==================== block 1
Fig. 1: block 1, wiring by layer
Two of the layers only.
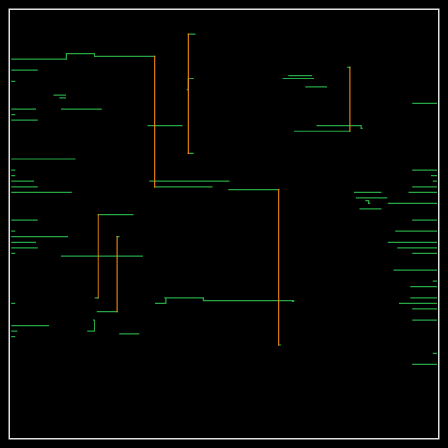
Fig. 2: block 1, gate families picked out
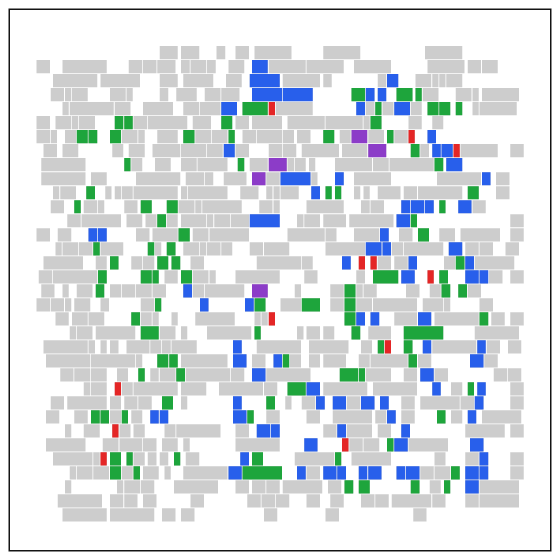
## config.mk

```make
export PLATFORM = sky130hd
export DESIGN_NAME = pipeline_hazard_ctrl
export DESIGN_NICKNAME = d
export VERILOG_FILES = /design/src/rtl/pipeline_hazard_ctrl.sv
export SDC_FILE = /design/constraint.sdc
export NUM_CORES = 1
export LEC_CHECK = 0
export CAP_MARGIN = 20
export CORE_MARGIN = 5
export CORE_UTILIZATION = 46
export DETAILED_ROUTE_END_ITERATION = 10
export PLACE_DENSITY_LB_ADDON = 0.05
export SETUP_SLACK_MARGIN = 0.02
export SLEW_MARGIN = 20
export SYNTH_ARGS = -nofsm -noshare
export SYNTH_HDL_FRONTEND = slang
export SYNTH_SLANG_ARGS = --single-unit
export TNS_END_PERCENT = 50
```

## constraint.sdc

```tcl
create_clock -name clk -period 2.18 [get_ports clk]
set_clock_uncertainty 0.05 [all_clocks]
set_input_delay 0.436 -clock clk [delete_from_list [all_inputs] [get_ports clk]]
set_output_delay 0.436 -clock clk [all_outputs]
set_load 0.1 [all_outputs]
```

## src/rtl/pipeline_hazard_ctrl.sv

```systemverilog
// Stall/flush sequencer for the 5-stage RV32I pipeline: post-reset fill window,
// load-use bubbles, EX redirects, fetch wait and data-memory freeze with watchdog.
module pipeline_hazard_ctrl #(
  parameter int RST_HOLD   = 4,
  parameter int FREEZE_MAX = 255,
  parameter int CNT_W      = 32
) (
  input  logic             clk,
  input  logic             rst_sync,
  input  logic             imem_ready,
  input  logic             dmem_busy,
  input  logic             ex_redirect,
  input  logic             ex_is_load,
  input  logic [4:0]       ex_rd,
  input  logic [4:0]       id_rs1,
  input  logic [4:0]       id_rs2,
  input  logic             id_use_rs1,
  input  logic             id_use_rs2,
  output logic             pc_we,
  output logic             if_id_stall_n,
  output logic             if_id_flush,
  output logic             id_ex_stall_n,
  output logic             id_ex_flush,
  output logic             ex_mem_stall_n,
  output logic             err_freeze_to,
  output logic [CNT_W-1:0] cnt_stall,
  output logic [CNT_W-1:0] cnt_flush
);

  // state  | meaning
  // FILL   | post-reset window, pipeline held flushed for RST_HOLD cycles
  // RUN    | normal issue with hazard resolution
  // FREEZE | dmem_busy seen, whole pipeline held; release cycle uses RUN rules
  typedef enum logic [1:0] {S_FILL, S_RUN, S_FREEZE} state_t;

  localparam int FILL_W = (RST_HOLD > 1) ? $clog2(RST_HOLD) : 1;
  localparam int FRZ_W  = $clog2(FREEZE_MAX + 1);

  state_t            state, state_nxt;
  logic [FILL_W-1:0] fill_cnt;
  logic [FRZ_W-1:0]  freeze_cnt, freeze_nxt;
  logic              load_use;
  logic              redirect_evt;
  logic              stall_evt;

  always_comb begin
    load_use = ex_is_load && (ex_rd != 5'd0) &&
               ((id_use_rs1 && (id_rs1 == ex_rd)) || (id_use_rs2 && (id_rs2 == ex_rd)));
  end

  always_comb begin
    pc_we          = 1'b1;
    if_id_stall_n  = 1'b1;
    if_id_flush    = 1'b0;
    id_ex_stall_n  = 1'b1;
    id_ex_flush    = 1'b0;
    ex_mem_stall_n = 1'b1;
    redirect_evt   = 1'b0;
    state_nxt      = state;
    freeze_nxt     = freeze_cnt;
    case (state)
      S_FILL: begin
        pc_we       = 1'b0;
        if_id_flush = 1'b1;
        id_ex_flush = 1'b1;
        if (fill_cnt == FILL_W'(RST_HOLD - 1)) state_nxt = S_RUN;
      end
      default: begin
        if (dmem_busy) begin
          pc_we          = 1'b0;
          if_id_stall_n  = 1'b0;
          id_ex_stall_n  = 1'b0;
          ex_mem_stall_n = 1'b0;
          state_nxt      = S_FREEZE;
          // freeze_cnt is 0 in RUN, so the saturating increment also yields the initial 1
          freeze_nxt     = (freeze_cnt == FRZ_W'(FREEZE_MAX)) ? freeze_cnt
                                                              : freeze_cnt + FRZ_W'(1);
        end else begin
          state_nxt  = S_RUN;
          freeze_nxt = '0;
          if (ex_redirect) begin
            if_id_flush  = 1'b1;
            id_ex_flush  = 1'b1;
            redirect_evt = 1'b1;
          end else if (load_use) begin
            pc_we         = 1'b0;
            if_id_stall_n = 1'b0;
            id_ex_flush   = 1'b1;
          end else if (!imem_ready) begin
            pc_we       = 1'b0;
            if_id_flush = 1'b1;
          end
        end
      end
    endcase
  end

  always_comb stall_evt = (state != S_FILL) && !pc_we;

  always_ff @(posedge clk) begin
    if (rst_sync) begin
      state         <= S_FILL;
      fill_cnt      <= '0;
      freeze_cnt    <= '0;
      err_freeze_to <= 1'b0;
      cnt_stall     <= '0;
      cnt_flush     <= '0;
    end else begin
      state      <= state_nxt;
      freeze_cnt <= freeze_nxt;
      if (state == S_FILL) fill_cnt <= fill_cnt + FILL_W'(1);
      if ((state != S_FILL) && dmem_busy && (freeze_nxt == FRZ_W'(FREEZE_MAX)))
        err_freeze_to <= 1'b1;
      if (stall_evt && (cnt_stall != '1)) cnt_stall <= cnt_stall + CNT_W'(1);
      if (redirect_evt && (cnt_flush != '1)) cnt_flush <= cnt_flush + CNT_W'(1);
    end
  end

endmodule
```

==> CHANGELOG.md <==
### Physical design

* Non-Clock Buffer Area Fraction at 19.4%
* Worst Slack Setup Final at -0.121 ns
* Logic share of the area at 44.7%
* Setup TNS at -1.26 ns
* M2 GR Usage at 34.6%
* Main area contributors: dfxtp_1, xnor2_1, nor2_1
* Status: finished with violations
* Total vias in the final route at 4211
* Most frequent cells in the layout: buf_4, nor2_1, a21oi_1
* FA/HA/MAJ Cells, Area Fraction at 1.21%
* Row count at 34
* Register area share after synthesis at 37.3%
* Final Setup Violations at 27
* Floorplan Nets at 537
* TritonCTS clock tree: yes
* Violations in the final reports: negative setup slack
* Top flop regs: cnt_flush x32, cnt_stall x32, freeze_cnt x8
* # Taps at 108
* Hold Vio Cnt, Final at 0
* Clock network power share at 31.6%
* Most crowded layer after global routing: met2
* Reg-to-Reg Start: cnt_stall[0]
* Yosys simple share at 33.5%
* Clock Buffer Count at 13
* Worst Hold Endpoint: err_freeze_to
* Comb pwr at 813 uW
* Max-area cell share at 37.3%
## Picture notes: Fig. 1
Key: metal 3 = green [wire length 493 um]; metal 4 = orange [wire length 154 um]

## Picture notes: Fig. 2
Key: inverters = red [cells 12, most used inv_1]; AND-OR and OR-AND gates = purple [cells 5]; NAND gates = green [cells 96, where all over the die]; inverting AOI/OAI gates = blue [cells 85, most used a21oi_1]


==================== block 2
<file path="config.mk">
export PLATFORM = sky130hd
export DESIGN_NAME = uart_loopback
export DESIGN_NICKNAME = d
export VERILOG_FILES = /design/src/rtl/uart_pkg.sv /design/src/rtl/uart_sync_fifo.sv /design/src/rtl/uart_loopback.sv
export SDC_FILE = /design/constraint.sdc
export NUM_CORES = 1
export LEC_CHECK = 0
export CORE_AREA = 2 2 112 71
export CTS_CLUSTER_DIAMETER = 60
export DETAILED_ROUTE_END_ITERATION = 8
export DIE_AREA = 0 0 114 73
export PLACE_DENSITY = 0.71
export SYNTH_ARGS = -nofsm -noshare
export SYNTH_HDL_FRONTEND = slang
export SYNTH_SLANG_ARGS = --single-unit
</file>
<file path="constraint.sdc">
create_clock -name clk -period 3.1 [get_ports clk]
set_input_delay 0.62 -clock clk [delete_from_list [all_inputs] [get_ports clk]]
set_output_delay 0.62 -clock clk [all_outputs]
set_load 0.01 [all_outputs]
</file>
<file path="src/rtl/uart_pkg.sv">
// uart_pkg: shared types and default constants for the UART loopback block.
//   rx_state_t / tx_state_t : receive / transmit FSM states
//   DEF_*                   : default tick divisor, oversample ratio, data width
//                             and FIFO depth
package uart_pkg;

  localparam int DEF_CLKS_PER_TICK = 54;  // 100 MHz / 54 / 16 ~= 115200 baud
  localparam int DEF_OVERSAMPLE    = 16;
  localparam int DEF_DATA_BITS     = 8;
  localparam int DEF_FIFO_DEPTH    = 4;

  // Both enums live in one package, so the literals carry an RX_/TX_ prefix.
  typedef enum logic [1:0] {
    RX_IDLE,
    RX_START,
    RX_DATA,
    RX_STOP
  } rx_state_t;

  typedef enum logic [1:0] {
    TX_IDLE,
    TX_START,
    TX_DATA,
    TX_STOP
  } tx_state_t;

endpackage

</file>
<file path="src/rtl/uart_sync_fifo.sv">
// uart_sync_fifo: small synchronous FIFO buffering received bytes for the
// transmitter.
//   clk       : system clock
//   reset     : asynchronous active-low reset (clears pointers -> empty)
//   push      : write push_data (ignored when full)
//   push_data : byte to store
//   pop       : consume the head entry (ignored when empty)
//   pop_data  : head entry, valid whenever empty=0
//   empty     : no entries stored
//   full      : FIFO_DEPTH entries stored
module uart_sync_fifo
  import uart_pkg::*;
#(
  parameter int FIFO_DEPTH = DEF_FIFO_DEPTH,
  parameter int WIDTH      = DEF_DATA_BITS
) (
  input  logic             clk,
  input  logic             reset,
  input  logic             push,
  input  logic [WIDTH-1:0] push_data,
  input  logic             pop,
  output logic [WIDTH-1:0] pop_data,
  output logic             empty,
  output logic             full
);

  localparam int AW = $clog2(FIFO_DEPTH);

  // Pointers carry one extra wrap bit so full and empty are distinguishable.
  logic [AW:0]      wr_ptr_q;
  logic [AW:0]      rd_ptr_q;
  logic [WIDTH-1:0] mem [FIFO_DEPTH];
  logic             wr_en;
  logic             rd_en;

  assign wr_en    = push & ~full;
  assign rd_en    = pop & ~empty;
  assign empty    = (wr_ptr_q == rd_ptr_q);
  assign full     = (wr_ptr_q[AW] != rd_ptr_q[AW]) &&
                    (wr_ptr_q[AW-1:0] == rd_ptr_q[AW-1:0]);
  assign pop_data = mem[rd_ptr_q[AW-1:0]];

  always_ff @(posedge clk or negedge reset) begin
    if (!reset) begin
      wr_ptr_q <= '0;
      rd_ptr_q <= '0;
    end else begin
      if (wr_en) wr_ptr_q <= wr_ptr_q + (AW+1)'(1);
      if (rd_en) rd_ptr_q <= rd_ptr_q + (AW+1)'(1);
    end
  end

  // Storage holds data only; pointers alone define what is valid.
  always_ff @(posedge clk) begin
    if (wr_en) mem[wr_ptr_q[AW-1:0]] <= push_data;
  end

endmodule

</file>
<file path="src/rtl/uart_loopback.sv">
// uart_loopback: 8N1 UART echo endpoint. Every byte received on data_in is
// buffered and retransmitted unchanged on data_out, using a shared 16x
// oversample tick.
//   clk      : system clock (100 MHz nominal)
//   reset    : asynchronous active-low reset; aborts any frame in progress
//   data_in  : serial RX line, idle high, asynchronous to clk
//   data_out : serial TX line, idle high, driven from a register
module uart_loopback
  import uart_pkg::*;
#(
  parameter int CLKS_PER_TICK = DEF_CLKS_PER_TICK,
  parameter int OVERSAMPLE    = DEF_OVERSAMPLE,
  parameter int DATA_BITS     = DEF_DATA_BITS,
  parameter int FIFO_DEPTH    = DEF_FIFO_DEPTH
) (
  input  logic clk,
  input  logic reset,
  input  logic data_in,
  output logic data_out
);

  localparam int TW = (CLKS_PER_TICK > 1) ? $clog2(CLKS_PER_TICK) : 1;
  localparam int CW = $clog2(OVERSAMPLE);
  localparam int BW = $clog2(DATA_BITS + 1);

  localparam logic [TW-1:0] TICK_LAST = TW'(CLKS_PER_TICK - 1);
  localparam logic [CW-1:0] HALF_LAST = CW'(OVERSAMPLE / 2 - 1);
  localparam logic [CW-1:0] FULL_LAST = CW'(OVERSAMPLE - 1);
  localparam logic [BW-1:0] BITS_LAST = BW'(DATA_BITS - 1);

  // ---------------------------------------------------------------- tick
  logic [TW-1:0] tick_cnt_q;
  logic          tick;

  assign tick = (tick_cnt_q == TICK_LAST);

  always_ff @(posedge clk or negedge reset) begin
    if (!reset)    tick_cnt_q <= '0;
    else if (tick) tick_cnt_q <= '0;
    else           tick_cnt_q <= tick_cnt_q + TW'(1);
  end

  // ---------------------------------------------------------------- RX sync
  logic rx_meta_q;
  logic rx_sync_q;

  // An unknown line level is taken as idle (not low) so it can never start
  // a frame.
  always_ff @(posedge clk or negedge reset) begin
    if (!reset) begin
      rx_meta_q <= 1'b1;
      rx_sync_q <= 1'b1;
    end else begin
      rx_meta_q <= (data_in !== 1'b0);
      rx_sync_q <= rx_meta_q;
    end
  end

  // ---------------------------------------------------------------- RX FSM
  rx_state_t            rx_state_q, rx_state_d;
  logic [CW-1:0]        rx_cnt_q,   rx_cnt_d;
  logic [BW-1:0]        rx_bits_q,  rx_bits_d;
  logic                 rx_brk_q,   rx_brk_d;
  logic [DATA_BITS-1:0] rx_shift_q, rx_shift_d;
  logic                 rx_push;

  logic                 fifo_push;
  logic                 fifo_pop;
  logic [DATA_BITS-1:0] fifo_data;
  logic                 fifo_empty;
  logic                 fifo_full;

  always_ff @(posedge clk or negedge reset) begin
    if (!reset) begin
      rx_state_q <= RX_IDLE;
      rx_cnt_q   <= '0;
      rx_bits_q  <= '0;
      rx_brk_q   <= 1'b0;
    end else begin
      rx_state_q <= rx_state_d;
      rx_cnt_q   <= rx_cnt_d;
      rx_bits_q  <= rx_bits_d;
      rx_brk_q   <= rx_brk_d;
    end
  end

  always_ff @(posedge clk) begin
    rx_shift_q <= rx_shift_d;
  end

  always_comb begin
    rx_state_d = rx_state_q;
    rx_cnt_d   = rx_cnt_q;
    rx_bits_d  = rx_bits_q;
    rx_brk_d   = rx_brk_q;
    rx_shift_d = rx_shift_q;
    rx_push    = 1'b0;
    case (rx_state_q)
      RX_IDLE: begin
        rx_cnt_d = '0;
        // After a framing error the line must go high again before a new
        // start bit is believed.
        if (rx_brk_q) begin
          if (rx_sync_q) rx_brk_d = 1'b0;
        end else if (tick && !rx_sync_q) begin
          rx_state_d = RX_START;
        end
      end
      RX_START: begin
        if (tick) begin
          if (rx_cnt_q == HALF_LAST) begin
            rx_cnt_d   = '0;
            rx_bits_d  = '0;
            rx_state_d = rx_sync_q ? RX_IDLE : RX_DATA;
          end else begin
            rx_cnt_d = rx_cnt_q + CW'(1);
          end
        end
      end
      RX_DATA: begin
        if (tick) begin
          if (rx_cnt_q == FULL_LAST) begin
            rx_cnt_d   = '0;
            rx_shift_d = {rx_sync_q, rx_shift_q[DATA_BITS-1:1]};
            rx_bits_d  = rx_bits_q + BW'(1);
            if (rx_bits_q == BITS_LAST) rx_state_d = RX_STOP;
          end else begin
            rx_cnt_d = rx_cnt_q + CW'(1);
          end
        end
      end
      RX_STOP: begin
        if (tick) begin
          if (rx_cnt_q == FULL_LAST) begin
            // Leave at the mid-stop sample so a back-to-back start bit is
            // caught.
            rx_cnt_d   = '0;
            rx_state_d = RX_IDLE;
            if (rx_sync_q) rx_push  = 1'b1;
            else           rx_brk_d = 1'b1;
          end else begin
            rx_cnt_d = rx_cnt_q + CW'(1);
          end
        end
      end
      default: rx_state_d = RX_IDLE;
    endcase
  end

  // A byte arriving while the FIFO is full is dropped.
  assign fifo_push = rx_push & ~fifo_full;

  // ---------------------------------------------------------------- FIFO
  uart_sync_fifo #(
    .FIFO_DEPTH (FIFO_DEPTH),
    .WIDTH      (DATA_BITS)
  ) u_fifo (
    .clk       (clk),
    .reset     (reset),
    .push      (fifo_push),
    .push_data (rx_shift_q),
    .pop       (fifo_pop),
    .pop_data  (fifo_data),
    .empty     (fifo_empty),
    .full      (fifo_full)
  );

  // ---------------------------------------------------------------- TX FSM
  tx_state_t            tx_state_q, tx_state_d;
  logic [CW-1:0]        tx_cnt_q,   tx_cnt_d;
  logic [BW-1:0]        tx_bits_q,  tx_bits_d;
  logic [DATA_BITS-1:0] tx_shift_q, tx_shift_d;
  logic                 tx_out_d;

  always_ff @(posedge clk or negedge reset) begin
    if (!reset) begin
      tx_state_q <= TX_IDLE;
      tx_cnt_q   <= '0;
      tx_bits_q  <= '0;
      data_out   <= 1'b1;
    end else begin
      tx_state_q <= tx_state_d;
      tx_cnt_q   <= tx_cnt_d;
      tx_bits_q  <= tx_bits_d;
      data_out   <= tx_out_d;
    end
  end

  always_ff @(posedge clk) begin
    tx_shift_q <= tx_shift_d;
  end

  always_comb begin
    tx_state_d = tx_state_q;
    tx_cnt_d   = tx_cnt_q;
    tx_bits_d  = tx_bits_q;
    tx_shift_d = tx_shift_q;
    fifo_pop   = 1'b0;
    case (tx_state_q)
      TX_IDLE: begin
        tx_cnt_d = '0;
        if (tick && !fifo_empty) begin
          fifo_pop   = 1'b1;
          tx_shift_d = fifo_data;
          tx_state_d = TX_START;
        end
      end
      TX_START: begin
        if (tick) begin
          if (tx_cnt_q == FULL_LAST) begin
            tx_cnt_d   = '0;
            tx_bits_d  = '0;
            tx_state_d = TX_DATA;
          end else begin
            tx_cnt_d = tx_cnt_q + CW'(1);
          end
        end
      end
      TX_DATA: begin
        if (tick) begin
          if (tx_cnt_q == FULL_LAST) begin
            tx_cnt_d   = '0;
            tx_shift_d = tx_shift_q >> 1;
            tx_bits_d  = tx_bits_q + BW'(1);
            if (tx_bits_q == BITS_LAST) tx_state_d = TX_STOP;
          end else begin
            tx_cnt_d = tx_cnt_q + CW'(1);
          end
        end
      end
      TX_STOP: begin
        if (tick) begin
          if (tx_cnt_q == FULL_LAST) begin
            tx_cnt_d = '0;
            // A waiting byte follows immediately, with no idle bit between.
            if (!fifo_empty) begin
              fifo_pop   = 1'b1;
              tx_shift_d = fifo_data;
              tx_state_d = TX_START;
            end else begin
              tx_state_d = TX_IDLE;
            end
          end else begin
            tx_cnt_d = tx_cnt_q + CW'(1);
          end
        end
      end
      default: tx_state_d = TX_IDLE;
    endcase

    // The line level is decoded from the next state so the register changes
    // on the same edge as the FSM.
    case (tx_state_d)
      TX_START: tx_out_d = 1'b0;
      TX_DATA:  tx_out_d = tx_shift_d[0];
      default:  tx_out_d = 1'b1;
    endcase
  end

endmodule

</file>
==> CHANGELOG.md <==
### Physical design

* CP Buf/Inv Count at 1
* Clock buffers and inverters, area share at 6.40%
* CTS clk-pin slew, worst paths at 0.06 ns
* M2 GR Usage at 23.4%
* Maxcap violations at 0
* Hold Path Stages at 0
* Chip Area, Yosys at 0.00392 mm2
* Slew Limit Fails at 0
* Clock-net power at 975 uW
* # DRC at 0
* Area-dominant class: sequential cells
* Worst Slack Setup Final at 0.573 ns
* Comb gates at 199
* TritonCTS clock tree: yes
* Status: finished, final reports clean
* Comb pwr at 11.9 uW
* Detail Placement HPWL at 4640 um
Fig. 3: block 2, gate families picked out
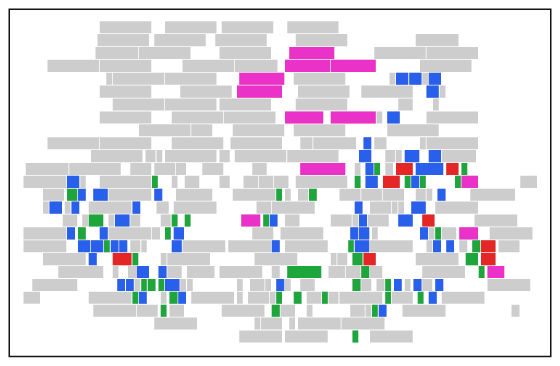
Key: NAND gates = green [cells 42, most used nand2_1]; multiplexers = magenta [cells 12, most used mux4_1]; inverting AOI/OAI gates = blue [cells 56, most used a21oi_1]; AND-OR and OR-AND gates = red [cells 8]

Fig. 4: block 2, where the registers sit
Scale bar: 20 um. Other sequential cells in the stronger grey, the rest of the logic in the fainter grey.
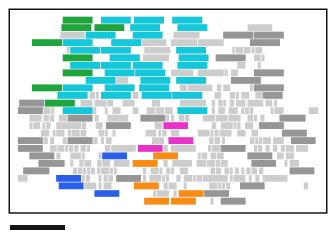
Key: `rx_shift_q` = green [sequential cells 8, where upper left]; `u_fifo.rd_ptr_q` = magenta [sequential cells 3]; `u_fifo.mem` = cyan [sequential cells 32]; `tick_cnt_q` = orange [sequential cells 6, where bottom centre]; `rx_cnt_q` = blue [sequential cells 4, where lower left]
Another 31 sequential cells are not coloured.
fin util: 57.8%
Flop+latch power: 1170 uW

Fig. 5: block 2, wiring by layer
Two of the layers only.
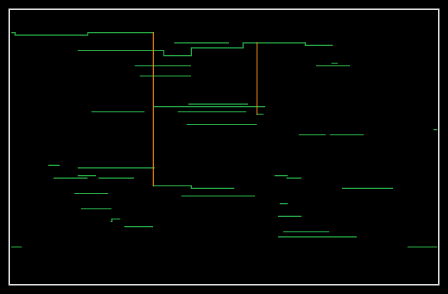
Key: metal 4 = orange [wire length 59.8 um]; metal 3 = green [wire length 462 um]
WL/cell: 16.3 um
total track usage: 18.6%


==================== block 3
<file path="src/rtl/keypad_scanner.sv">
// 4x4 active-low keypad scanner with sweep-level debounce and ghosting reject,
// plus an independent debouncer that turns the semitone button into a one-cycle pulse.
module keypad_scanner #(
  parameter int SCAN_DIV       = 50000,
  parameter int DEBOUNCE_SCANS = 4,
  parameter int SEMI_DEB       = 500000
) (
  input  logic       clk,
  input  logic       rst,
  input  logic [3:0] row_in,
  input  logic       semi_btn,
  output logic [3:0] col_out,
  output logic [7:0] diods,
  output logic       semitone,
  output logic       key_valid,
  output logic [1:0] dbg_state
);

  localparam int SW = $clog2(SCAN_DIV);
  localparam int DW = $clog2(DEBOUNCE_SCANS + 1);
  localparam int BW = (SEMI_DEB > 1) ? $clog2(SEMI_DEB) : 1;

  typedef enum logic [1:0] {COL0, COL1, COL2, COL3} scan_state_t;

  scan_state_t   state, state_nxt;
  logic [SW-1:0] slot;
  logic          slot_end;
  logic          sweep_end;

  logic [3:0]    row_s1, row_s2;
  logic          btn_s1, btn_s2;

  logic [1:0]    key_cnt;
  logic [7:0]    key_code;
  logic [3:0]    hits;
  logic [2:0]    n_hits;
  logic [2:0]    total;
  logic [1:0]    sat_cnt;
  logic [3:0]    first_row;
  logic [7:0]    code_nxt;
  logic [7:0]    cand;

  logic [DW-1:0] stable_cnt;
  logic [7:0]    prev_cand;

  logic          btn_acc;
  logic [BW-1:0] sem_cnt;

  // Two-flop synchronizers; idle levels are rows high and button released
  always_ff @(posedge clk or posedge rst) begin
    if (rst) begin
      row_s1 <= 4'hF;
      row_s2 <= 4'hF;
      btn_s1 <= 1'b0;
      btn_s2 <= 1'b0;
    end else begin
      row_s1 <= row_in;
      row_s2 <= row_s1;
      btn_s1 <= semi_btn;
      btn_s2 <= btn_s1;
    end
  end

  assign slot_end  = (slot == SW'(SCAN_DIV - 1));
  assign sweep_end = slot_end && (state == COL3);
  assign dbg_state = state;

  always_ff @(posedge clk or posedge rst) begin
    if (rst) begin
      state <= COL0;
      slot  <= '0;
    end else begin
      state <= state_nxt;
      slot  <= slot_end ? '0 : slot + SW'(1);
    end
  end

  always_comb begin
    state_nxt = state;
    col_out   = 4'b1110;
    case (state)
      COL0: begin
        col_out = 4'b1110;
        if (slot_end) state_nxt = COL1;
      end
      COL1: begin
        col_out = 4'b1101;
        if (slot_end) state_nxt = COL2;
      end
      COL2: begin
        col_out = 4'b1011;
        if (slot_end) state_nxt = COL3;
      end
      COL3: begin
        col_out = 4'b0111;
        if (slot_end) state_nxt = COL0;
      end
      default: ;
    endcase
  end

  // Per-slot row evaluation: count pressed keys (saturating at 2) and keep the first one found
  always_comb begin
    hits      = ~row_s2;
    n_hits    = {2'b00, hits[0]} + {2'b00, hits[1]} + {2'b00, hits[2]} + {2'b00, hits[3]};
    total     = {1'b0, key_cnt} + n_hits;
    sat_cnt   = (total >= 3'd2) ? 2'd2 : total[1:0];
    first_row = hits & (~hits + 4'd1);
    code_nxt  = key_code;
    if (key_cnt == 2'd0 && n_hits != 3'd0) code_nxt = {first_row, ~col_out};
    cand      = (sat_cnt == 2'd1) ? code_nxt : 8'h00;
  end

  always_ff @(posedge clk or posedge rst) begin
    if (rst) begin
      key_cnt  <= 2'd0;
      key_code <= 8'h00;
    end else if (sweep_end) begin
      key_cnt  <= 2'd0;
      key_code <= 8'h00;
    end else if (slot_end) begin
      key_cnt  <= sat_cnt;
      key_code <= code_nxt;
    end
  end

  // An empty keypad is a candidate like any other, so release is debounced the same way
  always_ff @(posedge clk or posedge rst) begin
    if (rst) begin
      stable_cnt <= '0;
      prev_cand  <= 8'h00;
    end else if (sweep_end) begin
      if (cand == prev_cand) begin
        if (stable_cnt != DW'(DEBOUNCE_SCANS)) stable_cnt <= stable_cnt + DW'(1);
      end else begin
        stable_cnt <= DW'(1);
        prev_cand  <= cand;
      end
    end
  end

  always_ff @(posedge clk or posedge rst) begin
    if (rst) diods <= 8'h00;
    else if (stable_cnt == DW'(DEBOUNCE_SCANS)) diods <= prev_cand;
  end

  assign key_valid = |diods;

  // Semitone: accept a new level after it has differed from the accepted one for SEMI_DEB cycles
  always_ff @(posedge clk or posedge rst) begin
    if (rst) begin
      btn_acc  <= 1'b0;
      sem_cnt  <= '0;
      semitone <= 1'b0;
    end else begin
      semitone <= 1'b0;
      if (btn_s2 == btn_acc) begin
        sem_cnt <= '0;
      end else if (sem_cnt == BW'(SEMI_DEB - 1)) begin
        btn_acc  <= btn_s2;
        sem_cnt  <= '0;
        semitone <= btn_s2;
      end else begin
        sem_cnt <= sem_cnt + BW'(1);
      end
    end
  end

endmodule

</file>
<file path="config.mk">
export PLATFORM = sky130hd
export DESIGN_NAME = keypad_scanner
export DESIGN_NICKNAME = d
export VERILOG_FILES = /design/src/rtl/keypad_scanner.sv
export SDC_FILE = /design/constraint.sdc
export NUM_CORES = 1
export LEC_CHECK = 0
export CAP_MARGIN = 20
export CORE_MARGIN = 5
export CORE_UTILIZATION = 63
export DETAILED_ROUTE_END_ITERATION = 7
export PLACE_DENSITY = 0.88
export SYNTH_ARGS = -nofsm -noshare
export SYNTH_HDL_FRONTEND = slang
export SYNTH_SLANG_ARGS = --single-unit
</file>
<file path="constraint.sdc">
create_clock -name clk -period 6.64 [get_ports clk]
set_clock_uncertainty 0.05 [all_clocks]
set_input_delay 0.664 -clock clk [delete_from_list [all_inputs] [get_ports clk]]
set_output_delay 0.664 -clock clk [all_outputs]
set_load 0.005 [all_outputs]
</file>
==> CHANGELOG.md <==
### Physical design

* Combinational Power Share at 6.2%
* Most frequent cells in the layout: dfrtp_1, nor2_1, nand2_1
* Post-synth design cell area at 0.00373 mm2
* Yosys cell types at 46
* Htree depth at 3
* CTS resizes at 0
* Status: finished, final reports clean
* CP Buf/Inv Count at 1
* Number of enable flip-flop cells at 0
* Max reg flops at 19
* Setup TNS at 0 ns
* Hold Path Stages at 0
* Yosys aoi share at 6.28%
* DP Area at 0.00401 mm2
* Seq_cells at 78
* Seq cells post-synth at 78
* Die Area at 0.00756 mm2
* Fillers at 422
* VDD IR max at 0.204 mV
* Hold Vio Cnt, Final at 0
* Synth Warn # at 0
Fig. 6: block 3, wiring by layer
Two of the layers only.
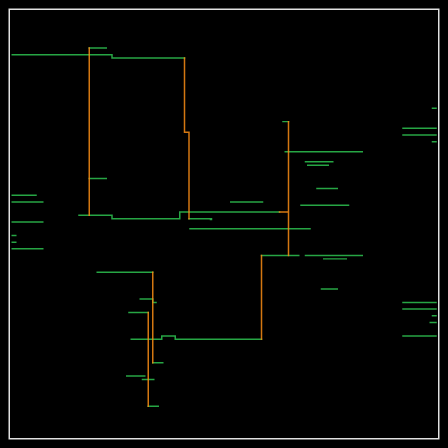
Key: metal 3 = green [wire length 307 um]; metal 4 = orange [wire length 151 um]
WL/cell: 15.2 um
total track usage: 21.2%
total vias in the final route: 2553

Fig. 7: block 3, gate families picked out
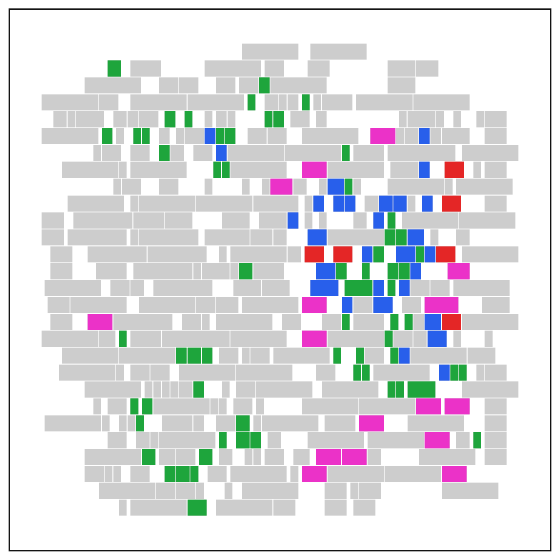
Key: inverting AOI/OAI gates = blue [cells 29, most used o21ai_0]; multiplexers = magenta [cells 16, most used mux2_2]; AND-OR and OR-AND gates = red [cells 6, most used a22o_1, where middle right]; NAND gates = green [cells 63, most used nand2_1]


==================== block 4
Fig. 8: block 4, wiring by layer
Two of the layers only.
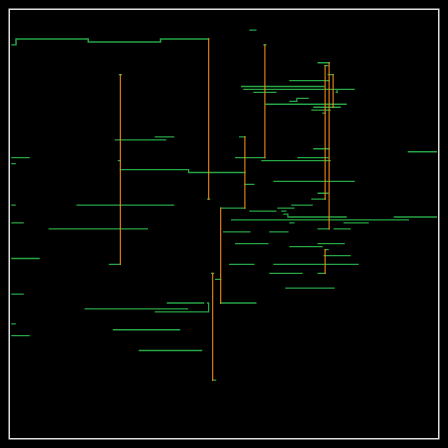
Fig. 9: block 4, where the registers sit
Scale bar: 20 um. Other sequential cells in the stronger grey, the rest of the logic in the fainter grey.
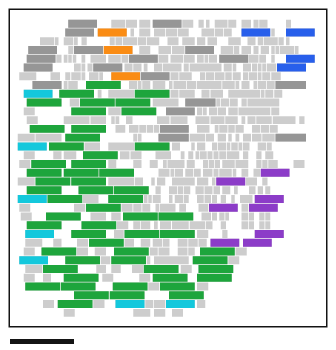
Fig. 10: block 4, signal wires on met4
Scale bar: 20 um.
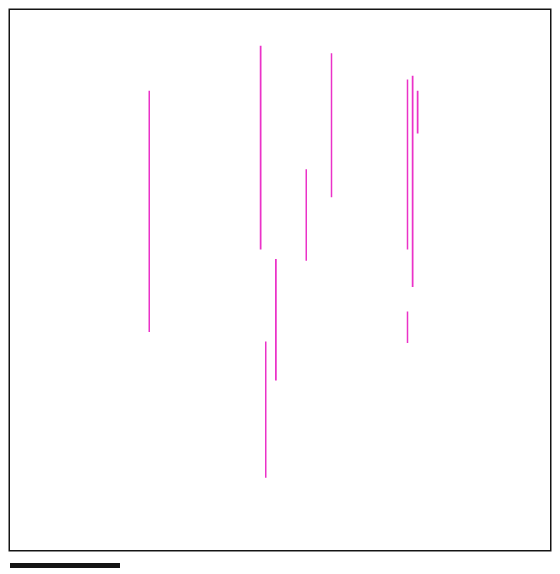
[src/rtl/dram_ctrl_pkg.sv]
// Shared opcodes, FSM state encoding and the fixed 7/3/7 request-address layout.
package dram_ctrl_pkg;

  localparam logic [2:0] OP_NOP  = 3'd0;
  localparam logic [2:0] OP_ACT  = 3'd1;
  localparam logic [2:0] OP_RD   = 3'd2;
  localparam logic [2:0] OP_WR   = 3'd3;
  localparam logic [2:0] OP_PRE  = 3'd4;
  localparam logic [2:0] OP_PREA = 3'd5;
  localparam logic [2:0] OP_REF  = 3'd6;

  typedef enum logic [3:0] {
    ST_IDLE,
    ST_CHECK,
    ST_PRE,
    ST_WAIT_RP,
    ST_ACT,
    ST_WAIT_RCD,
    ST_BURST,
    ST_DONE,
    ST_PREA,
    ST_REF,
    ST_WAIT_RFC
  } state_t;

  // Address layout from the MSB down: ignored offset, bank field, row field.
  localparam int ADDR_OFS_BITS  = 7;
  localparam int ADDR_BANK_BITS = 3;
  localparam int ADDR_ROW_BITS  = 7;

endpackage

[src/rtl/dram_refresh_timer.sv]
// Free-running refresh interval counter; raises a sticky pending flag on each wrap.
// A wrap coinciding with i_clr keeps the flag set so that interval is not lost.
module dram_refresh_timer #(
  parameter int T_REFI = 256
) (
  input  logic clk,
  input  logic rst_n,
  input  logic i_clr,
  output logic o_pending
);

  localparam int CNT_W = (T_REFI > 1) ? $clog2(T_REFI) : 1;

  logic [CNT_W-1:0] r_cnt;
  logic             r_pending;
  logic             w_wrap;

  assign w_wrap = (r_cnt == CNT_W'(T_REFI - 1));

  always_ff @(posedge clk or negedge rst_n) begin
    if (!rst_n) begin
      r_cnt     <= '0;
      r_pending <= 1'b0;
    end else begin
      r_cnt <= w_wrap ? '0 : r_cnt + CNT_W'(1);
      if (w_wrap) begin
        r_pending <= 1'b1;
      end else if (i_clr) begin
        r_pending <= 1'b0;
      end
    end
  end

  assign o_pending = r_pending;

endmodule

[src/rtl/dram_bank_scheduler.sv]
// One-at-a-time DRAM access sequencer: PRE/ACT/column burst with open-page tracking and refresh.
// req_ready only in IDLE without refresh pending; first column at 2 (hit), 3+T_RCD (empty), 4+T_RP+T_RCD (conflict).
module dram_bank_scheduler
  import dram_ctrl_pkg::*;
#(
  parameter int ADDR_WIDTH   = 20,
  parameter int NUM_OF_BANKS = 8,
  parameter int NUM_OF_ROWS  = 128,
  parameter int NUM_OF_COLS  = 8,
  parameter int T_RP         = 2,
  parameter int T_RCD        = 2,
  parameter int T_RFC        = 8,
  parameter int T_REFI       = 256,
  localparam int BW = $clog2(NUM_OF_BANKS),
  localparam int RW = $clog2(NUM_OF_ROWS),
  localparam int CW = $clog2(NUM_OF_COLS)
) (
  input  logic                  clk,
  input  logic                  rst_n,
  input  logic                  req_valid,
  output logic                  req_ready,
  input  logic [ADDR_WIDTH-1:0] req_addr,
  input  logic                  req_we,
  output logic                  cmd_valid,
  output logic [2:0]            cmd_op,
  output logic [BW-1:0]         cmd_bank,
  output logic [RW-1:0]         cmd_row,
  output logic [CW-1:0]         cmd_col,
  output logic                  done,
  output logic                  busy
);

  localparam int BANK_MSB = ADDR_WIDTH - ADDR_OFS_BITS - 1;
  localparam int ROW_MSB  = BANK_MSB - ADDR_BANK_BITS;
  localparam int T_MAX_A  = (T_RP > T_RCD) ? T_RP : T_RCD;
  localparam int T_MAX    = (T_MAX_A > T_RFC) ? T_MAX_A : T_RFC;
  localparam int WW       = $clog2(T_MAX) + 1;

  state_t                  r_state;
  state_t                  w_state_nxt;
  logic [BW-1:0]           r_bank;
  logic [RW-1:0]           r_row;
  logic                    r_we;
  logic [CW-1:0]           r_col;
  logic [WW-1:0]           r_wait;
  logic [NUM_OF_BANKS-1:0] r_open_vld;
  logic [RW-1:0]           r_open_row [NUM_OF_BANKS];
  logic                    r_ref_seq;
  logic                    r_out_en;

  logic          w_pending;
  logic          w_req_rdy;
  logic          w_accept;
  logic          w_row_hit;
  logic          w_wait_done;
  logic          w_last_col;
  logic [2:0]    w_cmd_op;
  logic          w_done;
  logic [BW-1:0] w_req_bank;
  logic [RW-1:0] w_req_row;
  logic          w_unused_addr;

  dram_refresh_timer #(
    .T_REFI(T_REFI)
  ) u_refresh_timer (
    .clk      (clk),
    .rst_n    (rst_n),
    .i_clr    (r_state == ST_REF),
    .o_pending(w_pending)
  );

  assign w_req_bank    = req_addr[BANK_MSB -: BW];
  assign w_req_row     = req_addr[ROW_MSB -: RW];
  assign w_unused_addr = ^{req_addr[ADDR_WIDTH-1 -: ADDR_OFS_BITS], req_addr[ROW_MSB-ADDR_ROW_BITS:0]};

  // r_out_en keeps req_ready low while reset is asserted and for the release cycle.
  assign w_req_rdy   = (r_state == ST_IDLE) && r_out_en && !w_pending;
  assign w_accept    = w_req_rdy && req_valid;
  assign w_row_hit   = r_open_vld[r_bank] && (r_open_row[r_bank] == r_row);
  assign w_wait_done = (r_wait == '0);
  assign w_last_col  = (r_col == CW'(NUM_OF_COLS - 1));

  always_ff @(posedge clk or negedge rst_n) begin
    if (!rst_n) begin
      r_state <= ST_IDLE;
    end else begin
      r_state <= w_state_nxt;
    end
  end

  always_comb begin
    w_state_nxt = r_state;
    w_cmd_op    = OP_NOP;
    w_done      = 1'b0;
    case (r_state)
      ST_IDLE: begin
        if (w_pending) begin
          w_state_nxt = (|r_open_vld) ? ST_PREA : ST_REF;
        end else if (w_accept) begin
          w_state_nxt = ST_CHECK;
        end
      end
      ST_CHECK: begin
        if (w_row_hit) begin
          w_state_nxt = ST_BURST;
        end else if (r_open_vld[r_bank]) begin
          w_state_nxt = ST_PRE;
        end else begin
          w_state_nxt = ST_ACT;
        end
      end
      ST_PRE: begin
        w_cmd_op    = OP_PRE;
        w_state_nxt = ST_WAIT_RP;
      end
      ST_WAIT_RP: begin
        if (w_wait_done) begin
          w_state_nxt = r_ref_seq ? ST_REF : ST_ACT;
        end
      end
      ST_ACT: begin
        w_cmd_op    = OP_ACT;
        w_state_nxt = ST_WAIT_RCD;
      end
      ST_WAIT_RCD: begin
        if (w_wait_done) begin
          w_state_nxt = ST_BURST;
        end
      end
      ST_BURST: begin
        w_cmd_op = r_we ? OP_WR : OP_RD;
        if (w_last_col) begin
          w_state_nxt = ST_DONE;
        end
      end
      ST_DONE: begin
        w_done      = 1'b1;
        w_state_nxt = ST_IDLE;
      end
      ST_PREA: begin
        w_cmd_op    = OP_PREA;
        w_state_nxt = ST_WAIT_RP;
      end
      ST_REF: begin
        w_cmd_op    = OP_REF;
        w_state_nxt = ST_WAIT_RFC;
      end
      ST_WAIT_RFC: begin
        if (w_wait_done) begin
          w_state_nxt = ST_IDLE;
        end
      end
      default: w_state_nxt = ST_IDLE;
    endcase
  end

  always_ff @(posedge clk or negedge rst_n) begin
    if (!rst_n) begin
      r_bank     <= '0;
      r_row      <= '0;
      r_we       <= 1'b0;
      r_col      <= '0;
      r_wait     <= '0;
      r_open_vld <= '0;
      r_ref_seq  <= 1'b0;
      r_out_en   <= 1'b0;
    end else begin
      r_out_en <= 1'b1;
      case (r_state)
        ST_IDLE: begin
          if (w_pending) begin
            r_ref_seq <= 1'b1;
          end else if (w_accept) begin
            r_bank <= w_req_bank;
            r_row  <= w_req_row;
            r_we   <= req_we;
          end
        end
        ST_PRE: begin
          r_open_vld[r_bank] <= 1'b0;
          r_wait             <= WW'(T_RP - 1);
        end
        ST_PREA: begin
          r_open_vld <= '0;
          r_wait     <= WW'(T_RP - 1);
        end
        ST_ACT: begin
          r_open_vld[r_bank] <= 1'b1;
          r_wait             <= WW'(T_RCD - 1);
        end
        ST_REF: begin
          r_ref_seq <= 1'b0;
          r_wait    <= WW'(T_RFC - 1);
        end
        ST_WAIT_RP, ST_WAIT_RCD, ST_WAIT_RFC: begin
          if (!w_wait_done) begin
            r_wait <= r_wait - WW'(1);
          end
        end
        ST_BURST: begin
          r_col <= w_last_col ? '0 : r_col + CW'(1);
        end
        default: ;
      endcase
    end
  end

  // Row values are only meaningful under r_open_vld, so they need no reset.
  always_ff @(posedge clk) begin
    if (r_state == ST_ACT) begin
      r_open_row[r_bank] <= r_row;
    end
  end

  assign req_ready = w_req_rdy;
  assign cmd_op    = w_cmd_op;
  assign cmd_valid = (w_cmd_op != OP_NOP);
  assign cmd_bank  = r_bank;
  assign cmd_row   = r_row;
  assign cmd_col   = r_col;
  assign done      = w_done;
  assign busy      = (r_state != ST_IDLE);

endmodule

[config.mk]
export PLATFORM = sky130hd
export DESIGN_NAME = dram_bank_scheduler
export DESIGN_NICKNAME = d
export VERILOG_FILES = /design/src/rtl/dram_ctrl_pkg.sv /design/src/rtl/dram_refresh_timer.sv /design/src/rtl/dram_bank_scheduler.sv
export SDC_FILE = /design/constraint.sdc
export NUM_CORES = 1
export LEC_CHECK = 0
export CAP_MARGIN = 20
export CORE_MARGIN = 2
export CORE_UTILIZATION = 51
export CTS_CLUSTER_SIZE = 40
export DETAILED_ROUTE_END_ITERATION = 8
export PLACE_DENSITY = 0.75
export SLEW_MARGIN = 20
export SYNTH_ARGS = -nofsm -noshare
export SYNTH_HDL_FRONTEND = slang
export SYNTH_SLANG_ARGS = --single-unit
[constraint.sdc]
create_clock -name clk -period 2.1 [get_ports clk]
set_input_delay 0.42 -clock clk [delete_from_list [all_inputs] [get_ports clk]]
set_output_delay 0.42 -clock clk [all_outputs]
set_load 0.01 [all_outputs]
==> CHANGELOG.md <==
### Physical design

* Top pwr grp: combinational logic
* Max transition margin at 58.0%
* Non-Clock Buffer Area Fraction at 16.2%
* Max-area cell share at 37.2%
* Final Setup Violations at 15
* Worst Slack Setup Final at -0.243 ns
* Max Used Layer: met4
* Status: finished with violations
* NetSw at 3160 uW
* Nonclk inv count at 6
* Syn Inst Count at 352
* Seq_cells at 97
* Violations in the final reports: negative setup slack
* Via density at 5.95
* Post-synth design cell area at 0.00452 mm2
* Fmax at 427 MHz
* Worst Setup EP: cmd_valid
* CTS clk-pin slew, worst paths at 0.11 ns
* VDD IR max at 0.658 mV
* Vias in the first global route at 3156
* Total power at 8600 uW
About Fig. 8:
Key: metal 4 = orange [wire length 250 um]; metal 3 = green [wire length 593 um]
total vias in the final route: 3369
total track usage: 21.7%

About Fig. 9:
Key: `r_open_vld` = purple [sequential cells 8]; `r_wait` = blue [sequential cells 4, where upper right]; `cmd_col` = orange [sequential cells 3]; `r_open_row` = green [sequential cells 56]; `cmd_row` = cyan [sequential cells 7]
Another 19 sequential cells are not coloured.
Flop+latch power: 2890 uW
register area: 0.00271 mm2
fin util: 67.6%

About Fig. 10:
The wires run mostly vertical. 8 nets have wire on it. The layer carries 250 um of wire.


==================== block 5
Fig. 11: block 5, wiring by layer
Two of the layers only.
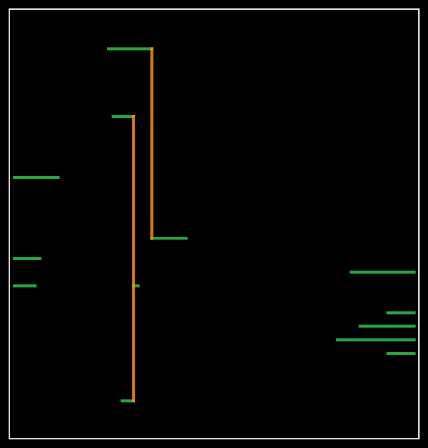
Fig. 12: block 5, routing congestion map
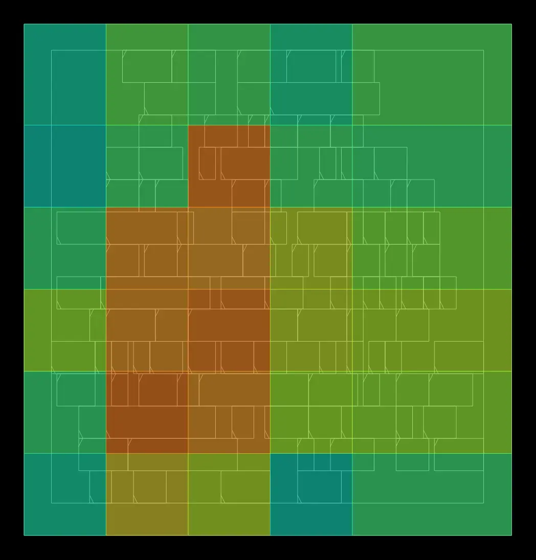
Fig. 13: block 5, drive-strength map
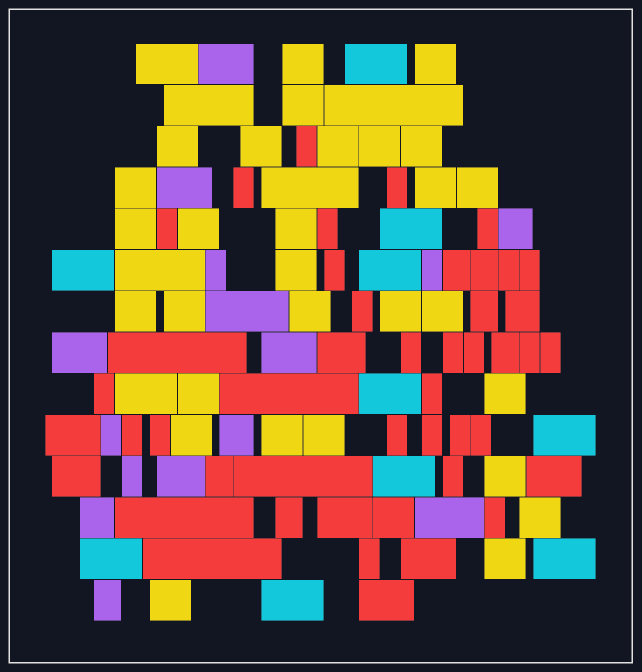
### config.mk
export PLATFORM = sky130hd
export DESIGN_NAME = param_sync_counter_flat
export DESIGN_NICKNAME = d
export VERILOG_FILES = /design/src/rtl/param_sync_counter_if.sv /design/src/rtl/param_sync_counter.sv /design/src/flat_wrapper.sv
export SDC_FILE = /design/constraint.sdc
export NUM_CORES = 1
export LEC_CHECK = 0
export ABC_AREA = 1
export CORE_AREA = 2 2 39 41
export DETAILED_ROUTE_END_ITERATION = 12
export DIE_AREA = 0 0 41 43
export GPL_TIMING_DRIVEN = 1
export SYNTH_ARGS = -nofsm -noshare
export SYNTH_HDL_FRONTEND = slang
export SYNTH_SLANG_ARGS = --single-unit
### constraint.sdc
create_clock -name clock_n -period 1.3 [get_ports clock_n]
set_clock_uncertainty 0.1 [all_clocks]
set_input_delay 0.195 -clock clock_n [delete_from_list [all_inputs] [get_ports clock_n]]
set_output_delay 0.195 -clock clock_n [all_outputs]
set_load 0.02 [all_outputs]
### src/rtl/param_sync_counter_if.sv
// Control/status bundle for param_sync_counter: count controls in, count state out.
interface param_sync_counter_if #(
  parameter int unsigned WIDTH = 4
);
  logic             enable;
  logic             up_down;
  logic             load;
  logic [WIDTH-1:0] load_value;
  logic [WIDTH-1:0] q;
  logic             tc;
  logic             wrapped;

  // Controller side: drives the controls, observes the count.
  modport master (
    output enable,
    output up_down,
    output load,
    output load_value,
    input  q,
    input  tc,
    input  wrapped
  );

  // Counter side: observes the controls, drives the count.
  modport slave (
    input  enable,
    input  up_down,
    input  load,
    input  load_value,
    output q,
    output tc,
    output wrapped
  );
endinterface

### src/rtl/param_sync_counter.sv
// Synchronous mod-MODULUS up/down counter, falling-edge clocked, with parallel
// load (clamped to the range), wrap or saturate at the range ends, a
// combinational terminal count for cascading and a registered wrap pulse.
module param_sync_counter #(
  parameter int unsigned WIDTH       = 4,
  parameter int unsigned MODULUS     = 16,
  parameter bit          SATURATE    = 1'b0,
  parameter int unsigned RESET_VALUE = 0
) (
  input logic                 clock_n,
  input logic                 reset,
  param_sync_counter_if.slave bus
);

  // One extra bit of headroom so q+1 at MODULUS = 2**WIDTH is still visible.
  localparam logic [WIDTH:0]   MOD_EXT = (WIDTH+1)'(MODULUS);
  localparam logic [WIDTH:0]   ONE_EXT = (WIDTH+1)'(1);
  localparam logic [WIDTH-1:0] MAX_Q   = WIDTH'(MODULUS - 1);
  localparam logic [WIDTH-1:0] ZERO_Q  = WIDTH'(0);
  localparam logic [WIDTH-1:0] RST_Q   = WIDTH'(RESET_VALUE);

  logic [WIDTH-1:0] q_r;
  logic             wrapped_r;
  logic [WIDTH-1:0] q_next_s;
  logic             wrapped_next_s;
  logic [WIDTH:0]   q_inc_s;
  logic [WIDTH:0]   q_dec_s;
  logic             at_top_s;
  logic             at_zero_s;
  logic             tc_s;

  // Out-of-range load values are clamped to the top of the count range.
  function automatic logic [WIDTH-1:0] clamp_load(input logic [WIDTH-1:0] value);
    logic [WIDTH-1:0] result;
    if ({1'b0, value} >= MOD_EXT) begin
      result = MAX_Q;
    end else begin
      result = value;
    end
    return result;
  endfunction

  // Range-end detection from the widened arithmetic: the increment reaching
  // MODULUS marks the top, the decrement borrowing out marks zero.
  assign q_inc_s   = {1'b0, q_r} + ONE_EXT;
  assign q_dec_s   = {1'b0, q_r} - ONE_EXT;
  assign at_top_s  = (q_inc_s >= MOD_EXT);
  assign at_zero_s = q_dec_s[WIDTH];

  // Terminal count: ignores SATURATE and load so a following stage sees a
  // pure "this stage rolls over on this edge if counting" flag.
  assign tc_s = bus.enable & ((bus.up_down & at_top_s) | (~bus.up_down & at_zero_s));

  // Next-state selection with priority load > enable > hold.
  always_comb begin
    q_next_s       = q_r;
    wrapped_next_s = 1'b0;
    if (bus.load) begin
      q_next_s       = clamp_load(bus.load_value);
      wrapped_next_s = 1'b0;
    end else if (bus.enable) begin
      if (bus.up_down) begin
        if (at_top_s) begin
          if (SATURATE) begin
            q_next_s       = q_r;
            wrapped_next_s = 1'b0;
          end else begin
            q_next_s       = ZERO_Q;
            wrapped_next_s = 1'b1;
          end
        end else begin
          q_next_s       = q_inc_s[WIDTH-1:0];
          wrapped_next_s = 1'b0;
        end
      end else begin
        if (at_zero_s) begin
          if (SATURATE) begin
            q_next_s       = q_r;
            wrapped_next_s = 1'b0;
          end else begin
            q_next_s       = MAX_Q;
            wrapped_next_s = 1'b1;
          end
        end else begin
          q_next_s       = q_dec_s[WIDTH-1:0];
          wrapped_next_s = 1'b0;
        end
      end
    end else begin
      q_next_s       = q_r;
      wrapped_next_s = 1'b0;
    end
  end

  // Count and wrap-pulse registers; reset acts immediately, clearing any pending pulse.
  always_ff @(negedge clock_n or posedge reset) begin
    if (reset) begin
      q_r       <= RST_Q;
      wrapped_r <= 1'b0;
    end else begin
      q_r       <= q_next_s;
      wrapped_r <= wrapped_next_s;
    end
  end

  assign bus.q       = q_r;
  assign bus.wrapped = wrapped_r;
  assign bus.tc      = tc_s;

endmodule

### src/flat_wrapper.sv
// flat-port wrapper written by rule: the top's interface ports become plain ports
module param_sync_counter_flat 
#(
  parameter int unsigned WIDTH       = 4,
  parameter int unsigned MODULUS     = 16,
  parameter bit          SATURATE    = 1'b0,
  parameter int unsigned RESET_VALUE = 0
)
  (clock_n, reset, bus_enable, bus_up_down, bus_load, bus_load_value, bus_q, bus_tc, bus_wrapped);
  param_sync_counter_if #(.WIDTH(WIDTH)) bus_i ();
  input logic clock_n;
  input logic reset;
  input wire logic [$bits(bus_i.enable)-1:0] bus_enable;
  input wire logic [$bits(bus_i.up_down)-1:0] bus_up_down;
  input wire logic [$bits(bus_i.load)-1:0] bus_load;
  input wire logic [$bits(bus_i.load_value)-1:0] bus_load_value;
  output wire logic [$bits(bus_i.q)-1:0] bus_q;
  output wire logic [$bits(bus_i.tc)-1:0] bus_tc;
  output wire logic [$bits(bus_i.wrapped)-1:0] bus_wrapped;
  assign bus_i.enable = bus_enable;
  assign bus_i.up_down = bus_up_down;
  assign bus_i.load = bus_load;
  assign bus_i.load_value = bus_load_value;
  assign bus_q = bus_i.q;
  assign bus_tc = bus_i.tc;
  assign bus_wrapped = bus_i.wrapped;
  param_sync_counter #(.WIDTH(WIDTH), .MODULUS(MODULUS), .SATURATE(SATURATE), .RESET_VALUE(RESET_VALUE)) u_core (.clock_n(clock_n), .reset(reset), .bus(bus_i));
endmodule
==> CHANGELOG.md <==
### Physical design

* Status: finished with violations
* Vias in the first global route at 517
* Fillers at 127
* Worst Setup EP: bus_tc
* Worst Slack Setup Final at -1.06 ns
* Htree depth at 1
* VDD IR max at 0.555 mV
* 1st-pass router iterations at 4
* Worst Hold Endpoint: u_core.bus.q[3]
* Worst Path Arrival at 2.07 ns
* WS Path Type: flip-flop to output port
* Slew @ Worst Pin at 0.233 ns
* Yosys cell types at 16
* Yosys aoi share at 9.70%
* Crit path launch type: flip-flop
* Final Setup Violations at 11
* Hold path startpoint: u_core.bus.q[3]
* Clock sinks at 5
* R2R Setup Slk at -0.28 ns
* # DRC at 0
* N_diodes at 0
* Post-synth top cells: nand2_1, inv_1, nand3_1
* Worst reg2reg endpoint: u_core.bus.q[2]
* CP Buf/Inv Count at 2
* Violations in the final reports: negative setup slack
## Picture notes: Fig. 11
Key: metal 3 = green [wire length 45.0 um]; metal 4 = orange [wire length 47.6 um]
total vias in the final route: 555
WL/cell: 11.1 um
Total Wirelength: 1350 um
total track usage: 17.8%

## Picture notes: Fig. 12
met3 Use GR: 0%
most crowded layer after global routing: met2
fin util: 64.8%
M2 GR Usage: 28.1%
met1 usage: 22.2%

## Picture notes: Fig. 13
Key: _6 and larger = cyan [cells 10]; _0 and _1 cells = red [cells 46]; _2 cells = purple [cells 15]; _3 and _4 cells = yellow [cells 35]
Area Overhead vs Synth: 117%
Worst Slack Setup Final: -1.06 ns
Non-CTS buffers: 42
fin area: 897 um2


==================== block 6
$ cat config.mk
export PLATFORM = sky130hd
export DESIGN_NAME = scroll_ctrl
export DESIGN_NICKNAME = d
export VERILOG_FILES = /design/src/rtl/scroll_pkg.sv /design/src/rtl/scroll_cfg_regs.sv /design/src/rtl/scroll_ctrl.sv
export SDC_FILE = /design/constraint.sdc
export NUM_CORES = 1
export LEC_CHECK = 0
export ABC_CLOCK_PERIOD_IN_PS = 4100
export CORE_ASPECT_RATIO = 1.25
export CORE_MARGIN = 2
export CORE_UTILIZATION = 45
export CTS_CLUSTER_DIAMETER = 150
export DETAILED_ROUTE_END_ITERATION = 16
export GPL_TIMING_DRIVEN = 0
export PLACE_DENSITY = 0.74
export SLEW_MARGIN = 20
export SYNTH_ARGS = -nofsm -noshare
export SYNTH_HDL_FRONTEND = slang
export SYNTH_HIERARCHICAL = 1
export SYNTH_SLANG_ARGS = --single-unit
$ cat constraint.sdc
create_clock -name clk_pix -period 4.1 [get_ports clk_pix]
set_clock_uncertainty 0.2 [all_clocks]
set_input_delay 0.82 -clock clk_pix [delete_from_list [all_inputs] [get_ports clk_pix]]
set_output_delay 0.82 -clock clk_pix [all_outputs]
set_load 0.02 [all_outputs]
$ cat src/rtl/scroll_pkg.sv
// scroll_pkg: shared types and constants for the running-line scroll sequencer.
//   state_t        : sequencer FSM states (STOP, RUN, STEP)
//   REG_*          : configuration register addresses
//   CTRL_*         : bit positions inside the CTRL register
//   RST_*          : reset defaults (LEN defaults to the H_RES parameter)
package scroll_pkg;

   typedef enum logic [1:0] {
      STOP = 2'd0,
      RUN  = 2'd1,
      STEP = 2'd2
   } state_t;

   localparam logic [1:0] REG_SPEED = 2'd0;
   localparam logic [1:0] REG_DIV   = 2'd1;
   localparam logic [1:0] REG_LEN   = 2'd2;
   localparam logic [1:0] REG_CTRL  = 2'd3;

   localparam int CTRL_DIR = 0;
   localparam int CTRL_RUN = 1;

   localparam int RST_SPEED = 1;
   localparam int RST_DIV   = 0;
   localparam int RST_CTRL  = 0;

endpackage

$ cat src/rtl/scroll_cfg_regs.sv
// scroll_cfg_regs: double-buffered configuration register file.
// Writes land in the shadow copy only; a commit pulse copies the whole shadow
// set into the active set in one edge, so the sequencer never sees a
// half-updated configuration.
//   clk_pix, rst : pixel clock, asynchronous active-high reset
//   we/addr/wdata: single-cycle shadow write port
//   commit       : copy shadow -> active on this edge (pre-write shadow wins
//                  when a write lands on the same edge)
//   speed/div/len/dir/run : active configuration
module scroll_cfg_regs
   import scroll_pkg::*;
#(
   parameter int H_RES = 640,
   parameter int OFS_W = 12,
   parameter int DIV_W = 8
) (
   input  logic             clk_pix,
   input  logic             rst,
   input  logic             we,
   input  logic [1:0]       addr,
   input  logic [OFS_W-1:0] wdata,
   input  logic             commit,
   output logic [OFS_W-1:0] speed,
   output logic [DIV_W-1:0] div,
   output logic [OFS_W-1:0] len,
   output logic             dir,
   output logic             run
);

   logic [OFS_W-1:0] speed_shadow_reg, speed_active_reg;
   logic [DIV_W-1:0] div_shadow_reg,   div_active_reg;
   logic [OFS_W-1:0] len_shadow_reg,   len_active_reg;
   logic [1:0]       ctrl_shadow_reg,  ctrl_active_reg;

   always_ff @(posedge clk_pix or posedge rst) begin
      if (rst) begin
         speed_shadow_reg <= OFS_W'(RST_SPEED);
         div_shadow_reg   <= DIV_W'(RST_DIV);
         len_shadow_reg   <= OFS_W'(H_RES);
         ctrl_shadow_reg  <= 2'(RST_CTRL);
      end else if (we) begin
         case (addr)
            REG_SPEED: speed_shadow_reg <= wdata;
            REG_DIV:   div_shadow_reg   <= wdata[DIV_W-1:0];
            REG_LEN:   len_shadow_reg   <= wdata;
            REG_CTRL:  ctrl_shadow_reg  <= wdata[1:0];
            default:   ;
         endcase
      end
   end

   always_ff @(posedge clk_pix or posedge rst) begin
      if (rst) begin
         speed_active_reg <= OFS_W'(RST_SPEED);
         div_active_reg   <= DIV_W'(RST_DIV);
         len_active_reg   <= OFS_W'(H_RES);
         ctrl_active_reg  <= 2'(RST_CTRL);
      end else if (commit) begin
         speed_active_reg <= speed_shadow_reg;
         div_active_reg   <= div_shadow_reg;
         len_active_reg   <= len_shadow_reg;
         ctrl_active_reg  <= ctrl_shadow_reg;
      end
   end

   assign speed = speed_active_reg;
   assign div   = div_active_reg;
   assign len   = len_active_reg;
   assign dir   = ctrl_active_reg[CTRL_DIR];
   assign run   = ctrl_active_reg[CTRL_RUN];

endmodule

$ cat src/rtl/scroll_ctrl.sv
// scroll_ctrl: frame-synchronous scroll sequencer for the running-line display.
// Produces a horizontal offset that only moves during vertical blanking.
//   clk_pix, rst : pixel clock, asynchronous active-high reset
//   sx, sy       : pixel coordinates from the sync generator
//   cfg_we/cfg_addr/cfg_wdata : shadow configuration write port
//   scroll_x     : current offset, in [0, LEN-1] (or 0)
//   frame_tick   : one-cycle pulse per frame, the cycle after (0, V_RES)
//   state        : sequencer state for debug/LEDs
module scroll_ctrl
   import scroll_pkg::*;
#(
   parameter int H_RES = 640,
   parameter int V_RES = 480,
   parameter int OFS_W = 12,
   parameter int DIV_W = 8
) (
   input  logic             clk_pix,
   input  logic             rst,
   input  logic [9:0]       sx,
   input  logic [9:0]       sy,
   input  logic             cfg_we,
   input  logic [1:0]       cfg_addr,
   input  logic [OFS_W-1:0] cfg_wdata,
   output logic [OFS_W-1:0] scroll_x,
   output logic             frame_tick,
   output logic [1:0]       state
);

   logic             tick_sample;
   logic             tick_reg;
   state_t           state_reg, state_next;
   logic [DIV_W-1:0] div_cnt_reg, div_cnt_next;
   logic [OFS_W-1:0] ofs_reg, ofs_next;

   logic [OFS_W-1:0] speed, len;
   logic [DIV_W-1:0] div;
   logic             dir, run;

   // First pixel of the first blanking line: commit config and arm the tick.
   assign tick_sample = (sx == 10'd0) && (sy == 10'(V_RES));

   scroll_cfg_regs #(
      .H_RES (H_RES),
      .OFS_W (OFS_W),
      .DIV_W (DIV_W)
   ) u_cfg (
      .clk_pix (clk_pix),
      .rst     (rst),
      .we      (cfg_we),
      .addr    (cfg_addr),
      .wdata   (cfg_wdata),
      .commit  (tick_sample),
      .speed   (speed),
      .div     (div),
      .len     (len),
      .dir     (dir),
      .run     (run)
   );

   // Step arithmetic. Compare/sign decisions use the OFS_W+1 bit value; the
   // final correction can be done modulo 2^OFS_W because the true result
   // always lies in [0, LEN-1] once ofs < LEN and SPEED < LEN.
   logic [OFS_W:0]   sum, diff;
   logic [OFS_W-1:0] n_fwd, n_bwd, step_n;
   logic             step_valid;

   always_comb begin
      sum    = {1'b0, ofs_reg} + {1'b0, speed};
      diff   = {1'b0, ofs_reg} - {1'b0, speed};
      n_fwd  = (sum >= {1'b0, len}) ? (sum[OFS_W-1:0] - len) : sum[OFS_W-1:0];
      n_bwd  = diff[OFS_W] ? (diff[OFS_W-1:0] + len) : diff[OFS_W-1:0];
      step_n = dir ? n_bwd : n_fwd;
   end

   // Degenerate geometry pins the offset to zero and suppresses stepping.
   assign step_valid = (len != '0) && (speed < len);

   always_comb begin
      state_next   = state_reg;
      div_cnt_next = div_cnt_reg;
      case (state_reg)
         STOP: begin
            if (tick_reg && run) begin
               state_next   = RUN;
               div_cnt_next = '0;
            end
         end
         RUN: begin
            if (tick_reg) begin
               if (!run) begin
                  state_next = STOP;
               end else if (div_cnt_reg == div) begin
                  state_next   = STEP;
                  div_cnt_next = '0;
               end else begin
                  div_cnt_next = div_cnt_reg + DIV_W'(1);
               end
            end
         end
         STEP:    state_next = RUN;
         default: state_next = STOP;
      endcase
   end

   // Active config only changes at commit, so this clear fires on the cycle
   // right after a commit that shrinks LEN below the current offset.
   always_comb begin
      ofs_next = ofs_reg;
      if (!step_valid || (len <= ofs_reg)) begin
         ofs_next = '0;
      end else if (state_reg == STEP) begin
         ofs_next = step_n;
      end
   end

   always_ff @(posedge clk_pix or posedge rst) begin
      if (rst) begin
         tick_reg    <= 1'b0;
         state_reg   <= STOP;
         div_cnt_reg <= '0;
         ofs_reg     <= '0;
      end else begin
         tick_reg    <= tick_sample;
         state_reg   <= state_next;
         div_cnt_reg <= div_cnt_next;
         ofs_reg     <= ofs_next;
      end
   end

   assign scroll_x   = ofs_reg;
   assign frame_tick = tick_reg;
   assign state      = state_reg;

endmodule

Fig. 14: block 6, routing congestion map
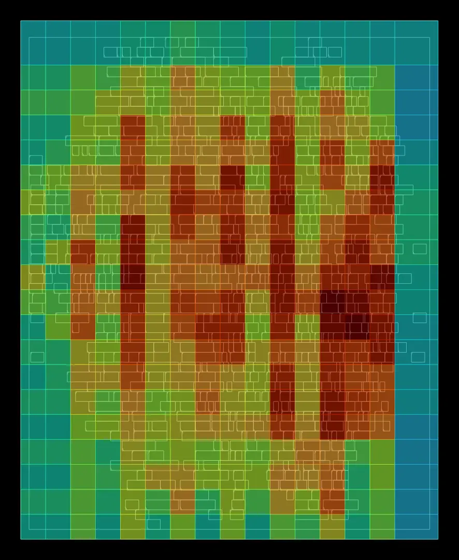
total track usage: 22.9%
met3 Use GR: 2.87%

Fig. 15: block 6, signal wires on met4
Scale bar: 20 um.
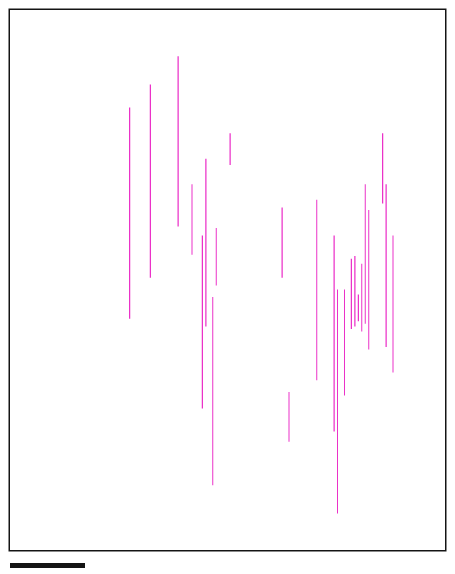
The layer holds 4.3% of the routed length. The wires run mostly vertical. The layer carries 782 um of wire. The longest straight run is 59.2 um. 23 nets have wire on it.
total vias in the final route: 5826
Total Wirelength: 18400 um

Fig. 16: block 6, wiring by layer
Two of the layers only.
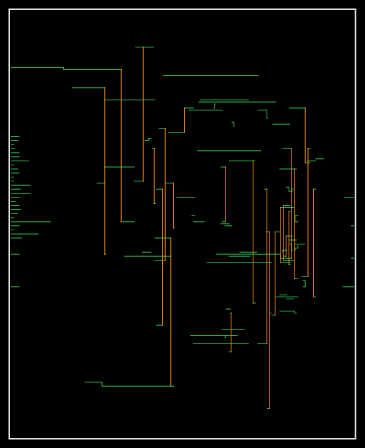
Key: metal 3 = green [wire length 610 um]; metal 4 = orange [wire length 782 um]

==> CHANGELOG.md <==
### Physical design

* Number of enable flip-flop cells at 0
* Synth Warn # at 6
* Status: finished with violations
* Crit-path max cell delay at 0.45 ns
* Die width at 115 um
* Worst EP required at 4.13 ns
* Max Used Layer: met4
* Clk latency late pin at 0.34 ns
* Syn Inst Count at 706
* GRT overflow at 0
* Seq_cells at 91
* Cell taking the most area after synthesis: dfrtp_1
* Final Setup Violations at 1
* Root Driver: clkbuf_16
* Iteration-0 DRC Markers at 354
* Pre-CTS setup slack at -0.446 ns
* Worst Setup EP: scroll_x[8]
* Clock-net power at 1030 uW
* MUX share of area at 11.6%
* Violations in the final reports: negative setup slack
* Top pwr grp: the clock network
* Top FF cell, synth: dfrtp_1
* Clock sinks at 91
* Final net count at 914
* Placed instance count at 966
* Worst Slack Setup Final at -0.0118 ns
* CTS clk-pin slew, worst paths at 0.06 ns

==================== block 7
Fig. 17: block 7, wiring by layer
Two of the layers only.
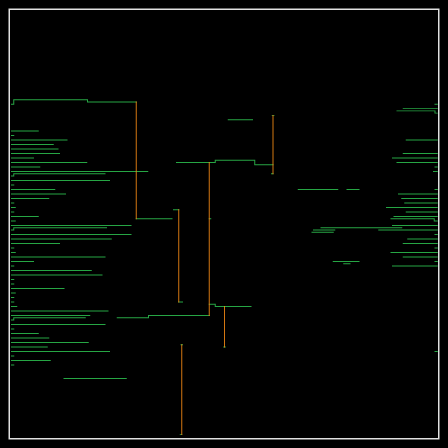
Fig. 18: block 7, gate families picked out
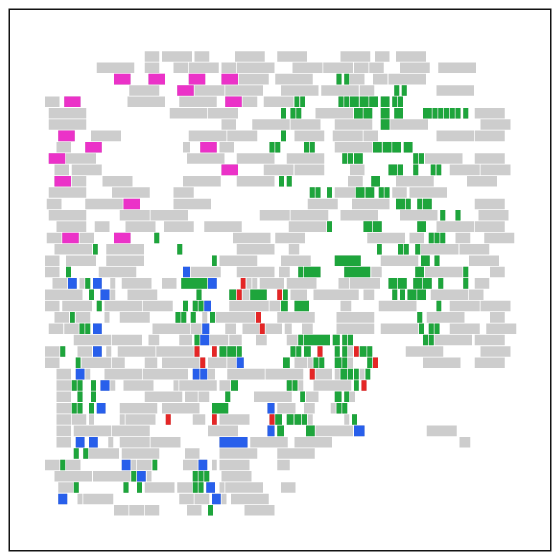
==> config.mk <==
export PLATFORM = sky130hd
export DESIGN_NAME = memory_bus_sequencer_flat
export DESIGN_NICKNAME = d
export VERILOG_FILES = /design/src/rtl/memory_bus_sequencer_if.sv /design/src/rtl/memory_bus_sequencer.sv /design/src/flat_wrapper.sv
export SDC_FILE = /design/constraint.sdc
export NUM_CORES = 1
export LEC_CHECK = 0
export ABC_AREA = 1
export CORE_MARGIN = 8
export CORE_UTILIZATION = 30
export CTS_CLUSTER_DIAMETER = 40
export CTS_CLUSTER_SIZE = 30
export DETAILED_ROUTE_END_ITERATION = 10
export SLEW_MARGIN = 10
export SYNTH_ARGS = -nofsm -noshare
export SYNTH_HDL_FRONTEND = slang
export SYNTH_SLANG_ARGS = --single-unit
export TNS_END_PERCENT = 10
==> constraint.sdc <==
create_clock -name clk -period 1.77 [get_ports clk]
set_input_delay 0.4425 -clock clk [delete_from_list [all_inputs] [get_ports clk]]
set_output_delay 0.4425 -clock clk [all_outputs]
set_load 0.1 [all_outputs]
==> src/rtl/memory_bus_sequencer_if.sv <==
// memory_bus_sequencer_if: request, response and memory bus signals of the bus sequencer
interface memory_bus_sequencer_if #(
  parameter int ADDR_WIDTH = 16,
  parameter int DATA_WIDTH = 16
);
  logic                  ifetch_req;
  logic [ADDR_WIDTH-1:0] ifetch_addr;
  logic                  data_req;
  logic                  data_we;
  logic [ADDR_WIDTH-1:0] data_addr;
  logic [DATA_WIDTH-1:0] data_wdata;
  logic [DATA_WIDTH-1:0] mem_rdata;
  logic                  mem_ready;
  logic [ADDR_WIDTH-1:0] mem_addr;
  logic [DATA_WIDTH-1:0] mem_wdata;
  logic                  mem_rd;
  logic                  mem_wr;
  logic [DATA_WIDTH-1:0] instr;
  logic                  instr_valid;
  logic [DATA_WIDTH-1:0] data_rdata;
  logic                  data_done;
  logic                  bus_err;
  logic                  stall;
  modport master (
    input  ifetch_req, ifetch_addr, data_req, data_we, data_addr, data_wdata, mem_rdata, mem_ready,
    output mem_addr, mem_wdata, mem_rd, mem_wr, instr, instr_valid, data_rdata, data_done, bus_err, stall
  );
  modport slave (
    output ifetch_req, ifetch_addr, data_req, data_we, data_addr, data_wdata, mem_rdata, mem_ready,
    input  mem_addr, mem_wdata, mem_rd, mem_wr, instr, instr_valid, data_rdata, data_done, bus_err, stall
  );
endinterface

==> src/rtl/memory_bus_sequencer.sv <==
// memory_bus_sequencer: shares one memory bus between instruction fetch and data load/store
module memory_bus_sequencer #(
  parameter int WAIT_STATES = 1,
  parameter int TIMEOUT     = 64
) (
  input logic                   clk,
  input logic                   reset,
  memory_bus_sequencer_if.master bus
);
  typedef enum logic [1:0] {IDLE, ACCESS, ACK} state_t;
  typedef enum logic [1:0] {FETCH, LOAD, STORE} op_t;
  state_t     state;
  op_t        op;
  logic [3:0] wait_cnt;
  logic [7:0] to_cnt;
  // stall is masked by reset so every output reads 0 while reset is held
  assign bus.stall = reset && (state == ACCESS || (state == IDLE && (bus.ifetch_req || bus.data_req)));
  // sequencer: arbitrate in IDLE, run wait states and timeout in ACCESS, pulse results in ACK
  always_ff @(posedge clk or negedge reset) begin
    if (!reset) begin
      state          <= IDLE;
      op             <= FETCH;
      wait_cnt       <= '0;
      to_cnt         <= '0;
      bus.mem_addr   <= '0;
      bus.mem_wdata  <= '0;
      bus.mem_rd     <= 1'b0;
      bus.mem_wr     <= 1'b0;
      bus.instr      <= '0;
      bus.instr_valid <= 1'b0;
      bus.data_rdata <= '0;
      bus.data_done  <= 1'b0;
      bus.bus_err    <= 1'b0;
    end else begin
      bus.instr_valid <= 1'b0;
      bus.data_done   <= 1'b0;
      bus.bus_err     <= 1'b0;
      case (state)
        IDLE: begin
          wait_cnt <= 4'(WAIT_STATES);
          to_cnt   <= '0;
          if (bus.data_req) begin
            state        <= ACCESS;
            op           <= bus.data_we ? STORE : LOAD;
            bus.mem_addr <= bus.data_addr;
            bus.mem_rd   <= !bus.data_we;
            bus.mem_wr   <= bus.data_we;
            if (bus.data_we) bus.mem_wdata <= bus.data_wdata;
          end else if (bus.ifetch_req) begin
            state        <= ACCESS;
            op           <= FETCH;
            bus.mem_addr <= bus.ifetch_addr;
            bus.mem_rd   <= 1'b1;
          end
        end
        ACCESS: begin
          if (wait_cnt != 0) begin
            wait_cnt <= wait_cnt - 4'd1;
          end else if (bus.mem_ready || to_cnt == 8'(TIMEOUT - 1)) begin
            state           <= ACK;
            bus.mem_rd      <= 1'b0;
            bus.mem_wr      <= 1'b0;
            bus.bus_err     <= !bus.mem_ready;
            bus.instr_valid <= op == FETCH;
            bus.data_done   <= op != FETCH;
            if (bus.mem_ready && op == FETCH) bus.instr <= bus.mem_rdata;
            if (bus.mem_ready && op == LOAD) bus.data_rdata <= bus.mem_rdata;
          end else begin
            to_cnt <= to_cnt + 8'd1;
          end
        end
        default: state <= IDLE;
      endcase
    end
  end
endmodule
==> src/flat_wrapper.sv <==
// flat-port wrapper written by rule: the top's interface ports become plain ports
module memory_bus_sequencer_flat 
#(
  parameter int WAIT_STATES = 1,
  parameter int TIMEOUT     = 64
)
  (clk, reset, bus_ifetch_req, bus_ifetch_addr, bus_data_req, bus_data_we, bus_data_addr, bus_data_wdata, bus_mem_rdata, bus_mem_ready, bus_mem_addr, bus_mem_wdata, bus_mem_rd, bus_mem_wr, bus_instr, bus_instr_valid, bus_data_rdata, bus_data_done, bus_bus_err, bus_stall);
  memory_bus_sequencer_if bus_i ();
  input logic clk;
  input logic reset;
  input wire logic [$bits(bus_i.ifetch_req)-1:0] bus_ifetch_req;
  input wire logic [$bits(bus_i.ifetch_addr)-1:0] bus_ifetch_addr;
  input wire logic [$bits(bus_i.data_req)-1:0] bus_data_req;
  input wire logic [$bits(bus_i.data_we)-1:0] bus_data_we;
  input wire logic [$bits(bus_i.data_addr)-1:0] bus_data_addr;
  input wire logic [$bits(bus_i.data_wdata)-1:0] bus_data_wdata;
  input wire logic [$bits(bus_i.mem_rdata)-1:0] bus_mem_rdata;
  input wire logic [$bits(bus_i.mem_ready)-1:0] bus_mem_ready;
  output wire logic [$bits(bus_i.mem_addr)-1:0] bus_mem_addr;
  output wire logic [$bits(bus_i.mem_wdata)-1:0] bus_mem_wdata;
  output wire logic [$bits(bus_i.mem_rd)-1:0] bus_mem_rd;
  output wire logic [$bits(bus_i.mem_wr)-1:0] bus_mem_wr;
  output wire logic [$bits(bus_i.instr)-1:0] bus_instr;
  output wire logic [$bits(bus_i.instr_valid)-1:0] bus_instr_valid;
  output wire logic [$bits(bus_i.data_rdata)-1:0] bus_data_rdata;
  output wire logic [$bits(bus_i.data_done)-1:0] bus_data_done;
  output wire logic [$bits(bus_i.bus_err)-1:0] bus_bus_err;
  output wire logic [$bits(bus_i.stall)-1:0] bus_stall;
  assign bus_i.ifetch_req = bus_ifetch_req;
  assign bus_i.ifetch_addr = bus_ifetch_addr;
  assign bus_i.data_req = bus_data_req;
  assign bus_i.data_we = bus_data_we;
  assign bus_i.data_addr = bus_data_addr;
  assign bus_i.data_wdata = bus_data_wdata;
  assign bus_i.mem_rdata = bus_mem_rdata;
  assign bus_i.mem_ready = bus_mem_ready;
  assign bus_mem_addr = bus_i.mem_addr;
  assign bus_mem_wdata = bus_i.mem_wdata;
  assign bus_mem_rd = bus_i.mem_rd;
  assign bus_mem_wr = bus_i.mem_wr;
  assign bus_instr = bus_i.instr;
  assign bus_instr_valid = bus_i.instr_valid;
  assign bus_data_rdata = bus_i.data_rdata;
  assign bus_data_done = bus_i.data_done;
  assign bus_bus_err = bus_i.bus_err;
  assign bus_stall = bus_i.stall;
  memory_bus_sequencer #(.WAIT_STATES(WAIT_STATES), .TIMEOUT(TIMEOUT)) u_core (.clk(clk), .reset(reset), .bus(bus_i));
endmodule
==> CHANGELOG.md <==
### Physical design

* Status: finished, final reports clean
* Max-area cell share at 55.1%
* Seq_cells at 85
* Max transition margin at 68.2%
* Synth Warn # at 0
* Core area at 0.0126 mm2
* 1st-pass router iterations at 4
* Critical-path cell list: nor2_4 -> nand2_4 -> a21boi_4 -> buf_12
* WL/cell at 15.1 um
* CP top delay family: flip-flops
* # DRC at 0
* Wire length on met2 at 5210 um
* Top FF cell, synth: dfrtp_1
* Syn Inst Count at 406
* Die Ht at 129 um
* Layout cells sized above 1 at 26.0%
* R2R Setup Slk at 0.19 ns
* Met3 Use GR at 6.49%
* Iteration-0 DRC Markers at 239
* Final Setup Violations at 0
Notes on Fig. 17 above:
Key: metal 4 = orange [wire length 167 um]; metal 3 = green [wire length 1180 um]

Notes on Fig. 18 above:
Key: inverters = red [cells 16, most used inv_1]; NAND gates = green [cells 193, most used nand2_1]; multiplexers = magenta [cells 16, most used mux2_2, where upper left]; inverting AOI/OAI gates = blue [cells 28, most used a31oi_1]
fin cells: 734
most numerous logic cell after layout: nand2_1
logic share of the area: 23.8%


==================== block 8
Fig. 19: block 8, where the registers sit
Scale bar: 20 um. Other sequential cells in the stronger grey, the rest of the logic in the fainter grey.
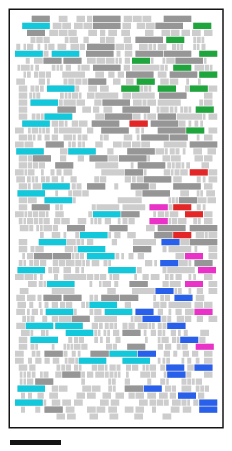
Fig. 20: block 8, signal wires on met4
Scale bar: 20 um.
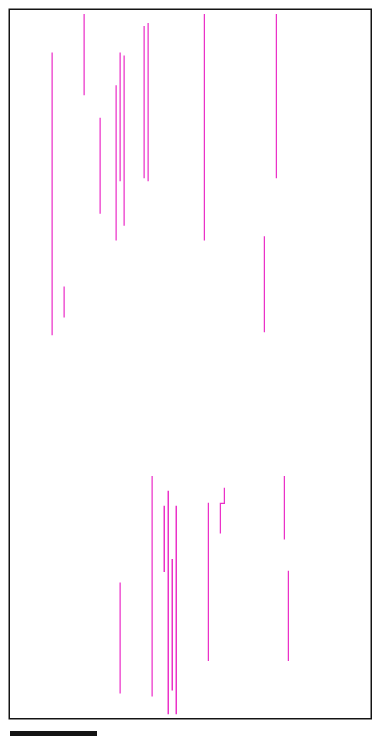
Fig. 21: block 8, routing congestion map
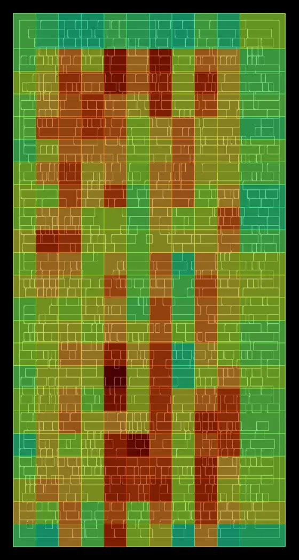
==> config.mk <==
export PLATFORM = sky130hd
export DESIGN_NAME = itype_issue_stage
export DESIGN_NICKNAME = d
export VERILOG_FILES = /design/src/rtl/itype_pkg.sv /design/src/rtl/itype_legal_check.sv /design/src/rtl/itype_issue_stage.sv
export SDC_FILE = /design/constraint.sdc
export NUM_CORES = 1
export LEC_CHECK = 0
export CORE_ASPECT_RATIO = 2
export CORE_MARGIN = 1.5
export CORE_UTILIZATION = 50
export DETAILED_ROUTE_END_ITERATION = 8
export PLACE_DENSITY_LB_ADDON = 0.05
export SYNTH_ARGS = -nofsm -noshare
export SYNTH_HDL_FRONTEND = slang
export SYNTH_SLANG_ARGS = --single-unit
==> constraint.sdc <==
create_clock -name clk -period 9.92 [get_ports clk]
set_clock_uncertainty 0.2 [all_clocks]
set_input_delay 1.984 -clock clk [delete_from_list [all_inputs] [get_ports clk]]
set_output_delay 1.984 -clock clk [all_outputs]
set_load 0.02 [all_outputs]
==> src/rtl/itype_pkg.sv <==
// Shared encodings for the RV32I OP-IMM issue stage: opcode, funct3 names
// and the two funct7 patterns allowed on immediate shifts.
package itype_pkg;

    localparam logic [6:0] OPCODE_OP_IMM = 7'b0010011;
    localparam logic [6:0] FUNCT7_ZERO   = 7'h00;
    localparam logic [6:0] FUNCT7_SRA    = 7'h20;

    typedef enum logic [2:0] {
        ADDI      = 3'b000,
        SLLI      = 3'b001,
        SLTI      = 3'b010,
        SLTIU     = 3'b011,
        XORI      = 3'b100,
        SRLI_SRAI = 3'b101,
        ORI       = 3'b110,
        ANDI      = 3'b111
    } funct3_e;

endpackage

==> src/rtl/itype_legal_check.sv <==
// Combinational legality check for an OP-IMM instruction word: opcode must be
// OP-IMM and shift-immediate encodings must carry a valid funct7.
module itype_legal_check
    import itype_pkg::*;
(
    input  logic [31:0] instr_i,
    output logic        legal_o
);

    logic [6:0] opcode;
    logic [6:0] funct7;
    funct3_e    funct3;

    assign opcode = instr_i[6:0];
    assign funct7 = instr_i[31:25];
    assign funct3 = funct3_e'(instr_i[14:12]);

    // NOTE: every signal written in always_comb gets a default first, so no path can infer a latch.
    always_comb begin
        legal_o = 1'b0;
        if (opcode == OPCODE_OP_IMM) begin
            case (funct3)
                SLLI:      legal_o = (funct7 == FUNCT7_ZERO);
                SRLI_SRAI: legal_o = (funct7 == FUNCT7_ZERO) || (funct7 == FUNCT7_SRA);
                default:   legal_o = 1'b1;
            endcase
        end
    end

endmodule

==> src/rtl/itype_issue_stage.sv <==
// Two-stage OP-IMM decode/operand-fetch: stage A waits for the synchronous
// register-file read, stage B presents decoded operands to the execute unit.
module itype_issue_stage
    import itype_pkg::*;
#(
    parameter int CNT_W = 16,
    parameter int XLEN  = 32
) (
    input  logic             clk,
    input  logic             rst,
    input  logic             instr_valid,
    output logic             instr_ready,
    input  logic [31:0]      instr,
    output logic [4:0]       rf_raddr,
    input  logic [XLEN-1:0]  rf_rdata,
    input  logic             wb_en,
    input  logic [4:0]       wb_addr,
    input  logic [XLEN-1:0]  wb_data,
    output logic             dec_valid,
    input  logic             dec_ready,
    output logic [6:0]       opcode,
    output logic [2:0]       funct3,
    output logic [11:0]      imm,
    output logic [XLEN-1:0]  in1,
    output logic [4:0]       rd,
    output logic             illegal,
    output logic [CNT_W-1:0] illegal_count
);

    // Stage A
    logic            a_valid_q, a_valid_d;
    logic [31:0]     a_instr_q, a_instr_d;
    logic [XLEN-1:0] a_data_q, a_data_d;
    logic            a_data_ok_q, a_data_ok_d;

    // Stage B and status
    logic             dec_valid_q, dec_valid_d;
    logic [6:0]       opcode_q, opcode_d;
    logic [2:0]       funct3_q, funct3_d;
    logic [11:0]      imm_q, imm_d;
    logic [XLEN-1:0]  in1_q, in1_d;
    logic [4:0]       rd_q, rd_d;
    logic             illegal_q, illegal_d;
    logic [CNT_W-1:0] illegal_count_q, illegal_count_d;

    logic            a_legal;
    logic [4:0]      a_rs1;
    logic            wb_hit;
    logic [XLEN-1:0] candidate;
    logic            accept;
    logic            a_move;
    logic            b_load;

    itype_legal_check u_legal_check (
        .instr_i (a_instr_q),
        .legal_o (a_legal)
    );

    assign a_rs1     = a_instr_q[19:15];
    assign wb_hit    = wb_en && (wb_addr == a_rs1) && (a_rs1 != 5'd0);
    // A writeback landing in the read cycle is newer than the RF read data.
    assign candidate = (a_rs1 == 5'd0) ? '0 : (wb_hit ? wb_data : rf_rdata);

    // Illegal words never occupy B, so they may leave A even while B stalls.
    assign a_move      = a_valid_q && (!dec_valid_q || dec_ready || !a_legal);
    assign b_load      = a_move && a_legal;
    assign instr_ready = !a_valid_q || a_move;
    assign accept      = instr_valid && instr_ready;
    assign rf_raddr    = instr_valid ? instr[19:15] : 5'd0;

    always_comb begin
        a_valid_d   = a_valid_q;
        a_instr_d   = a_instr_q;
        a_data_d    = a_data_q;
        a_data_ok_d = a_data_ok_q;
        if (accept) begin
            a_valid_d   = 1'b1;
            a_instr_d   = instr;
            a_data_ok_d = 1'b0;
        end else begin
            if (a_move) begin
                a_valid_d = 1'b0;
            end
            if (a_valid_q && !a_data_ok_q) begin
                a_data_d    = candidate;
                a_data_ok_d = 1'b1;
            end else if (a_valid_q && wb_hit) begin
                a_data_d = wb_data;
            end
        end
    end

    always_comb begin
        dec_valid_d     = dec_valid_q && !dec_ready;
        opcode_d        = opcode_q;
        funct3_d        = funct3_q;
        imm_d           = imm_q;
        in1_d           = in1_q;
        rd_d            = rd_q;
        illegal_d       = a_move && !a_legal;
        illegal_count_d = illegal_count_q;
        if (b_load) begin
            dec_valid_d = 1'b1;
            opcode_d    = a_instr_q[6:0];
            funct3_d    = a_instr_q[14:12];
            imm_d       = a_instr_q[31:20];
            in1_d       = a_data_ok_q ? a_data_q : candidate;
            rd_d        = a_instr_q[11:7];
        end
        if (illegal_d && (illegal_count_q != '1)) begin
            illegal_count_d = illegal_count_q + CNT_W'(1);
        end
    end

    // NOTE: sequential state uses non-blocking assignments so every register samples pre-edge values.
    always_ff @(posedge clk) begin
        if (rst) begin
            a_valid_q       <= 1'b0;
            a_data_ok_q     <= 1'b0;
            dec_valid_q     <= 1'b0;
            opcode_q        <= '0;
            funct3_q        <= '0;
            imm_q           <= '0;
            in1_q           <= '0;
            rd_q            <= '0;
            illegal_q       <= 1'b0;
            illegal_count_q <= '0;
        end else begin
            a_valid_q       <= a_valid_d;
            a_data_ok_q     <= a_data_ok_d;
            dec_valid_q     <= dec_valid_d;
            opcode_q        <= opcode_d;
            funct3_q        <= funct3_d;
            imm_q           <= imm_d;
            in1_q           <= in1_d;
            rd_q            <= rd_d;
            illegal_q       <= illegal_d;
            illegal_count_q <= illegal_count_d;
        end
    end

    // NOTE: stage-A payload needs no reset; it is only observed while a_valid_q is set.
    always_ff @(posedge clk) begin
        a_instr_q <= a_instr_d;
        a_data_q  <= a_data_d;
    end

    assign dec_valid     = dec_valid_q;
    assign opcode        = opcode_q;
    assign funct3        = funct3_q;
    assign imm           = imm_q;
    assign in1           = in1_q;
    assign rd            = rd_q;
    assign illegal       = illegal_q;
    assign illegal_count = illegal_count_q;

endmodule

==> CHANGELOG.md <==
### Physical design

* Number of enable flip-flop cells at 64
* CP top delay family: buffers and inverters
* Fmax at 168 MHz
* Top Ports at 189
* Logic share of the area at 29.4%
* Die width at 82.8 um
* Flop pwr share at 45.2%
* Post-CTS Setup Bufs at 0
* Most crowded layer after global routing: met2
* Final Setup Violations at 0
* Area-dominant class: sequential cells
* Gpl congestion at 0.853
* Worst reg2reg endpoint: a_data_q[15]
* Max Used Layer: met4
* Post-synth design cell area at 0.00637 mm2
* Worst Slack Setup Final at 3.98 ns
* Crit-path max cell delay at 0.58 ns
* Pre-CTS setup slack at 3.98 ns
* Placed instance count at 971
* MUX share of area at 0.531%
* FA/HA/MAJ Cells, Area Fraction at 0.197%
* Status: finished, final reports clean
* Wire length on met2 at 9810 um
* Yosys aoi share at 20.9%
* CTS resizes at 0
* Clock buffers and inverters, area share at 6.80%
Notes on Fig. 19 above:
Key: `illegal_count` = blue [sequential cells 16, where lower right]; `a_data_q` = cyan [sequential cells 32]; `imm` = green [sequential cells 12, where upper right]; `rd` = red [sequential cells 5, where middle right]; `opcode` = magenta [sequential cells 7]
Another 71 sequential cells are not coloured.
Seq/total area: 39.5%
fin util: 71.1%
register area: 0.00350 mm2
Flop+latch power: 642 uW

Notes on Fig. 20 above:
The layer carries 697 um of wire. The longest straight run is 64.6 um. The layer holds 3.9% of the routed length. The wires run mostly vertical. 20 nets have wire on it.
total vias in the final route: 5863
Total Wirelength: 18100 um

Notes on Fig. 21 above:
WL/cell: 18.0 um
met1 usage: 28.4%


==================== block 9
Fig. 22: block 9, routing congestion map
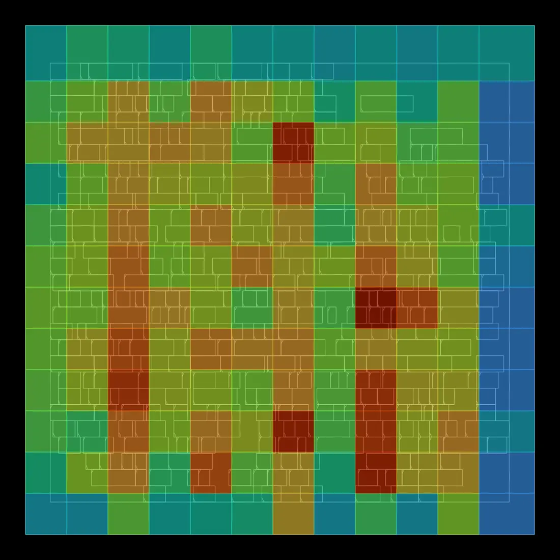
**src/rtl/exe_wb_pipe_reg.sv**
```systemverilog
// EXE->WB pipeline register with a 2-entry skid buffer, flush and a stall counter.
// Latency: 1 cycle from accept to *_out when empty, or when one entry is held and drains in the same cycle.
// Backpressure: in_ready depends only on registered state and drops only when both entries are held.
module exe_wb_pipe_reg #(
  parameter int DSIZE         = 16,
  parameter int ASIZE         = 4,
  parameter int ZERO_REG_MASK = 1,
  parameter int CNT_W         = 16
) (
  input  logic             clk,
  input  logic             rst,
  input  logic             flush,
  input  logic             in_valid,
  output logic             in_ready,
  input  logic [DSIZE-1:0] aluout_in,
  input  logic [ASIZE-1:0] waddr_in,
  input  logic             wen_in,
  output logic             out_valid,
  input  logic             out_ready,
  output logic [DSIZE-1:0] aluout_out,
  output logic [ASIZE-1:0] waddr_out,
  output logic             wen_out,
  output logic [1:0]       occupancy,
  output logic [CNT_W-1:0] stall_cnt
);

  // The encoding doubles as the occupancy count.
  typedef enum logic [1:0] {
    EMPTY = 2'd0,
    ONE   = 2'd1,
    FULL  = 2'd2
  } state_t;

  localparam logic [CNT_W-1:0] CNT_MAX = {CNT_W{1'b1}};
  localparam logic [CNT_W-1:0] CNT_ONE = {{(CNT_W-1){1'b0}}, 1'b1};

  state_t             state_q;
  logic [DSIZE-1:0]   main_dat_q;
  logic [ASIZE-1:0]   main_addr_q;
  logic               main_wen_q;
  logic [DSIZE-1:0]   skid_dat_q;
  logic [ASIZE-1:0]   skid_addr_q;
  logic               skid_wen_q;
  logic [CNT_W-1:0]   stall_q;
  logic [CNT_W-1:0]   stall_d;

  logic accept;
  logic drain;
  logic addr_is_zero;
  logic cap_wen;

  // Handshake decode: both ready and valid come straight from the state register.
  assign in_ready  = (state_q != FULL);
  assign out_valid = (state_q != EMPTY);
  assign accept    = in_valid & in_ready;
  assign drain     = out_valid & out_ready;

  // Writes to register 0 are neutralised on capture so WB never sees them.
  assign addr_is_zero = (waddr_in == '0);
  assign cap_wen      = wen_in & ~((ZERO_REG_MASK != 0) & addr_is_zero);

  assign aluout_out = main_dat_q;
  assign waddr_out  = main_addr_q;
  assign wen_out    = main_wen_q & out_valid;
  assign occupancy  = state_q;
  assign stall_cnt  = stall_q;

  // Occupancy FSM with head (main) and second (skid) entry storage.
  always_ff @(posedge clk) begin
    if (rst) begin
      state_q     <= EMPTY;
      main_dat_q  <= '0;
      main_addr_q <= '0;
      main_wen_q  <= 1'b0;
      skid_dat_q  <= '0;
      skid_addr_q <= '0;
      skid_wen_q  <= 1'b0;
    end else if (flush) begin
      // Data registers keep stale contents; out_valid gates them.
      state_q <= EMPTY;
    end else begin
      case (state_q)
        EMPTY: begin
          if (accept) begin
            state_q     <= ONE;
            main_dat_q  <= aluout_in;
            main_addr_q <= waddr_in;
            main_wen_q  <= cap_wen;
          end
        end
        ONE: begin
          if (accept && drain) begin
            main_dat_q  <= aluout_in;
            main_addr_q <= waddr_in;
            main_wen_q  <= cap_wen;
          end else if (accept) begin
            state_q     <= FULL;
            skid_dat_q  <= aluout_in;
            skid_addr_q <= waddr_in;
            skid_wen_q  <= cap_wen;
          end else if (drain) begin
            state_q <= EMPTY;
          end
        end
        FULL: begin
          if (drain) begin
            state_q     <= ONE;
            main_dat_q  <= skid_dat_q;
            main_addr_q <= skid_addr_q;
            main_wen_q  <= skid_wen_q;
          end
        end
        default: state_q <= EMPTY;
      endcase
    end
  end

  // Saturating stall counter next-state: counts cycles where WB holds off a valid head.
  always_comb begin
    stall_d = stall_q;
    if (out_valid && !out_ready && (stall_q != CNT_MAX)) begin
      stall_d = stall_q + CNT_ONE;
    end
  end

  // Stall counter register; only reset clears it, flush leaves it alone.
  always_ff @(posedge clk) begin
    if (rst) begin
      stall_q <= '0;
    end else begin
      stall_q <= stall_d;
    end
  end

endmodule

```
**config.mk**
```make
export PLATFORM = sky130hd
export DESIGN_NAME = exe_wb_pipe_reg
export DESIGN_NICKNAME = d
export VERILOG_FILES = /design/src/rtl/exe_wb_pipe_reg.sv
export SDC_FILE = /design/constraint.sdc
export NUM_CORES = 1
export LEC_CHECK = 0
export ABC_CLOCK_PERIOD_IN_PS = 2000
export CORE_MARGIN = 4
export CORE_UTILIZATION = 46
export CTS_BUF_LIST = sky130_fd_sc_hd__clkbuf_4 sky130_fd_sc_hd__clkbuf_8
export DETAILED_ROUTE_END_ITERATION = 10
export MAX_ROUTING_LAYER = met4
export PLACE_DENSITY = 0.78
export SLEW_MARGIN = 0
export SYNTH_ARGS = -nofsm -noshare
export SYNTH_HDL_FRONTEND = slang
export SYNTH_SLANG_ARGS = --single-unit
```
**constraint.sdc**
```tcl
create_clock -name clk -period 2 [get_ports clk]
set_clock_uncertainty 0.15 [all_clocks]
set_input_delay 0.4 -clock clk [delete_from_list [all_inputs] [get_ports clk]]
set_output_delay 0.4 -clock clk [all_outputs]
set_load 0.03 [all_outputs]
```
==> CHANGELOG.md <==
### Physical design

* Final net count at 408
* Nonclk inv count at 1
* Worst Slack Setup Final at 0.0162 ns
* Clock buffers and inverters, area share at 5.08%
* Seq_cells at 60
* CTS resizes at 16
* Met3 Use GR at 5.83%
* Via density at 5.62
* Worst reg2reg endpoint: stall_cnt[14]
* 1st-pass router iterations at 4
* Clock sinks at 60
* Floorplan Nets at 331
* Maxcap violations at 0
* Yosys aoi share at 15.4%
* Status: finished, final reports clean
* Logic share of the area at 38.7%
* Reg-to-Reg Start: stall_cnt[1]
* Layout cells sized above 1 at 18.9%
* Register area at 0.00124 mm2
About Fig. 22:
met1 usage: 22.8%
fin util: 69.4%
M2 GR Usage: 30.2%


==================== block 10
### src/rtl/muldiv_unit_if.sv
// muldiv_unit_if: request/response bundle between the decode stage and the
// multiply/divide engine.
//   start_i/div_i/sign_i/annul_i : op request, op kind, signedness, cancel
//   a_i/b_i                      : rs/rt operands
//   stall_o                      : hold the pipeline (combinational)
//   valid_o                      : one-cycle result strobe
//   hi_o/lo_o                    : HI/LO write-back values
// master = decoder side, slave = muldiv_unit.
interface muldiv_unit_if #(parameter int WIDTH = 32);
    logic             start_i;
    logic             div_i;
    logic             sign_i;
    logic             annul_i;
    logic [WIDTH-1:0] a_i;
    logic [WIDTH-1:0] b_i;
    logic             stall_o;
    logic             valid_o;
    logic [WIDTH-1:0] hi_o;
    logic [WIDTH-1:0] lo_o;

    modport master (output start_i, div_i, sign_i, annul_i, a_i, b_i,
                    input  stall_o, valid_o, hi_o, lo_o);
    modport slave  (input  start_i, div_i, sign_i, annul_i, a_i, b_i,
                    output stall_o, valid_o, hi_o, lo_o);
endinterface

### src/rtl/muldiv_unit.sv
// muldiv_unit: multi-cycle MULT/MULTU/DIV/DIVU engine for the MIPS pipeline.
// Multiply: product formed at accept, DONE after MUL_LAT cycles.
// Divide: radix-2 restoring, one quotient bit per cycle, DONE at WIDTH+1.
// Ports:
//   clk     rising-edge clock
//   resetn  asynchronous active-low reset
//   bus     muldiv_unit_if.slave (request in, stall/valid/hi/lo out)
module muldiv_unit #(
    parameter int WIDTH   = 32,
    parameter int MUL_LAT = 2
) (
    input  logic            clk,
    input  logic            resetn,
    muldiv_unit_if.slave    bus
);
    localparam int CW = $clog2(WIDTH + 1);
    localparam logic [CW-1:0] MUL_LAST = CW'(MUL_LAT - 1);
    localparam logic [CW-1:0] DIV_LAST = CW'(WIDTH - 1);

    typedef enum logic [1:0] {IDLE, MUL, DIV, DONE} state_t;

    state_t             state;
    logic [CW-1:0]      cnt;
    logic [WIDTH-1:0]   quo;      // dividend shifting out / quotient shifting in; product low
    logic [WIDTH-1:0]   rem;      // partial remainder; product high
    logic [WIDTH-1:0]   dvs;      // divisor magnitude
    logic               neg_q;
    logic               neg_r;
    logic [WIDTH-1:0]   hold_hi;
    logic [WIDTH-1:0]   hold_lo;

    logic               accept;
    logic               a_neg, b_neg;
    logic [WIDTH-1:0]   a_mag, b_mag;
    logic [2*WIDTH-1:0] a_ext, b_ext, prod;
    logic [WIDTH:0]     rem_sh, rem_sub;
    logic               fits;
    logic [WIDTH-1:0]   res_hi, res_lo;
    logic               live;

    assign accept = (state == IDLE) && bus.start_i && !bus.annul_i;

    assign a_neg = bus.sign_i && bus.a_i[WIDTH-1];
    assign b_neg = bus.sign_i && bus.b_i[WIDTH-1];
    assign a_mag = a_neg ? -bus.a_i : bus.a_i;
    assign b_mag = b_neg ? -bus.b_i : bus.b_i;

    // Sign/zero extension to 2W makes one truncated 2W multiply serve both
    // MULT and MULTU.
    assign a_ext = {{WIDTH{a_neg}}, bus.a_i};
    assign b_ext = {{WIDTH{b_neg}}, bus.b_i};
    assign prod  = a_ext * b_ext;

    // Restoring step: bring in the next dividend bit, keep the subtract if it fits.
    assign rem_sh  = {rem, quo[WIDTH-1]};
    assign fits    = rem_sh >= {1'b0, dvs};
    assign rem_sub = rem_sh - {1'b0, dvs};

    // Sign fix-up happens only in DONE; the flags are clear for MUL and /0.
    assign res_hi = neg_r ? -rem : rem;
    assign res_lo = neg_q ? -quo : quo;

    // Annul in DONE must suppress both the strobe and the new values, so the
    // fresh result is muxed onto hi/lo only while the strobe is live.
    assign live        = (state == DONE) && !bus.annul_i;
    assign bus.valid_o = live;
    assign bus.hi_o    = live ? res_hi : hold_hi;
    assign bus.lo_o    = live ? res_lo : hold_lo;
    assign bus.stall_o = accept || (((state == MUL) || (state == DIV)) && !bus.annul_i);

    always_ff @(posedge clk or negedge resetn) begin
        if (!resetn) begin
            state   <= IDLE;
            cnt     <= '0;
            quo     <= '0;
            rem     <= '0;
            dvs     <= '0;
            neg_q   <= 1'b0;
            neg_r   <= 1'b0;
            hold_hi <= '0;
            hold_lo <= '0;
        end else begin
            case (state)
                IDLE: if (accept) begin
                    if (!bus.div_i) begin
                        {rem, quo} <= prod;
                        neg_q      <= 1'b0;
                        neg_r      <= 1'b0;
                        cnt        <= CW'(1);
                        state      <= (MUL_LAT == 1) ? DONE : MUL;
                    end else if (bus.b_i == '0) begin
                        // Divide by zero: no iteration, raw dividend as remainder.
                        quo   <= '1;
                        rem   <= bus.a_i;
                        neg_q <= 1'b0;
                        neg_r <= 1'b0;
                        state <= DONE;
                    end else begin
                        quo   <= a_mag;
                        rem   <= '0;
                        dvs   <= b_mag;
                        neg_q <= a_neg ^ b_neg;
                        neg_r <= a_neg;
                        cnt   <= '0;
                        state <= DIV;
                    end
                end
                MUL: begin
                    if (bus.annul_i)          state <= IDLE;
                    else if (cnt == MUL_LAST) state <= DONE;
                    else                      cnt   <= cnt + 1'b1;
                end
                DIV: begin
                    if (bus.annul_i) begin
                        state <= IDLE;
                    end else begin
                        rem <= fits ? rem_sub[WIDTH-1:0] : rem_sh[WIDTH-1:0];
                        quo <= {quo[WIDTH-2:0], fits};
                        cnt <= cnt + 1'b1;
                        if (cnt == DIV_LAST) state <= DONE;
                    end
                end
                DONE: begin
                    if (!bus.annul_i) begin
                        hold_hi <= res_hi;
                        hold_lo <= res_lo;
                    end
                    state <= IDLE;
                end
                default: state <= IDLE;
            endcase
        end
    end
endmodule
### src/flat_wrapper.sv
// flat-port wrapper written by rule: the top's interface ports become plain ports
module muldiv_unit_flat 
#(
    parameter int WIDTH   = 32,
    parameter int MUL_LAT = 2
)
  (clk, resetn, bus_start_i, bus_div_i, bus_sign_i, bus_annul_i, bus_a_i, bus_b_i, bus_stall_o, bus_valid_o, bus_hi_o, bus_lo_o);
  muldiv_unit_if #(.WIDTH(WIDTH)) bus_i ();
  input  logic clk;
  input  logic resetn;
  input wire logic [$bits(bus_i.start_i)-1:0] bus_start_i;
  input wire logic [$bits(bus_i.div_i)-1:0] bus_div_i;
  input wire logic [$bits(bus_i.sign_i)-1:0] bus_sign_i;
  input wire logic [$bits(bus_i.annul_i)-1:0] bus_annul_i;
  input wire logic [$bits(bus_i.a_i)-1:0] bus_a_i;
  input wire logic [$bits(bus_i.b_i)-1:0] bus_b_i;
  output wire logic [$bits(bus_i.stall_o)-1:0] bus_stall_o;
  output wire logic [$bits(bus_i.valid_o)-1:0] bus_valid_o;
  output wire logic [$bits(bus_i.hi_o)-1:0] bus_hi_o;
  output wire logic [$bits(bus_i.lo_o)-1:0] bus_lo_o;
  assign bus_i.start_i = bus_start_i;
  assign bus_i.div_i = bus_div_i;
  assign bus_i.sign_i = bus_sign_i;
  assign bus_i.annul_i = bus_annul_i;
  assign bus_i.a_i = bus_a_i;
  assign bus_i.b_i = bus_b_i;
  assign bus_stall_o = bus_i.stall_o;
  assign bus_valid_o = bus_i.valid_o;
  assign bus_hi_o = bus_i.hi_o;
  assign bus_lo_o = bus_i.lo_o;
  muldiv_unit #(.WIDTH(WIDTH), .MUL_LAT(MUL_LAT)) u_core (.clk(clk), .resetn(resetn), .bus(bus_i));
endmodule
### config.mk
export PLATFORM = sky130hd
export DESIGN_NAME = muldiv_unit_flat
export DESIGN_NICKNAME = d
export VERILOG_FILES = /design/src/rtl/muldiv_unit_if.sv /design/src/rtl/muldiv_unit.sv /design/src/flat_wrapper.sv
export SDC_FILE = /design/constraint.sdc
export NUM_CORES = 2
export LEC_CHECK = 0
export CELL_PAD_IN_SITES_DETAIL_PLACEMENT = 1
export CELL_PAD_IN_SITES_GLOBAL_PLACEMENT = 1
export CORE_AREA = 2 2 382 384
export CTS_CLUSTER_SIZE = 10
export DETAILED_ROUTE_END_ITERATION = 12
export DIE_AREA = 0 0 384 386
export GPL_TIMING_DRIVEN = 1
export PLACE_DENSITY_LB_ADDON = 0.2
export SLEW_MARGIN = 10
export SYNTH_ARGS = -nofsm -noshare
export SYNTH_HDL_FRONTEND = slang
export SYNTH_SLANG_ARGS = --single-unit
### constraint.sdc
create_clock -name clk -period 4 [get_ports clk]
set_clock_uncertainty 0.2 [all_clocks]
set_input_delay 0.4 -clock clk [delete_from_list [all_inputs] [get_ports clk]]
set_output_delay 0.4 -clock clk [all_outputs]
set_load 0.1 [all_outputs]
Fig. 23: block 10, wiring by layer
Two of the layers only.
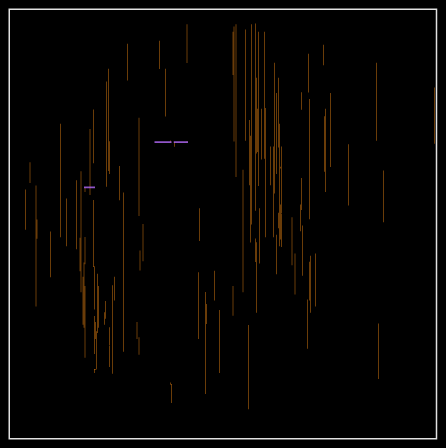
Key: metal 4 = orange [wire length 5700 um]; metal 5 = purple [wire length 33.1 um]
Total Wirelength: 202000 um
total vias in the final route: 43100
total track usage: 27.2%
WL/cell: 24.0 um

Fig. 24: block 10, routing congestion map
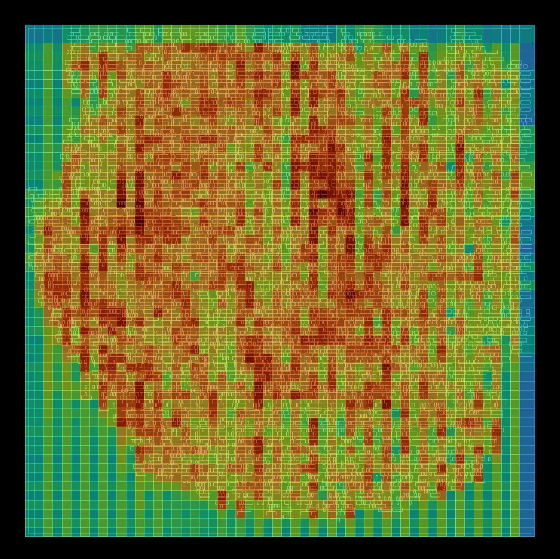
most crowded layer after global routing: met2
met3 Use GR: 4.57%
fin util: 46.3%
M2 GR Usage: 43.6%

==> CHANGELOG.md <==
### Physical design

* Fmax at 131 MHz
* Worst Slack Setup Final at -3.62 ns
* Die Ht at 386 um
* Register area at 0.00425 mm2
* Worst Path Arrival at 7.81 ns
* CP Buf/Inv Count at 8
* CTS hold repair buffers at 1
* Violations in the final reports: negative setup slack
* Status: finished with violations
* Final Setup Violations at 81
* Hold Path Stages at 2
* N_diodes at 12
* Initial antenna violation count at 14
* Reg-to-Reg Start: u_core.rem[9]
* Critical Path Most Common Cell: fa_1
* Pin count of the biggest net entering global routing at 91
* Yosys cell types at 76

==================== block 11
### config.mk
export PLATFORM = sky130hd
export DESIGN_NAME = uart_resp_framer
export DESIGN_NICKNAME = d
export VERILOG_FILES = /design/src/rtl/uart_resp_framer.sv
export SDC_FILE = /design/constraint.sdc
export NUM_CORES = 1
export LEC_CHECK = 0
export ABC_AREA = 1
export CAP_MARGIN = 0
export CORE_UTILIZATION = 50
export CTS_CLUSTER_DIAMETER = 40
export DETAILED_ROUTE_END_ITERATION = 16
export GPL_TIMING_DRIVEN = 0
export PLACE_DENSITY_LB_ADDON = 0.2
export SETUP_SLACK_MARGIN = 0.4
export SLEW_MARGIN = 20
export SYNTH_ARGS = -nofsm -noshare
export SYNTH_HDL_FRONTEND = slang
export SYNTH_SLANG_ARGS = --single-unit
export TNS_END_PERCENT = 100
### constraint.sdc
create_clock -name clk -period 6.3 [get_ports clk]
set_input_delay 0.63 -clock clk [delete_from_list [all_inputs] [get_ports clk]]
set_output_delay 0.63 -clock clk [all_outputs]
set_load 0.01 [all_outputs]
### src/rtl/uart_resp_framer.sv
// uart_resp_framer: serializes CSR read-back, result-dump and status responses into
// SOF/TYPE/LEN/PAYLOAD byte frames for uart_tx. Define UART_RESP_CRC8_EN to append a CRC-8 byte.
module uart_resp_framer #(
    parameter int N_ROWS = 2,
    parameter int N_COLS = 2,
    parameter int ACC_W  = 32,
    parameter int ADDR_W = 8
) (
    input  logic                             clk,
    input  logic                             rst,
    input  logic                             req_valid,
    output logic                             req_ready,
    input  logic [1:0]                       req_type,
    input  logic [ADDR_W-1:0]                req_addr,
    input  logic [7:0]                       status_code,
    input  logic [N_ROWS*N_COLS*ACC_W-1:0]   c_out_flat,
    output logic                             csr_ren,
    output logic [ADDR_W-1:0]                csr_addr,
    input  logic [31:0]                      csr_rdata,
    output logic [7:0]                       tx_data,
    output logic                             tx_valid,
    input  logic                             tx_ready,
    output logic                             busy,
    output logic                             pkt_done
);
    localparam int FLAT_W   = N_ROWS * N_COLS * ACC_W;
    localparam int DUMP_LEN = FLAT_W / 8;

`ifdef UART_RESP_CRC8_EN
    typedef enum logic [2:0] {S_IDLE, S_SOF, S_TYPE, S_LEN, S_PAYLOAD, S_CRC} state_t;
`else
    typedef enum logic [2:0] {S_IDLE, S_SOF, S_TYPE, S_LEN, S_PAYLOAD} state_t;
`endif

    state_t              state;
    logic [1:0]          type_q;
    logic [ADDR_W-1:0]   addr_q;
    logic [7:0]          status_q;
    logic [FLAT_W-1:0]   shadow;
    logic [31:0]         rdata_q;
    logic                rd_pending;
    logic [7:0]          idx;

    logic [7:0]          frame_len;
    logic [7:0]          next_idx;
    logic [1:0]          rd_bsel;
    logic [7:0]          next_byte;
    logic                payload_end;
    logic                last_byte;

    assign req_ready = (state == S_IDLE) && !rst;

`ifdef UART_RESP_CRC8_EN
    logic [7:0] crc;
    logic [7:0] crc_next;

    function automatic logic [7:0] crc8_step(input logic [7:0] crc_in, input logic [7:0] data);
        logic [7:0] c;
        c = crc_in ^ data;
        for (int unsigned i = 0; i < 8; i++)
            c = c[7] ? ((c << 1) ^ 8'h07) : (c << 1);
        return c;
    endfunction

    assign crc_next  = crc8_step(crc, tx_data);
    assign last_byte = (state == S_CRC);
`else
    assign last_byte = payload_end;
`endif

    // next_idx is the payload index loaded on the current handshake (0 when leaving LEN)
    always_comb begin
        case (type_q)
            2'd0:    frame_len = 8'd5;
            2'd1:    frame_len = 8'(DUMP_LEN);
            default: frame_len = 8'd1;
        endcase
        next_idx    = (state == S_PAYLOAD) ? idx + 8'd1 : 8'd0;
        rd_bsel     = next_idx[1:0] - 2'd1;
        payload_end = (state == S_PAYLOAD) && (idx == frame_len - 8'd1);
        case (type_q)
            2'd0:    next_byte = (next_idx == 8'd0) ? 8'(addr_q) : 8'(rdata_q >> {rd_bsel, 3'b000});
            2'd1:    next_byte = 8'(shadow >> {next_idx, 3'b000});
            2'd2:    next_byte = status_q;
            default: next_byte = 8'hFF;
        endcase
    end

    always_ff @(posedge clk) begin
        if (rst) begin
            state      <= S_IDLE;
            tx_valid   <= 1'b0;
            tx_data    <= '0;
            csr_ren    <= 1'b0;
            csr_addr   <= '0;
            busy       <= 1'b0;
            pkt_done   <= 1'b0;
            rd_pending <= 1'b0;
            idx        <= '0;
`ifdef UART_RESP_CRC8_EN
            crc        <= '0;
`endif
        end else begin
            pkt_done   <= 1'b0;
            csr_ren    <= 1'b0;
            rd_pending <= csr_ren;
            if (rd_pending)
                rdata_q <= csr_rdata;

            if (state == S_IDLE) begin
                if (req_valid && req_ready) begin
                    type_q   <= req_type;
                    addr_q   <= req_addr;
                    status_q <= status_code;
                    shadow   <= c_out_flat;
                    state    <= S_SOF;
                    tx_valid <= 1'b1;
                    tx_data  <= 8'hA5;
                    busy     <= 1'b1;
`ifdef UART_RESP_CRC8_EN
                    crc      <= '0;
`endif
                    if (req_type == 2'd0) begin
                        csr_ren  <= 1'b1;
                        csr_addr <= req_addr;
                    end
                end
            end else if (tx_valid && tx_ready) begin
`ifdef UART_RESP_CRC8_EN
                if (state != S_SOF)
                    crc <= crc_next;
`endif
                if (last_byte) begin
                    state    <= S_IDLE;
                    tx_valid <= 1'b0;
                    tx_data  <= '0;
                    busy     <= 1'b0;
                    pkt_done <= 1'b1;
                end
`ifdef UART_RESP_CRC8_EN
                else if (payload_end) begin
                    state   <= S_CRC;
                    tx_data <= crc_next;
                end
`endif
                else begin
                    case (state)
                        S_SOF: begin
                            tx_data <= 8'h80 | {6'b0, type_q};
                            state   <= S_TYPE;
                        end
                        S_TYPE: begin
                            tx_data <= frame_len;
                            state   <= S_LEN;
                        end
                        default: begin
                            idx     <= next_idx;
                            tx_data <= next_byte;
                            state   <= S_PAYLOAD;
                        end
                    endcase
                end
            end
        end
    end
endmodule

Fig. 25: block 11, gate families picked out
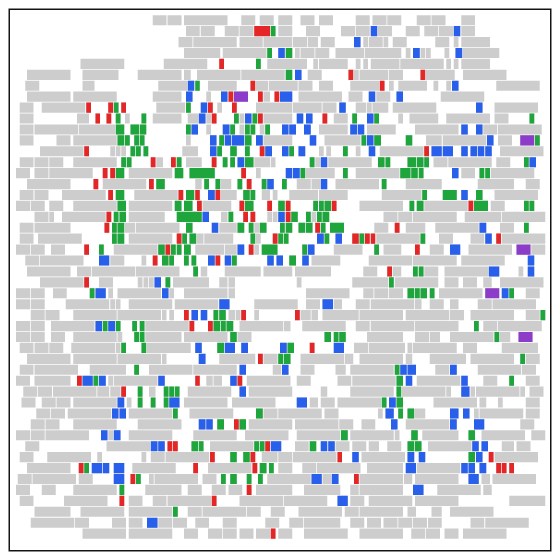
Key: inverting AOI/OAI gates = blue [cells 148, most used o21ai_0, where all over the die]; NAND gates = green [cells 216, most used nand2_1]; inverters = red [cells 93, most used inv_1]; AND-OR and OR-AND gates = purple [cells 5, most used a32o_1]
fin cells: 1277
logic share of the area: 18.7%
most numerous logic cell after layout: clkdlybuf4s50_1

==> CHANGELOG.md <==
### Physical design

* TritonCTS clock tree: yes
* Max Used Layer: met4
* VDD IR max at 0.274 mV
* Status: finished, final reports clean
* Dominant combinational family: simple AND/OR/NAND/NOR gates
* Final Setup Violations at 0
* Total track usage at 26.0%
* Top pwr grp: the clock network
* Post-Route M1 WL at 9340 um
* Nonclk inv count at 93
* GRT overflow at 0
* Post-synth ARST share at 0%
* RSZ-0062 raised after global routing: no
* Max-area cell share at 60.9%
* CTS clk-pin slew, worst paths at 0.05 ns
* # Cells Yosys at 793
* # DRC at 0
* Comb pwr at 286 uW
* Worst reg2reg endpoint: tx_data[4]
* Detail Placement HPWL at 16400 um
* Fillers at 1264
* Pin count of the biggest net entering global routing at 84
Fig. 26: block 11, wiring by layer
Two of the layers only.
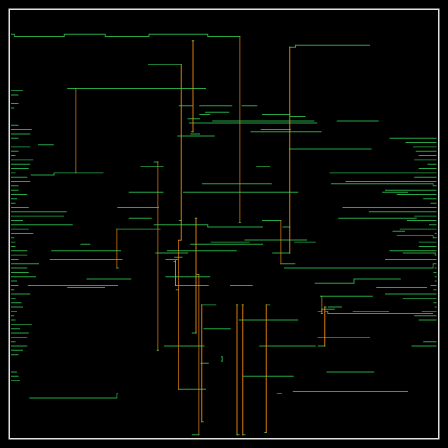
Key: metal 3 = green [wire length 1820 um]; metal 4 = orange [wire length 636 um]


==================== block 12
Fig. 27: block 12, wiring by layer
Two of the layers only.
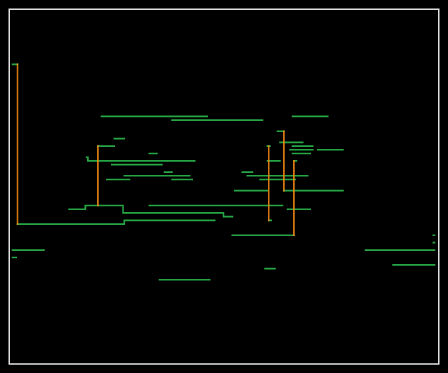
Fig. 28: block 12, where the registers sit
Scale bar: 20 um. Other sequential cells in the stronger grey, the rest of the logic in the fainter grey.
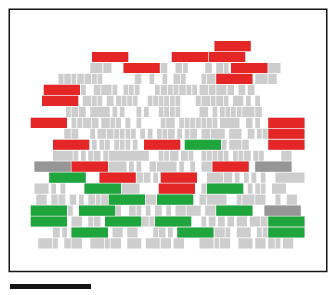
`src/rtl/uart_cmd_assembler.sv`:
```
// ============================================================================
// uart_cmd_assembler: pairs UART receiver bytes into 16-bit commands
// (high byte first) and drops a half-received command after a timeout.
// Revision: 1.0
// ============================================================================
`default_nettype none

module uart_cmd_assembler #(
  parameter int TIMEOUT = 52080
) (
  input  logic        clk,
  input  logic        rst_n,
  input  logic        rx_rdy,
  input  logic [7:0]  rx_data,
  output logic        clr_rx_rdy,
  input  logic        clr_cmd_rdy,
  output logic [15:0] cmd,
  output logic        cmd_rdy,
  output logic        timeout
);

  localparam logic [19:0] TIMER_RELOAD = 20'(TIMEOUT - 1);

  typedef enum logic [0:0] {
    ST_HIGH = 1'b0,
    ST_LOW  = 1'b1
  } state_t;

  state_t      state;
  logic [19:0] timer;
  logic        accept_high;
  logic        accept_low;

  // The byte is acknowledged in the same cycle it is captured, so the
  // receiver drops rdy on the very edge the data is latched.
  assign clr_rx_rdy  = rx_rdy && ((state == ST_HIGH) || (state == ST_LOW));
  assign accept_high = rx_rdy && (state == ST_HIGH);
  assign accept_low  = rx_rdy && (state == ST_LOW);

  always_ff @(posedge clk or negedge rst_n) begin
    if (!rst_n) begin
      state   <= ST_HIGH;
      timer   <= 20'd0;
      cmd     <= 16'h0000;
      cmd_rdy <= 1'b0;
      timeout <= 1'b0;
    end else begin
      case (state)
        ST_HIGH: begin
          if (accept_high) begin
            cmd[15:8] <= rx_data;
            timeout   <= 1'b0;
            timer     <= TIMER_RELOAD;
            state     <= ST_LOW;
          end
        end
        ST_LOW: begin
          if (accept_low) begin
            cmd[7:0] <= rx_data;
            state    <= ST_HIGH;
          end else if (timer == 20'd0) begin
            // Stale high byte stays on cmd; cmd_rdy was already cleared.
            state   <= ST_HIGH;
            timeout <= 1'b1;
          end else begin
            timer <= timer - 20'd1;
          end
        end
        default: state <= ST_HIGH;
      endcase

      if (accept_low) begin
        cmd_rdy <= 1'b1;
      end else if (accept_high || clr_cmd_rdy) begin
        cmd_rdy <= 1'b0;
      end
    end
  end

endmodule

`default_nettype wire

```
`config.mk`:
```
export PLATFORM = sky130hd
export DESIGN_NAME = uart_cmd_assembler
export DESIGN_NICKNAME = d
export VERILOG_FILES = /design/src/rtl/uart_cmd_assembler.sv
export SDC_FILE = /design/constraint.sdc
export NUM_CORES = 1
export LEC_CHECK = 0
export ABC_AREA = 1
export CAP_MARGIN = 30
export CORE_ASPECT_RATIO = 0.8
export CORE_MARGIN = 5
export CORE_UTILIZATION = 55
export CTS_CLUSTER_SIZE = 30
export DETAILED_ROUTE_END_ITERATION = 16
export GPL_ROUTABILITY_DRIVEN = 0
export PLACE_DENSITY = 0.86
export SLEW_MARGIN = 20
export SYNTH_ARGS = -nofsm -noshare
export SYNTH_HDL_FRONTEND = slang
export SYNTH_SLANG_ARGS = --single-unit
```
`constraint.sdc`:
```
create_clock -name clk -period 3.55 [get_ports clk]
set_clock_uncertainty 0.1 [all_clocks]
set_input_delay 1.065 -clock clk [delete_from_list [all_inputs] [get_ports clk]]
set_output_delay 1.065 -clock clk [all_outputs]
set_load 0.1 [all_outputs]
```
==> CHANGELOG.md <==
### Physical design

* Final Setup Violations at 0
* CP Max Fanout at 5
* Iteration-0 DRC Markers at 125
* 1st-pass router iterations at 5
* CTS hold repair buffers at 0
* Chip Area, Yosys at 0.00206 mm2
* Top Ports at 31
* Most frequent cells in the layout: nand2_1, dfrtp_1, nor2_1
* Crit-path slowest cell: clkdlybuf4s50_1
* Status: finished, final reports clean
* TritonCTS clock tree: yes
* Instance count on the critical path at 2
* Pin count of the biggest net entering global routing at 40
* Fmax at 328 MHz
* Htree depth at 2
* Seq cells post-synth at 39
* Pre-CTS setup slack at 0.514 ns
* N_diodes at 0
* Mean Syn Cell Area at 7.68 um2
* Hold Vio Cnt, Final at 0
## Picture notes: Fig. 27
Key: metal 3 = green [wire length 308 um]; metal 4 = orange [wire length 78.2 um]
total vias in the final route: 1854
WL/cell: 13.8 um

## Picture notes: Fig. 28
Key: `timer` = red [sequential cells 20]; `cmd` = green [sequential cells 16]
Another 3 sequential cells are not coloured.



==> gallery <==
Routing congestion map.
(a)
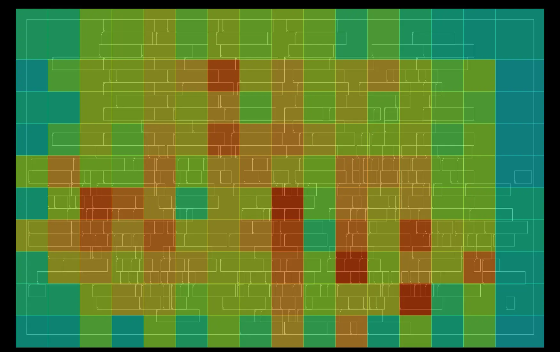
(b)
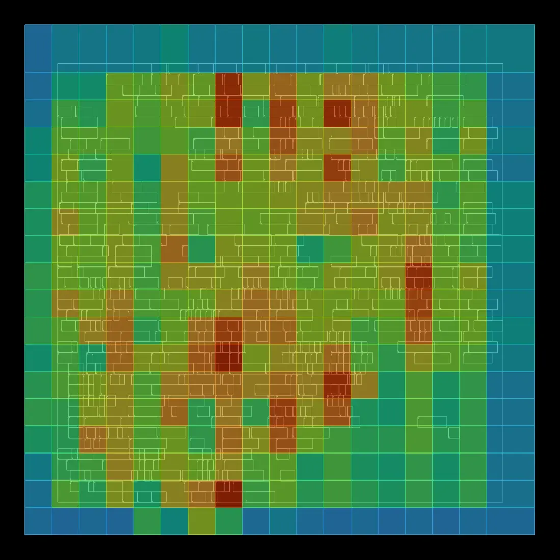
(c)
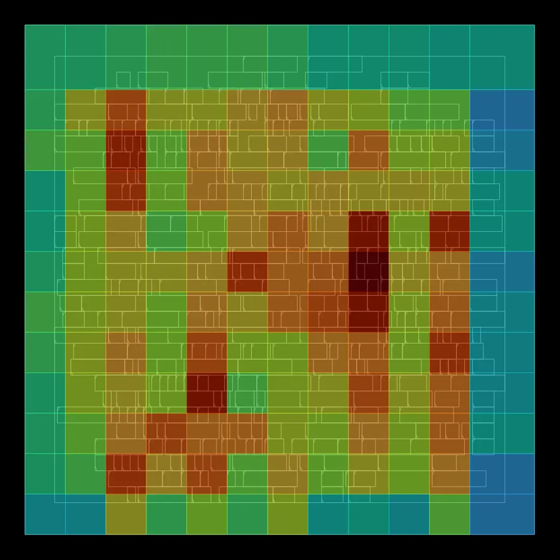
(d)
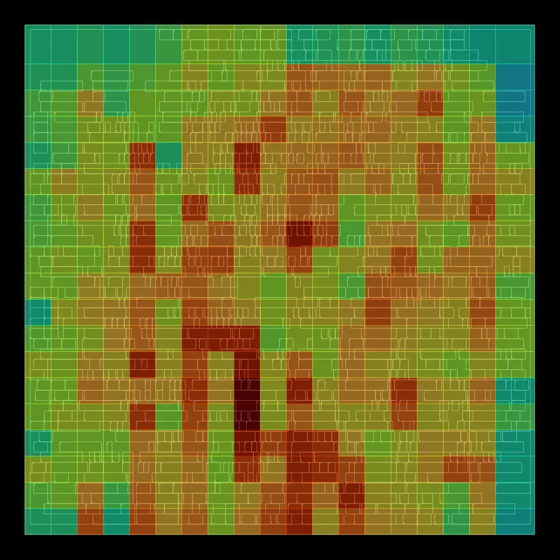
(e)
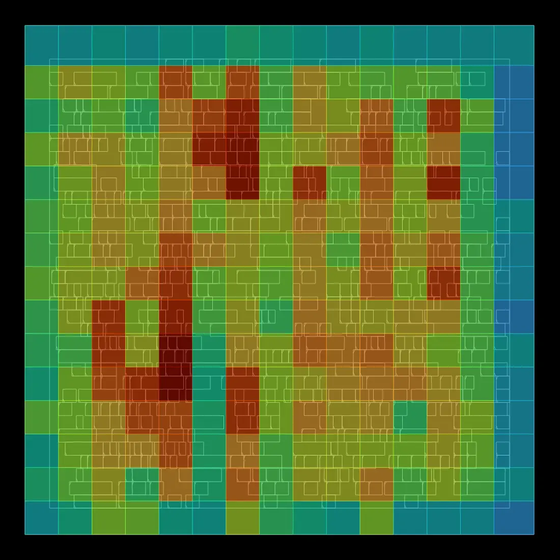
(f)
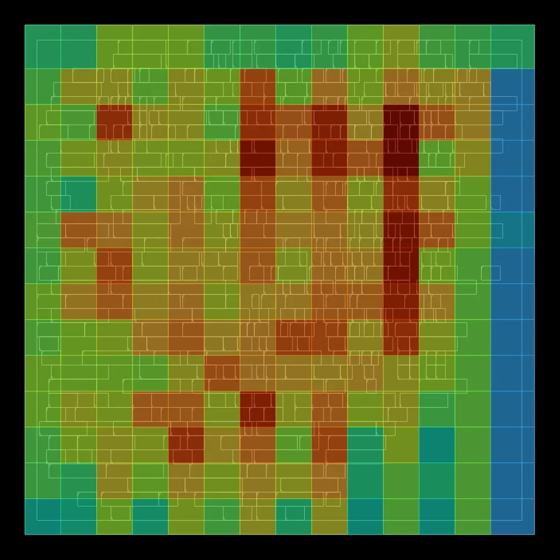
For block 2, see (a).
For block 1, see (e).
For block 3, see (c).
For block 7, see (b).
For block 11, see (d).
For block 4, see (f).


==> screenshots <==
Drive-strength map.
image #1
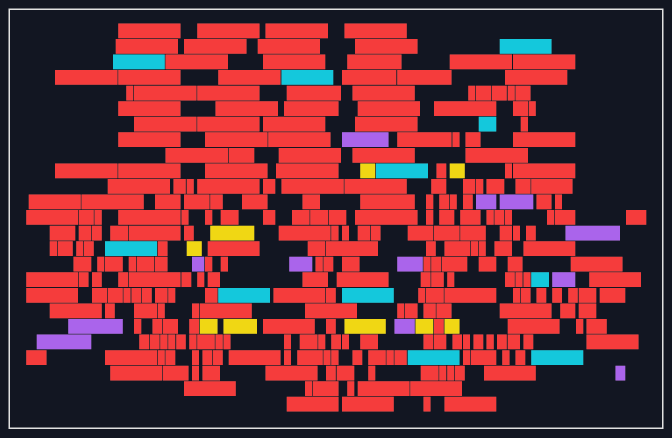
image #2
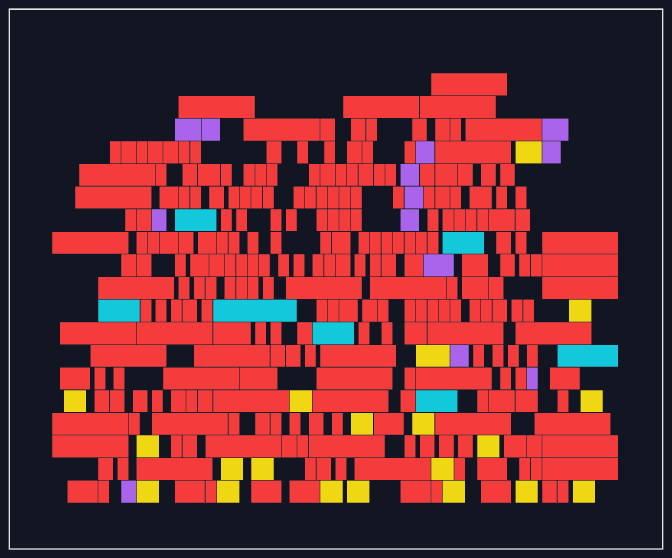
image #3
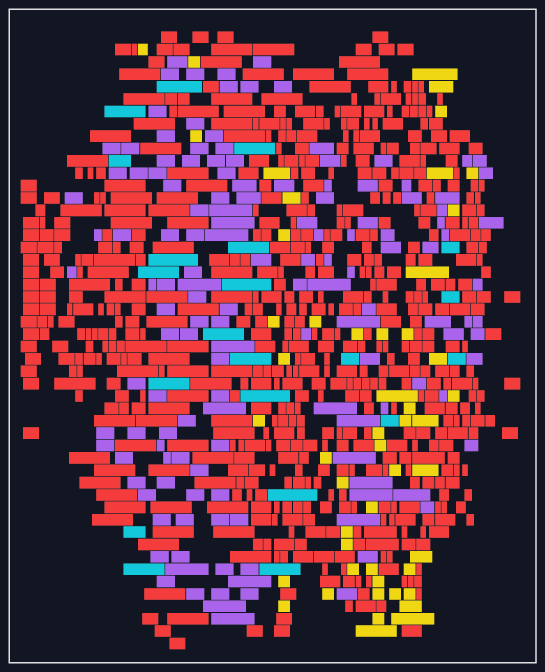
image #4
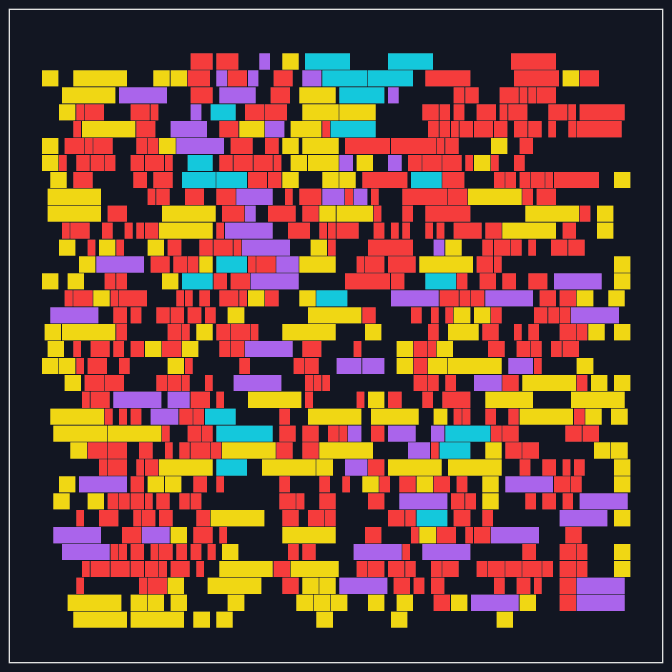
image #5
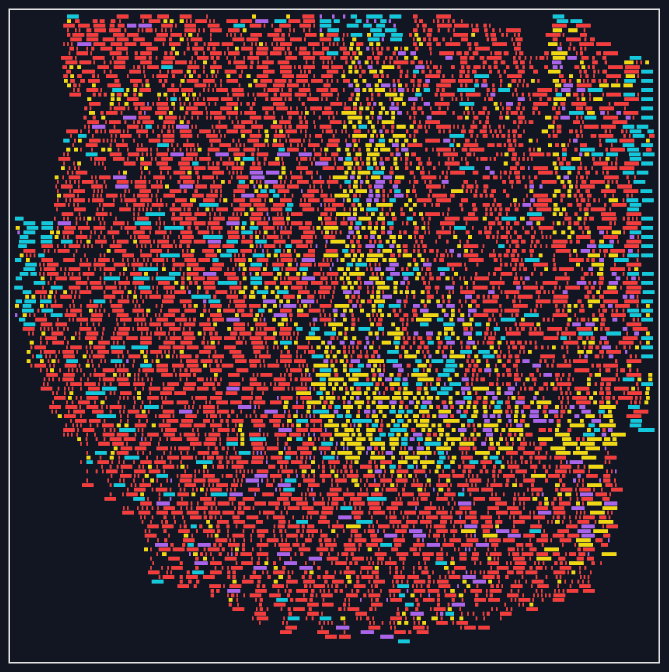
block 6: image #3
block 10: image #5
block 12: image #2
block 1: image #4
block 2: image #1
Of these, most cells: image #5
Of these, fewest cells: image #2

Power is estimated from default activity; no workload was simulated.
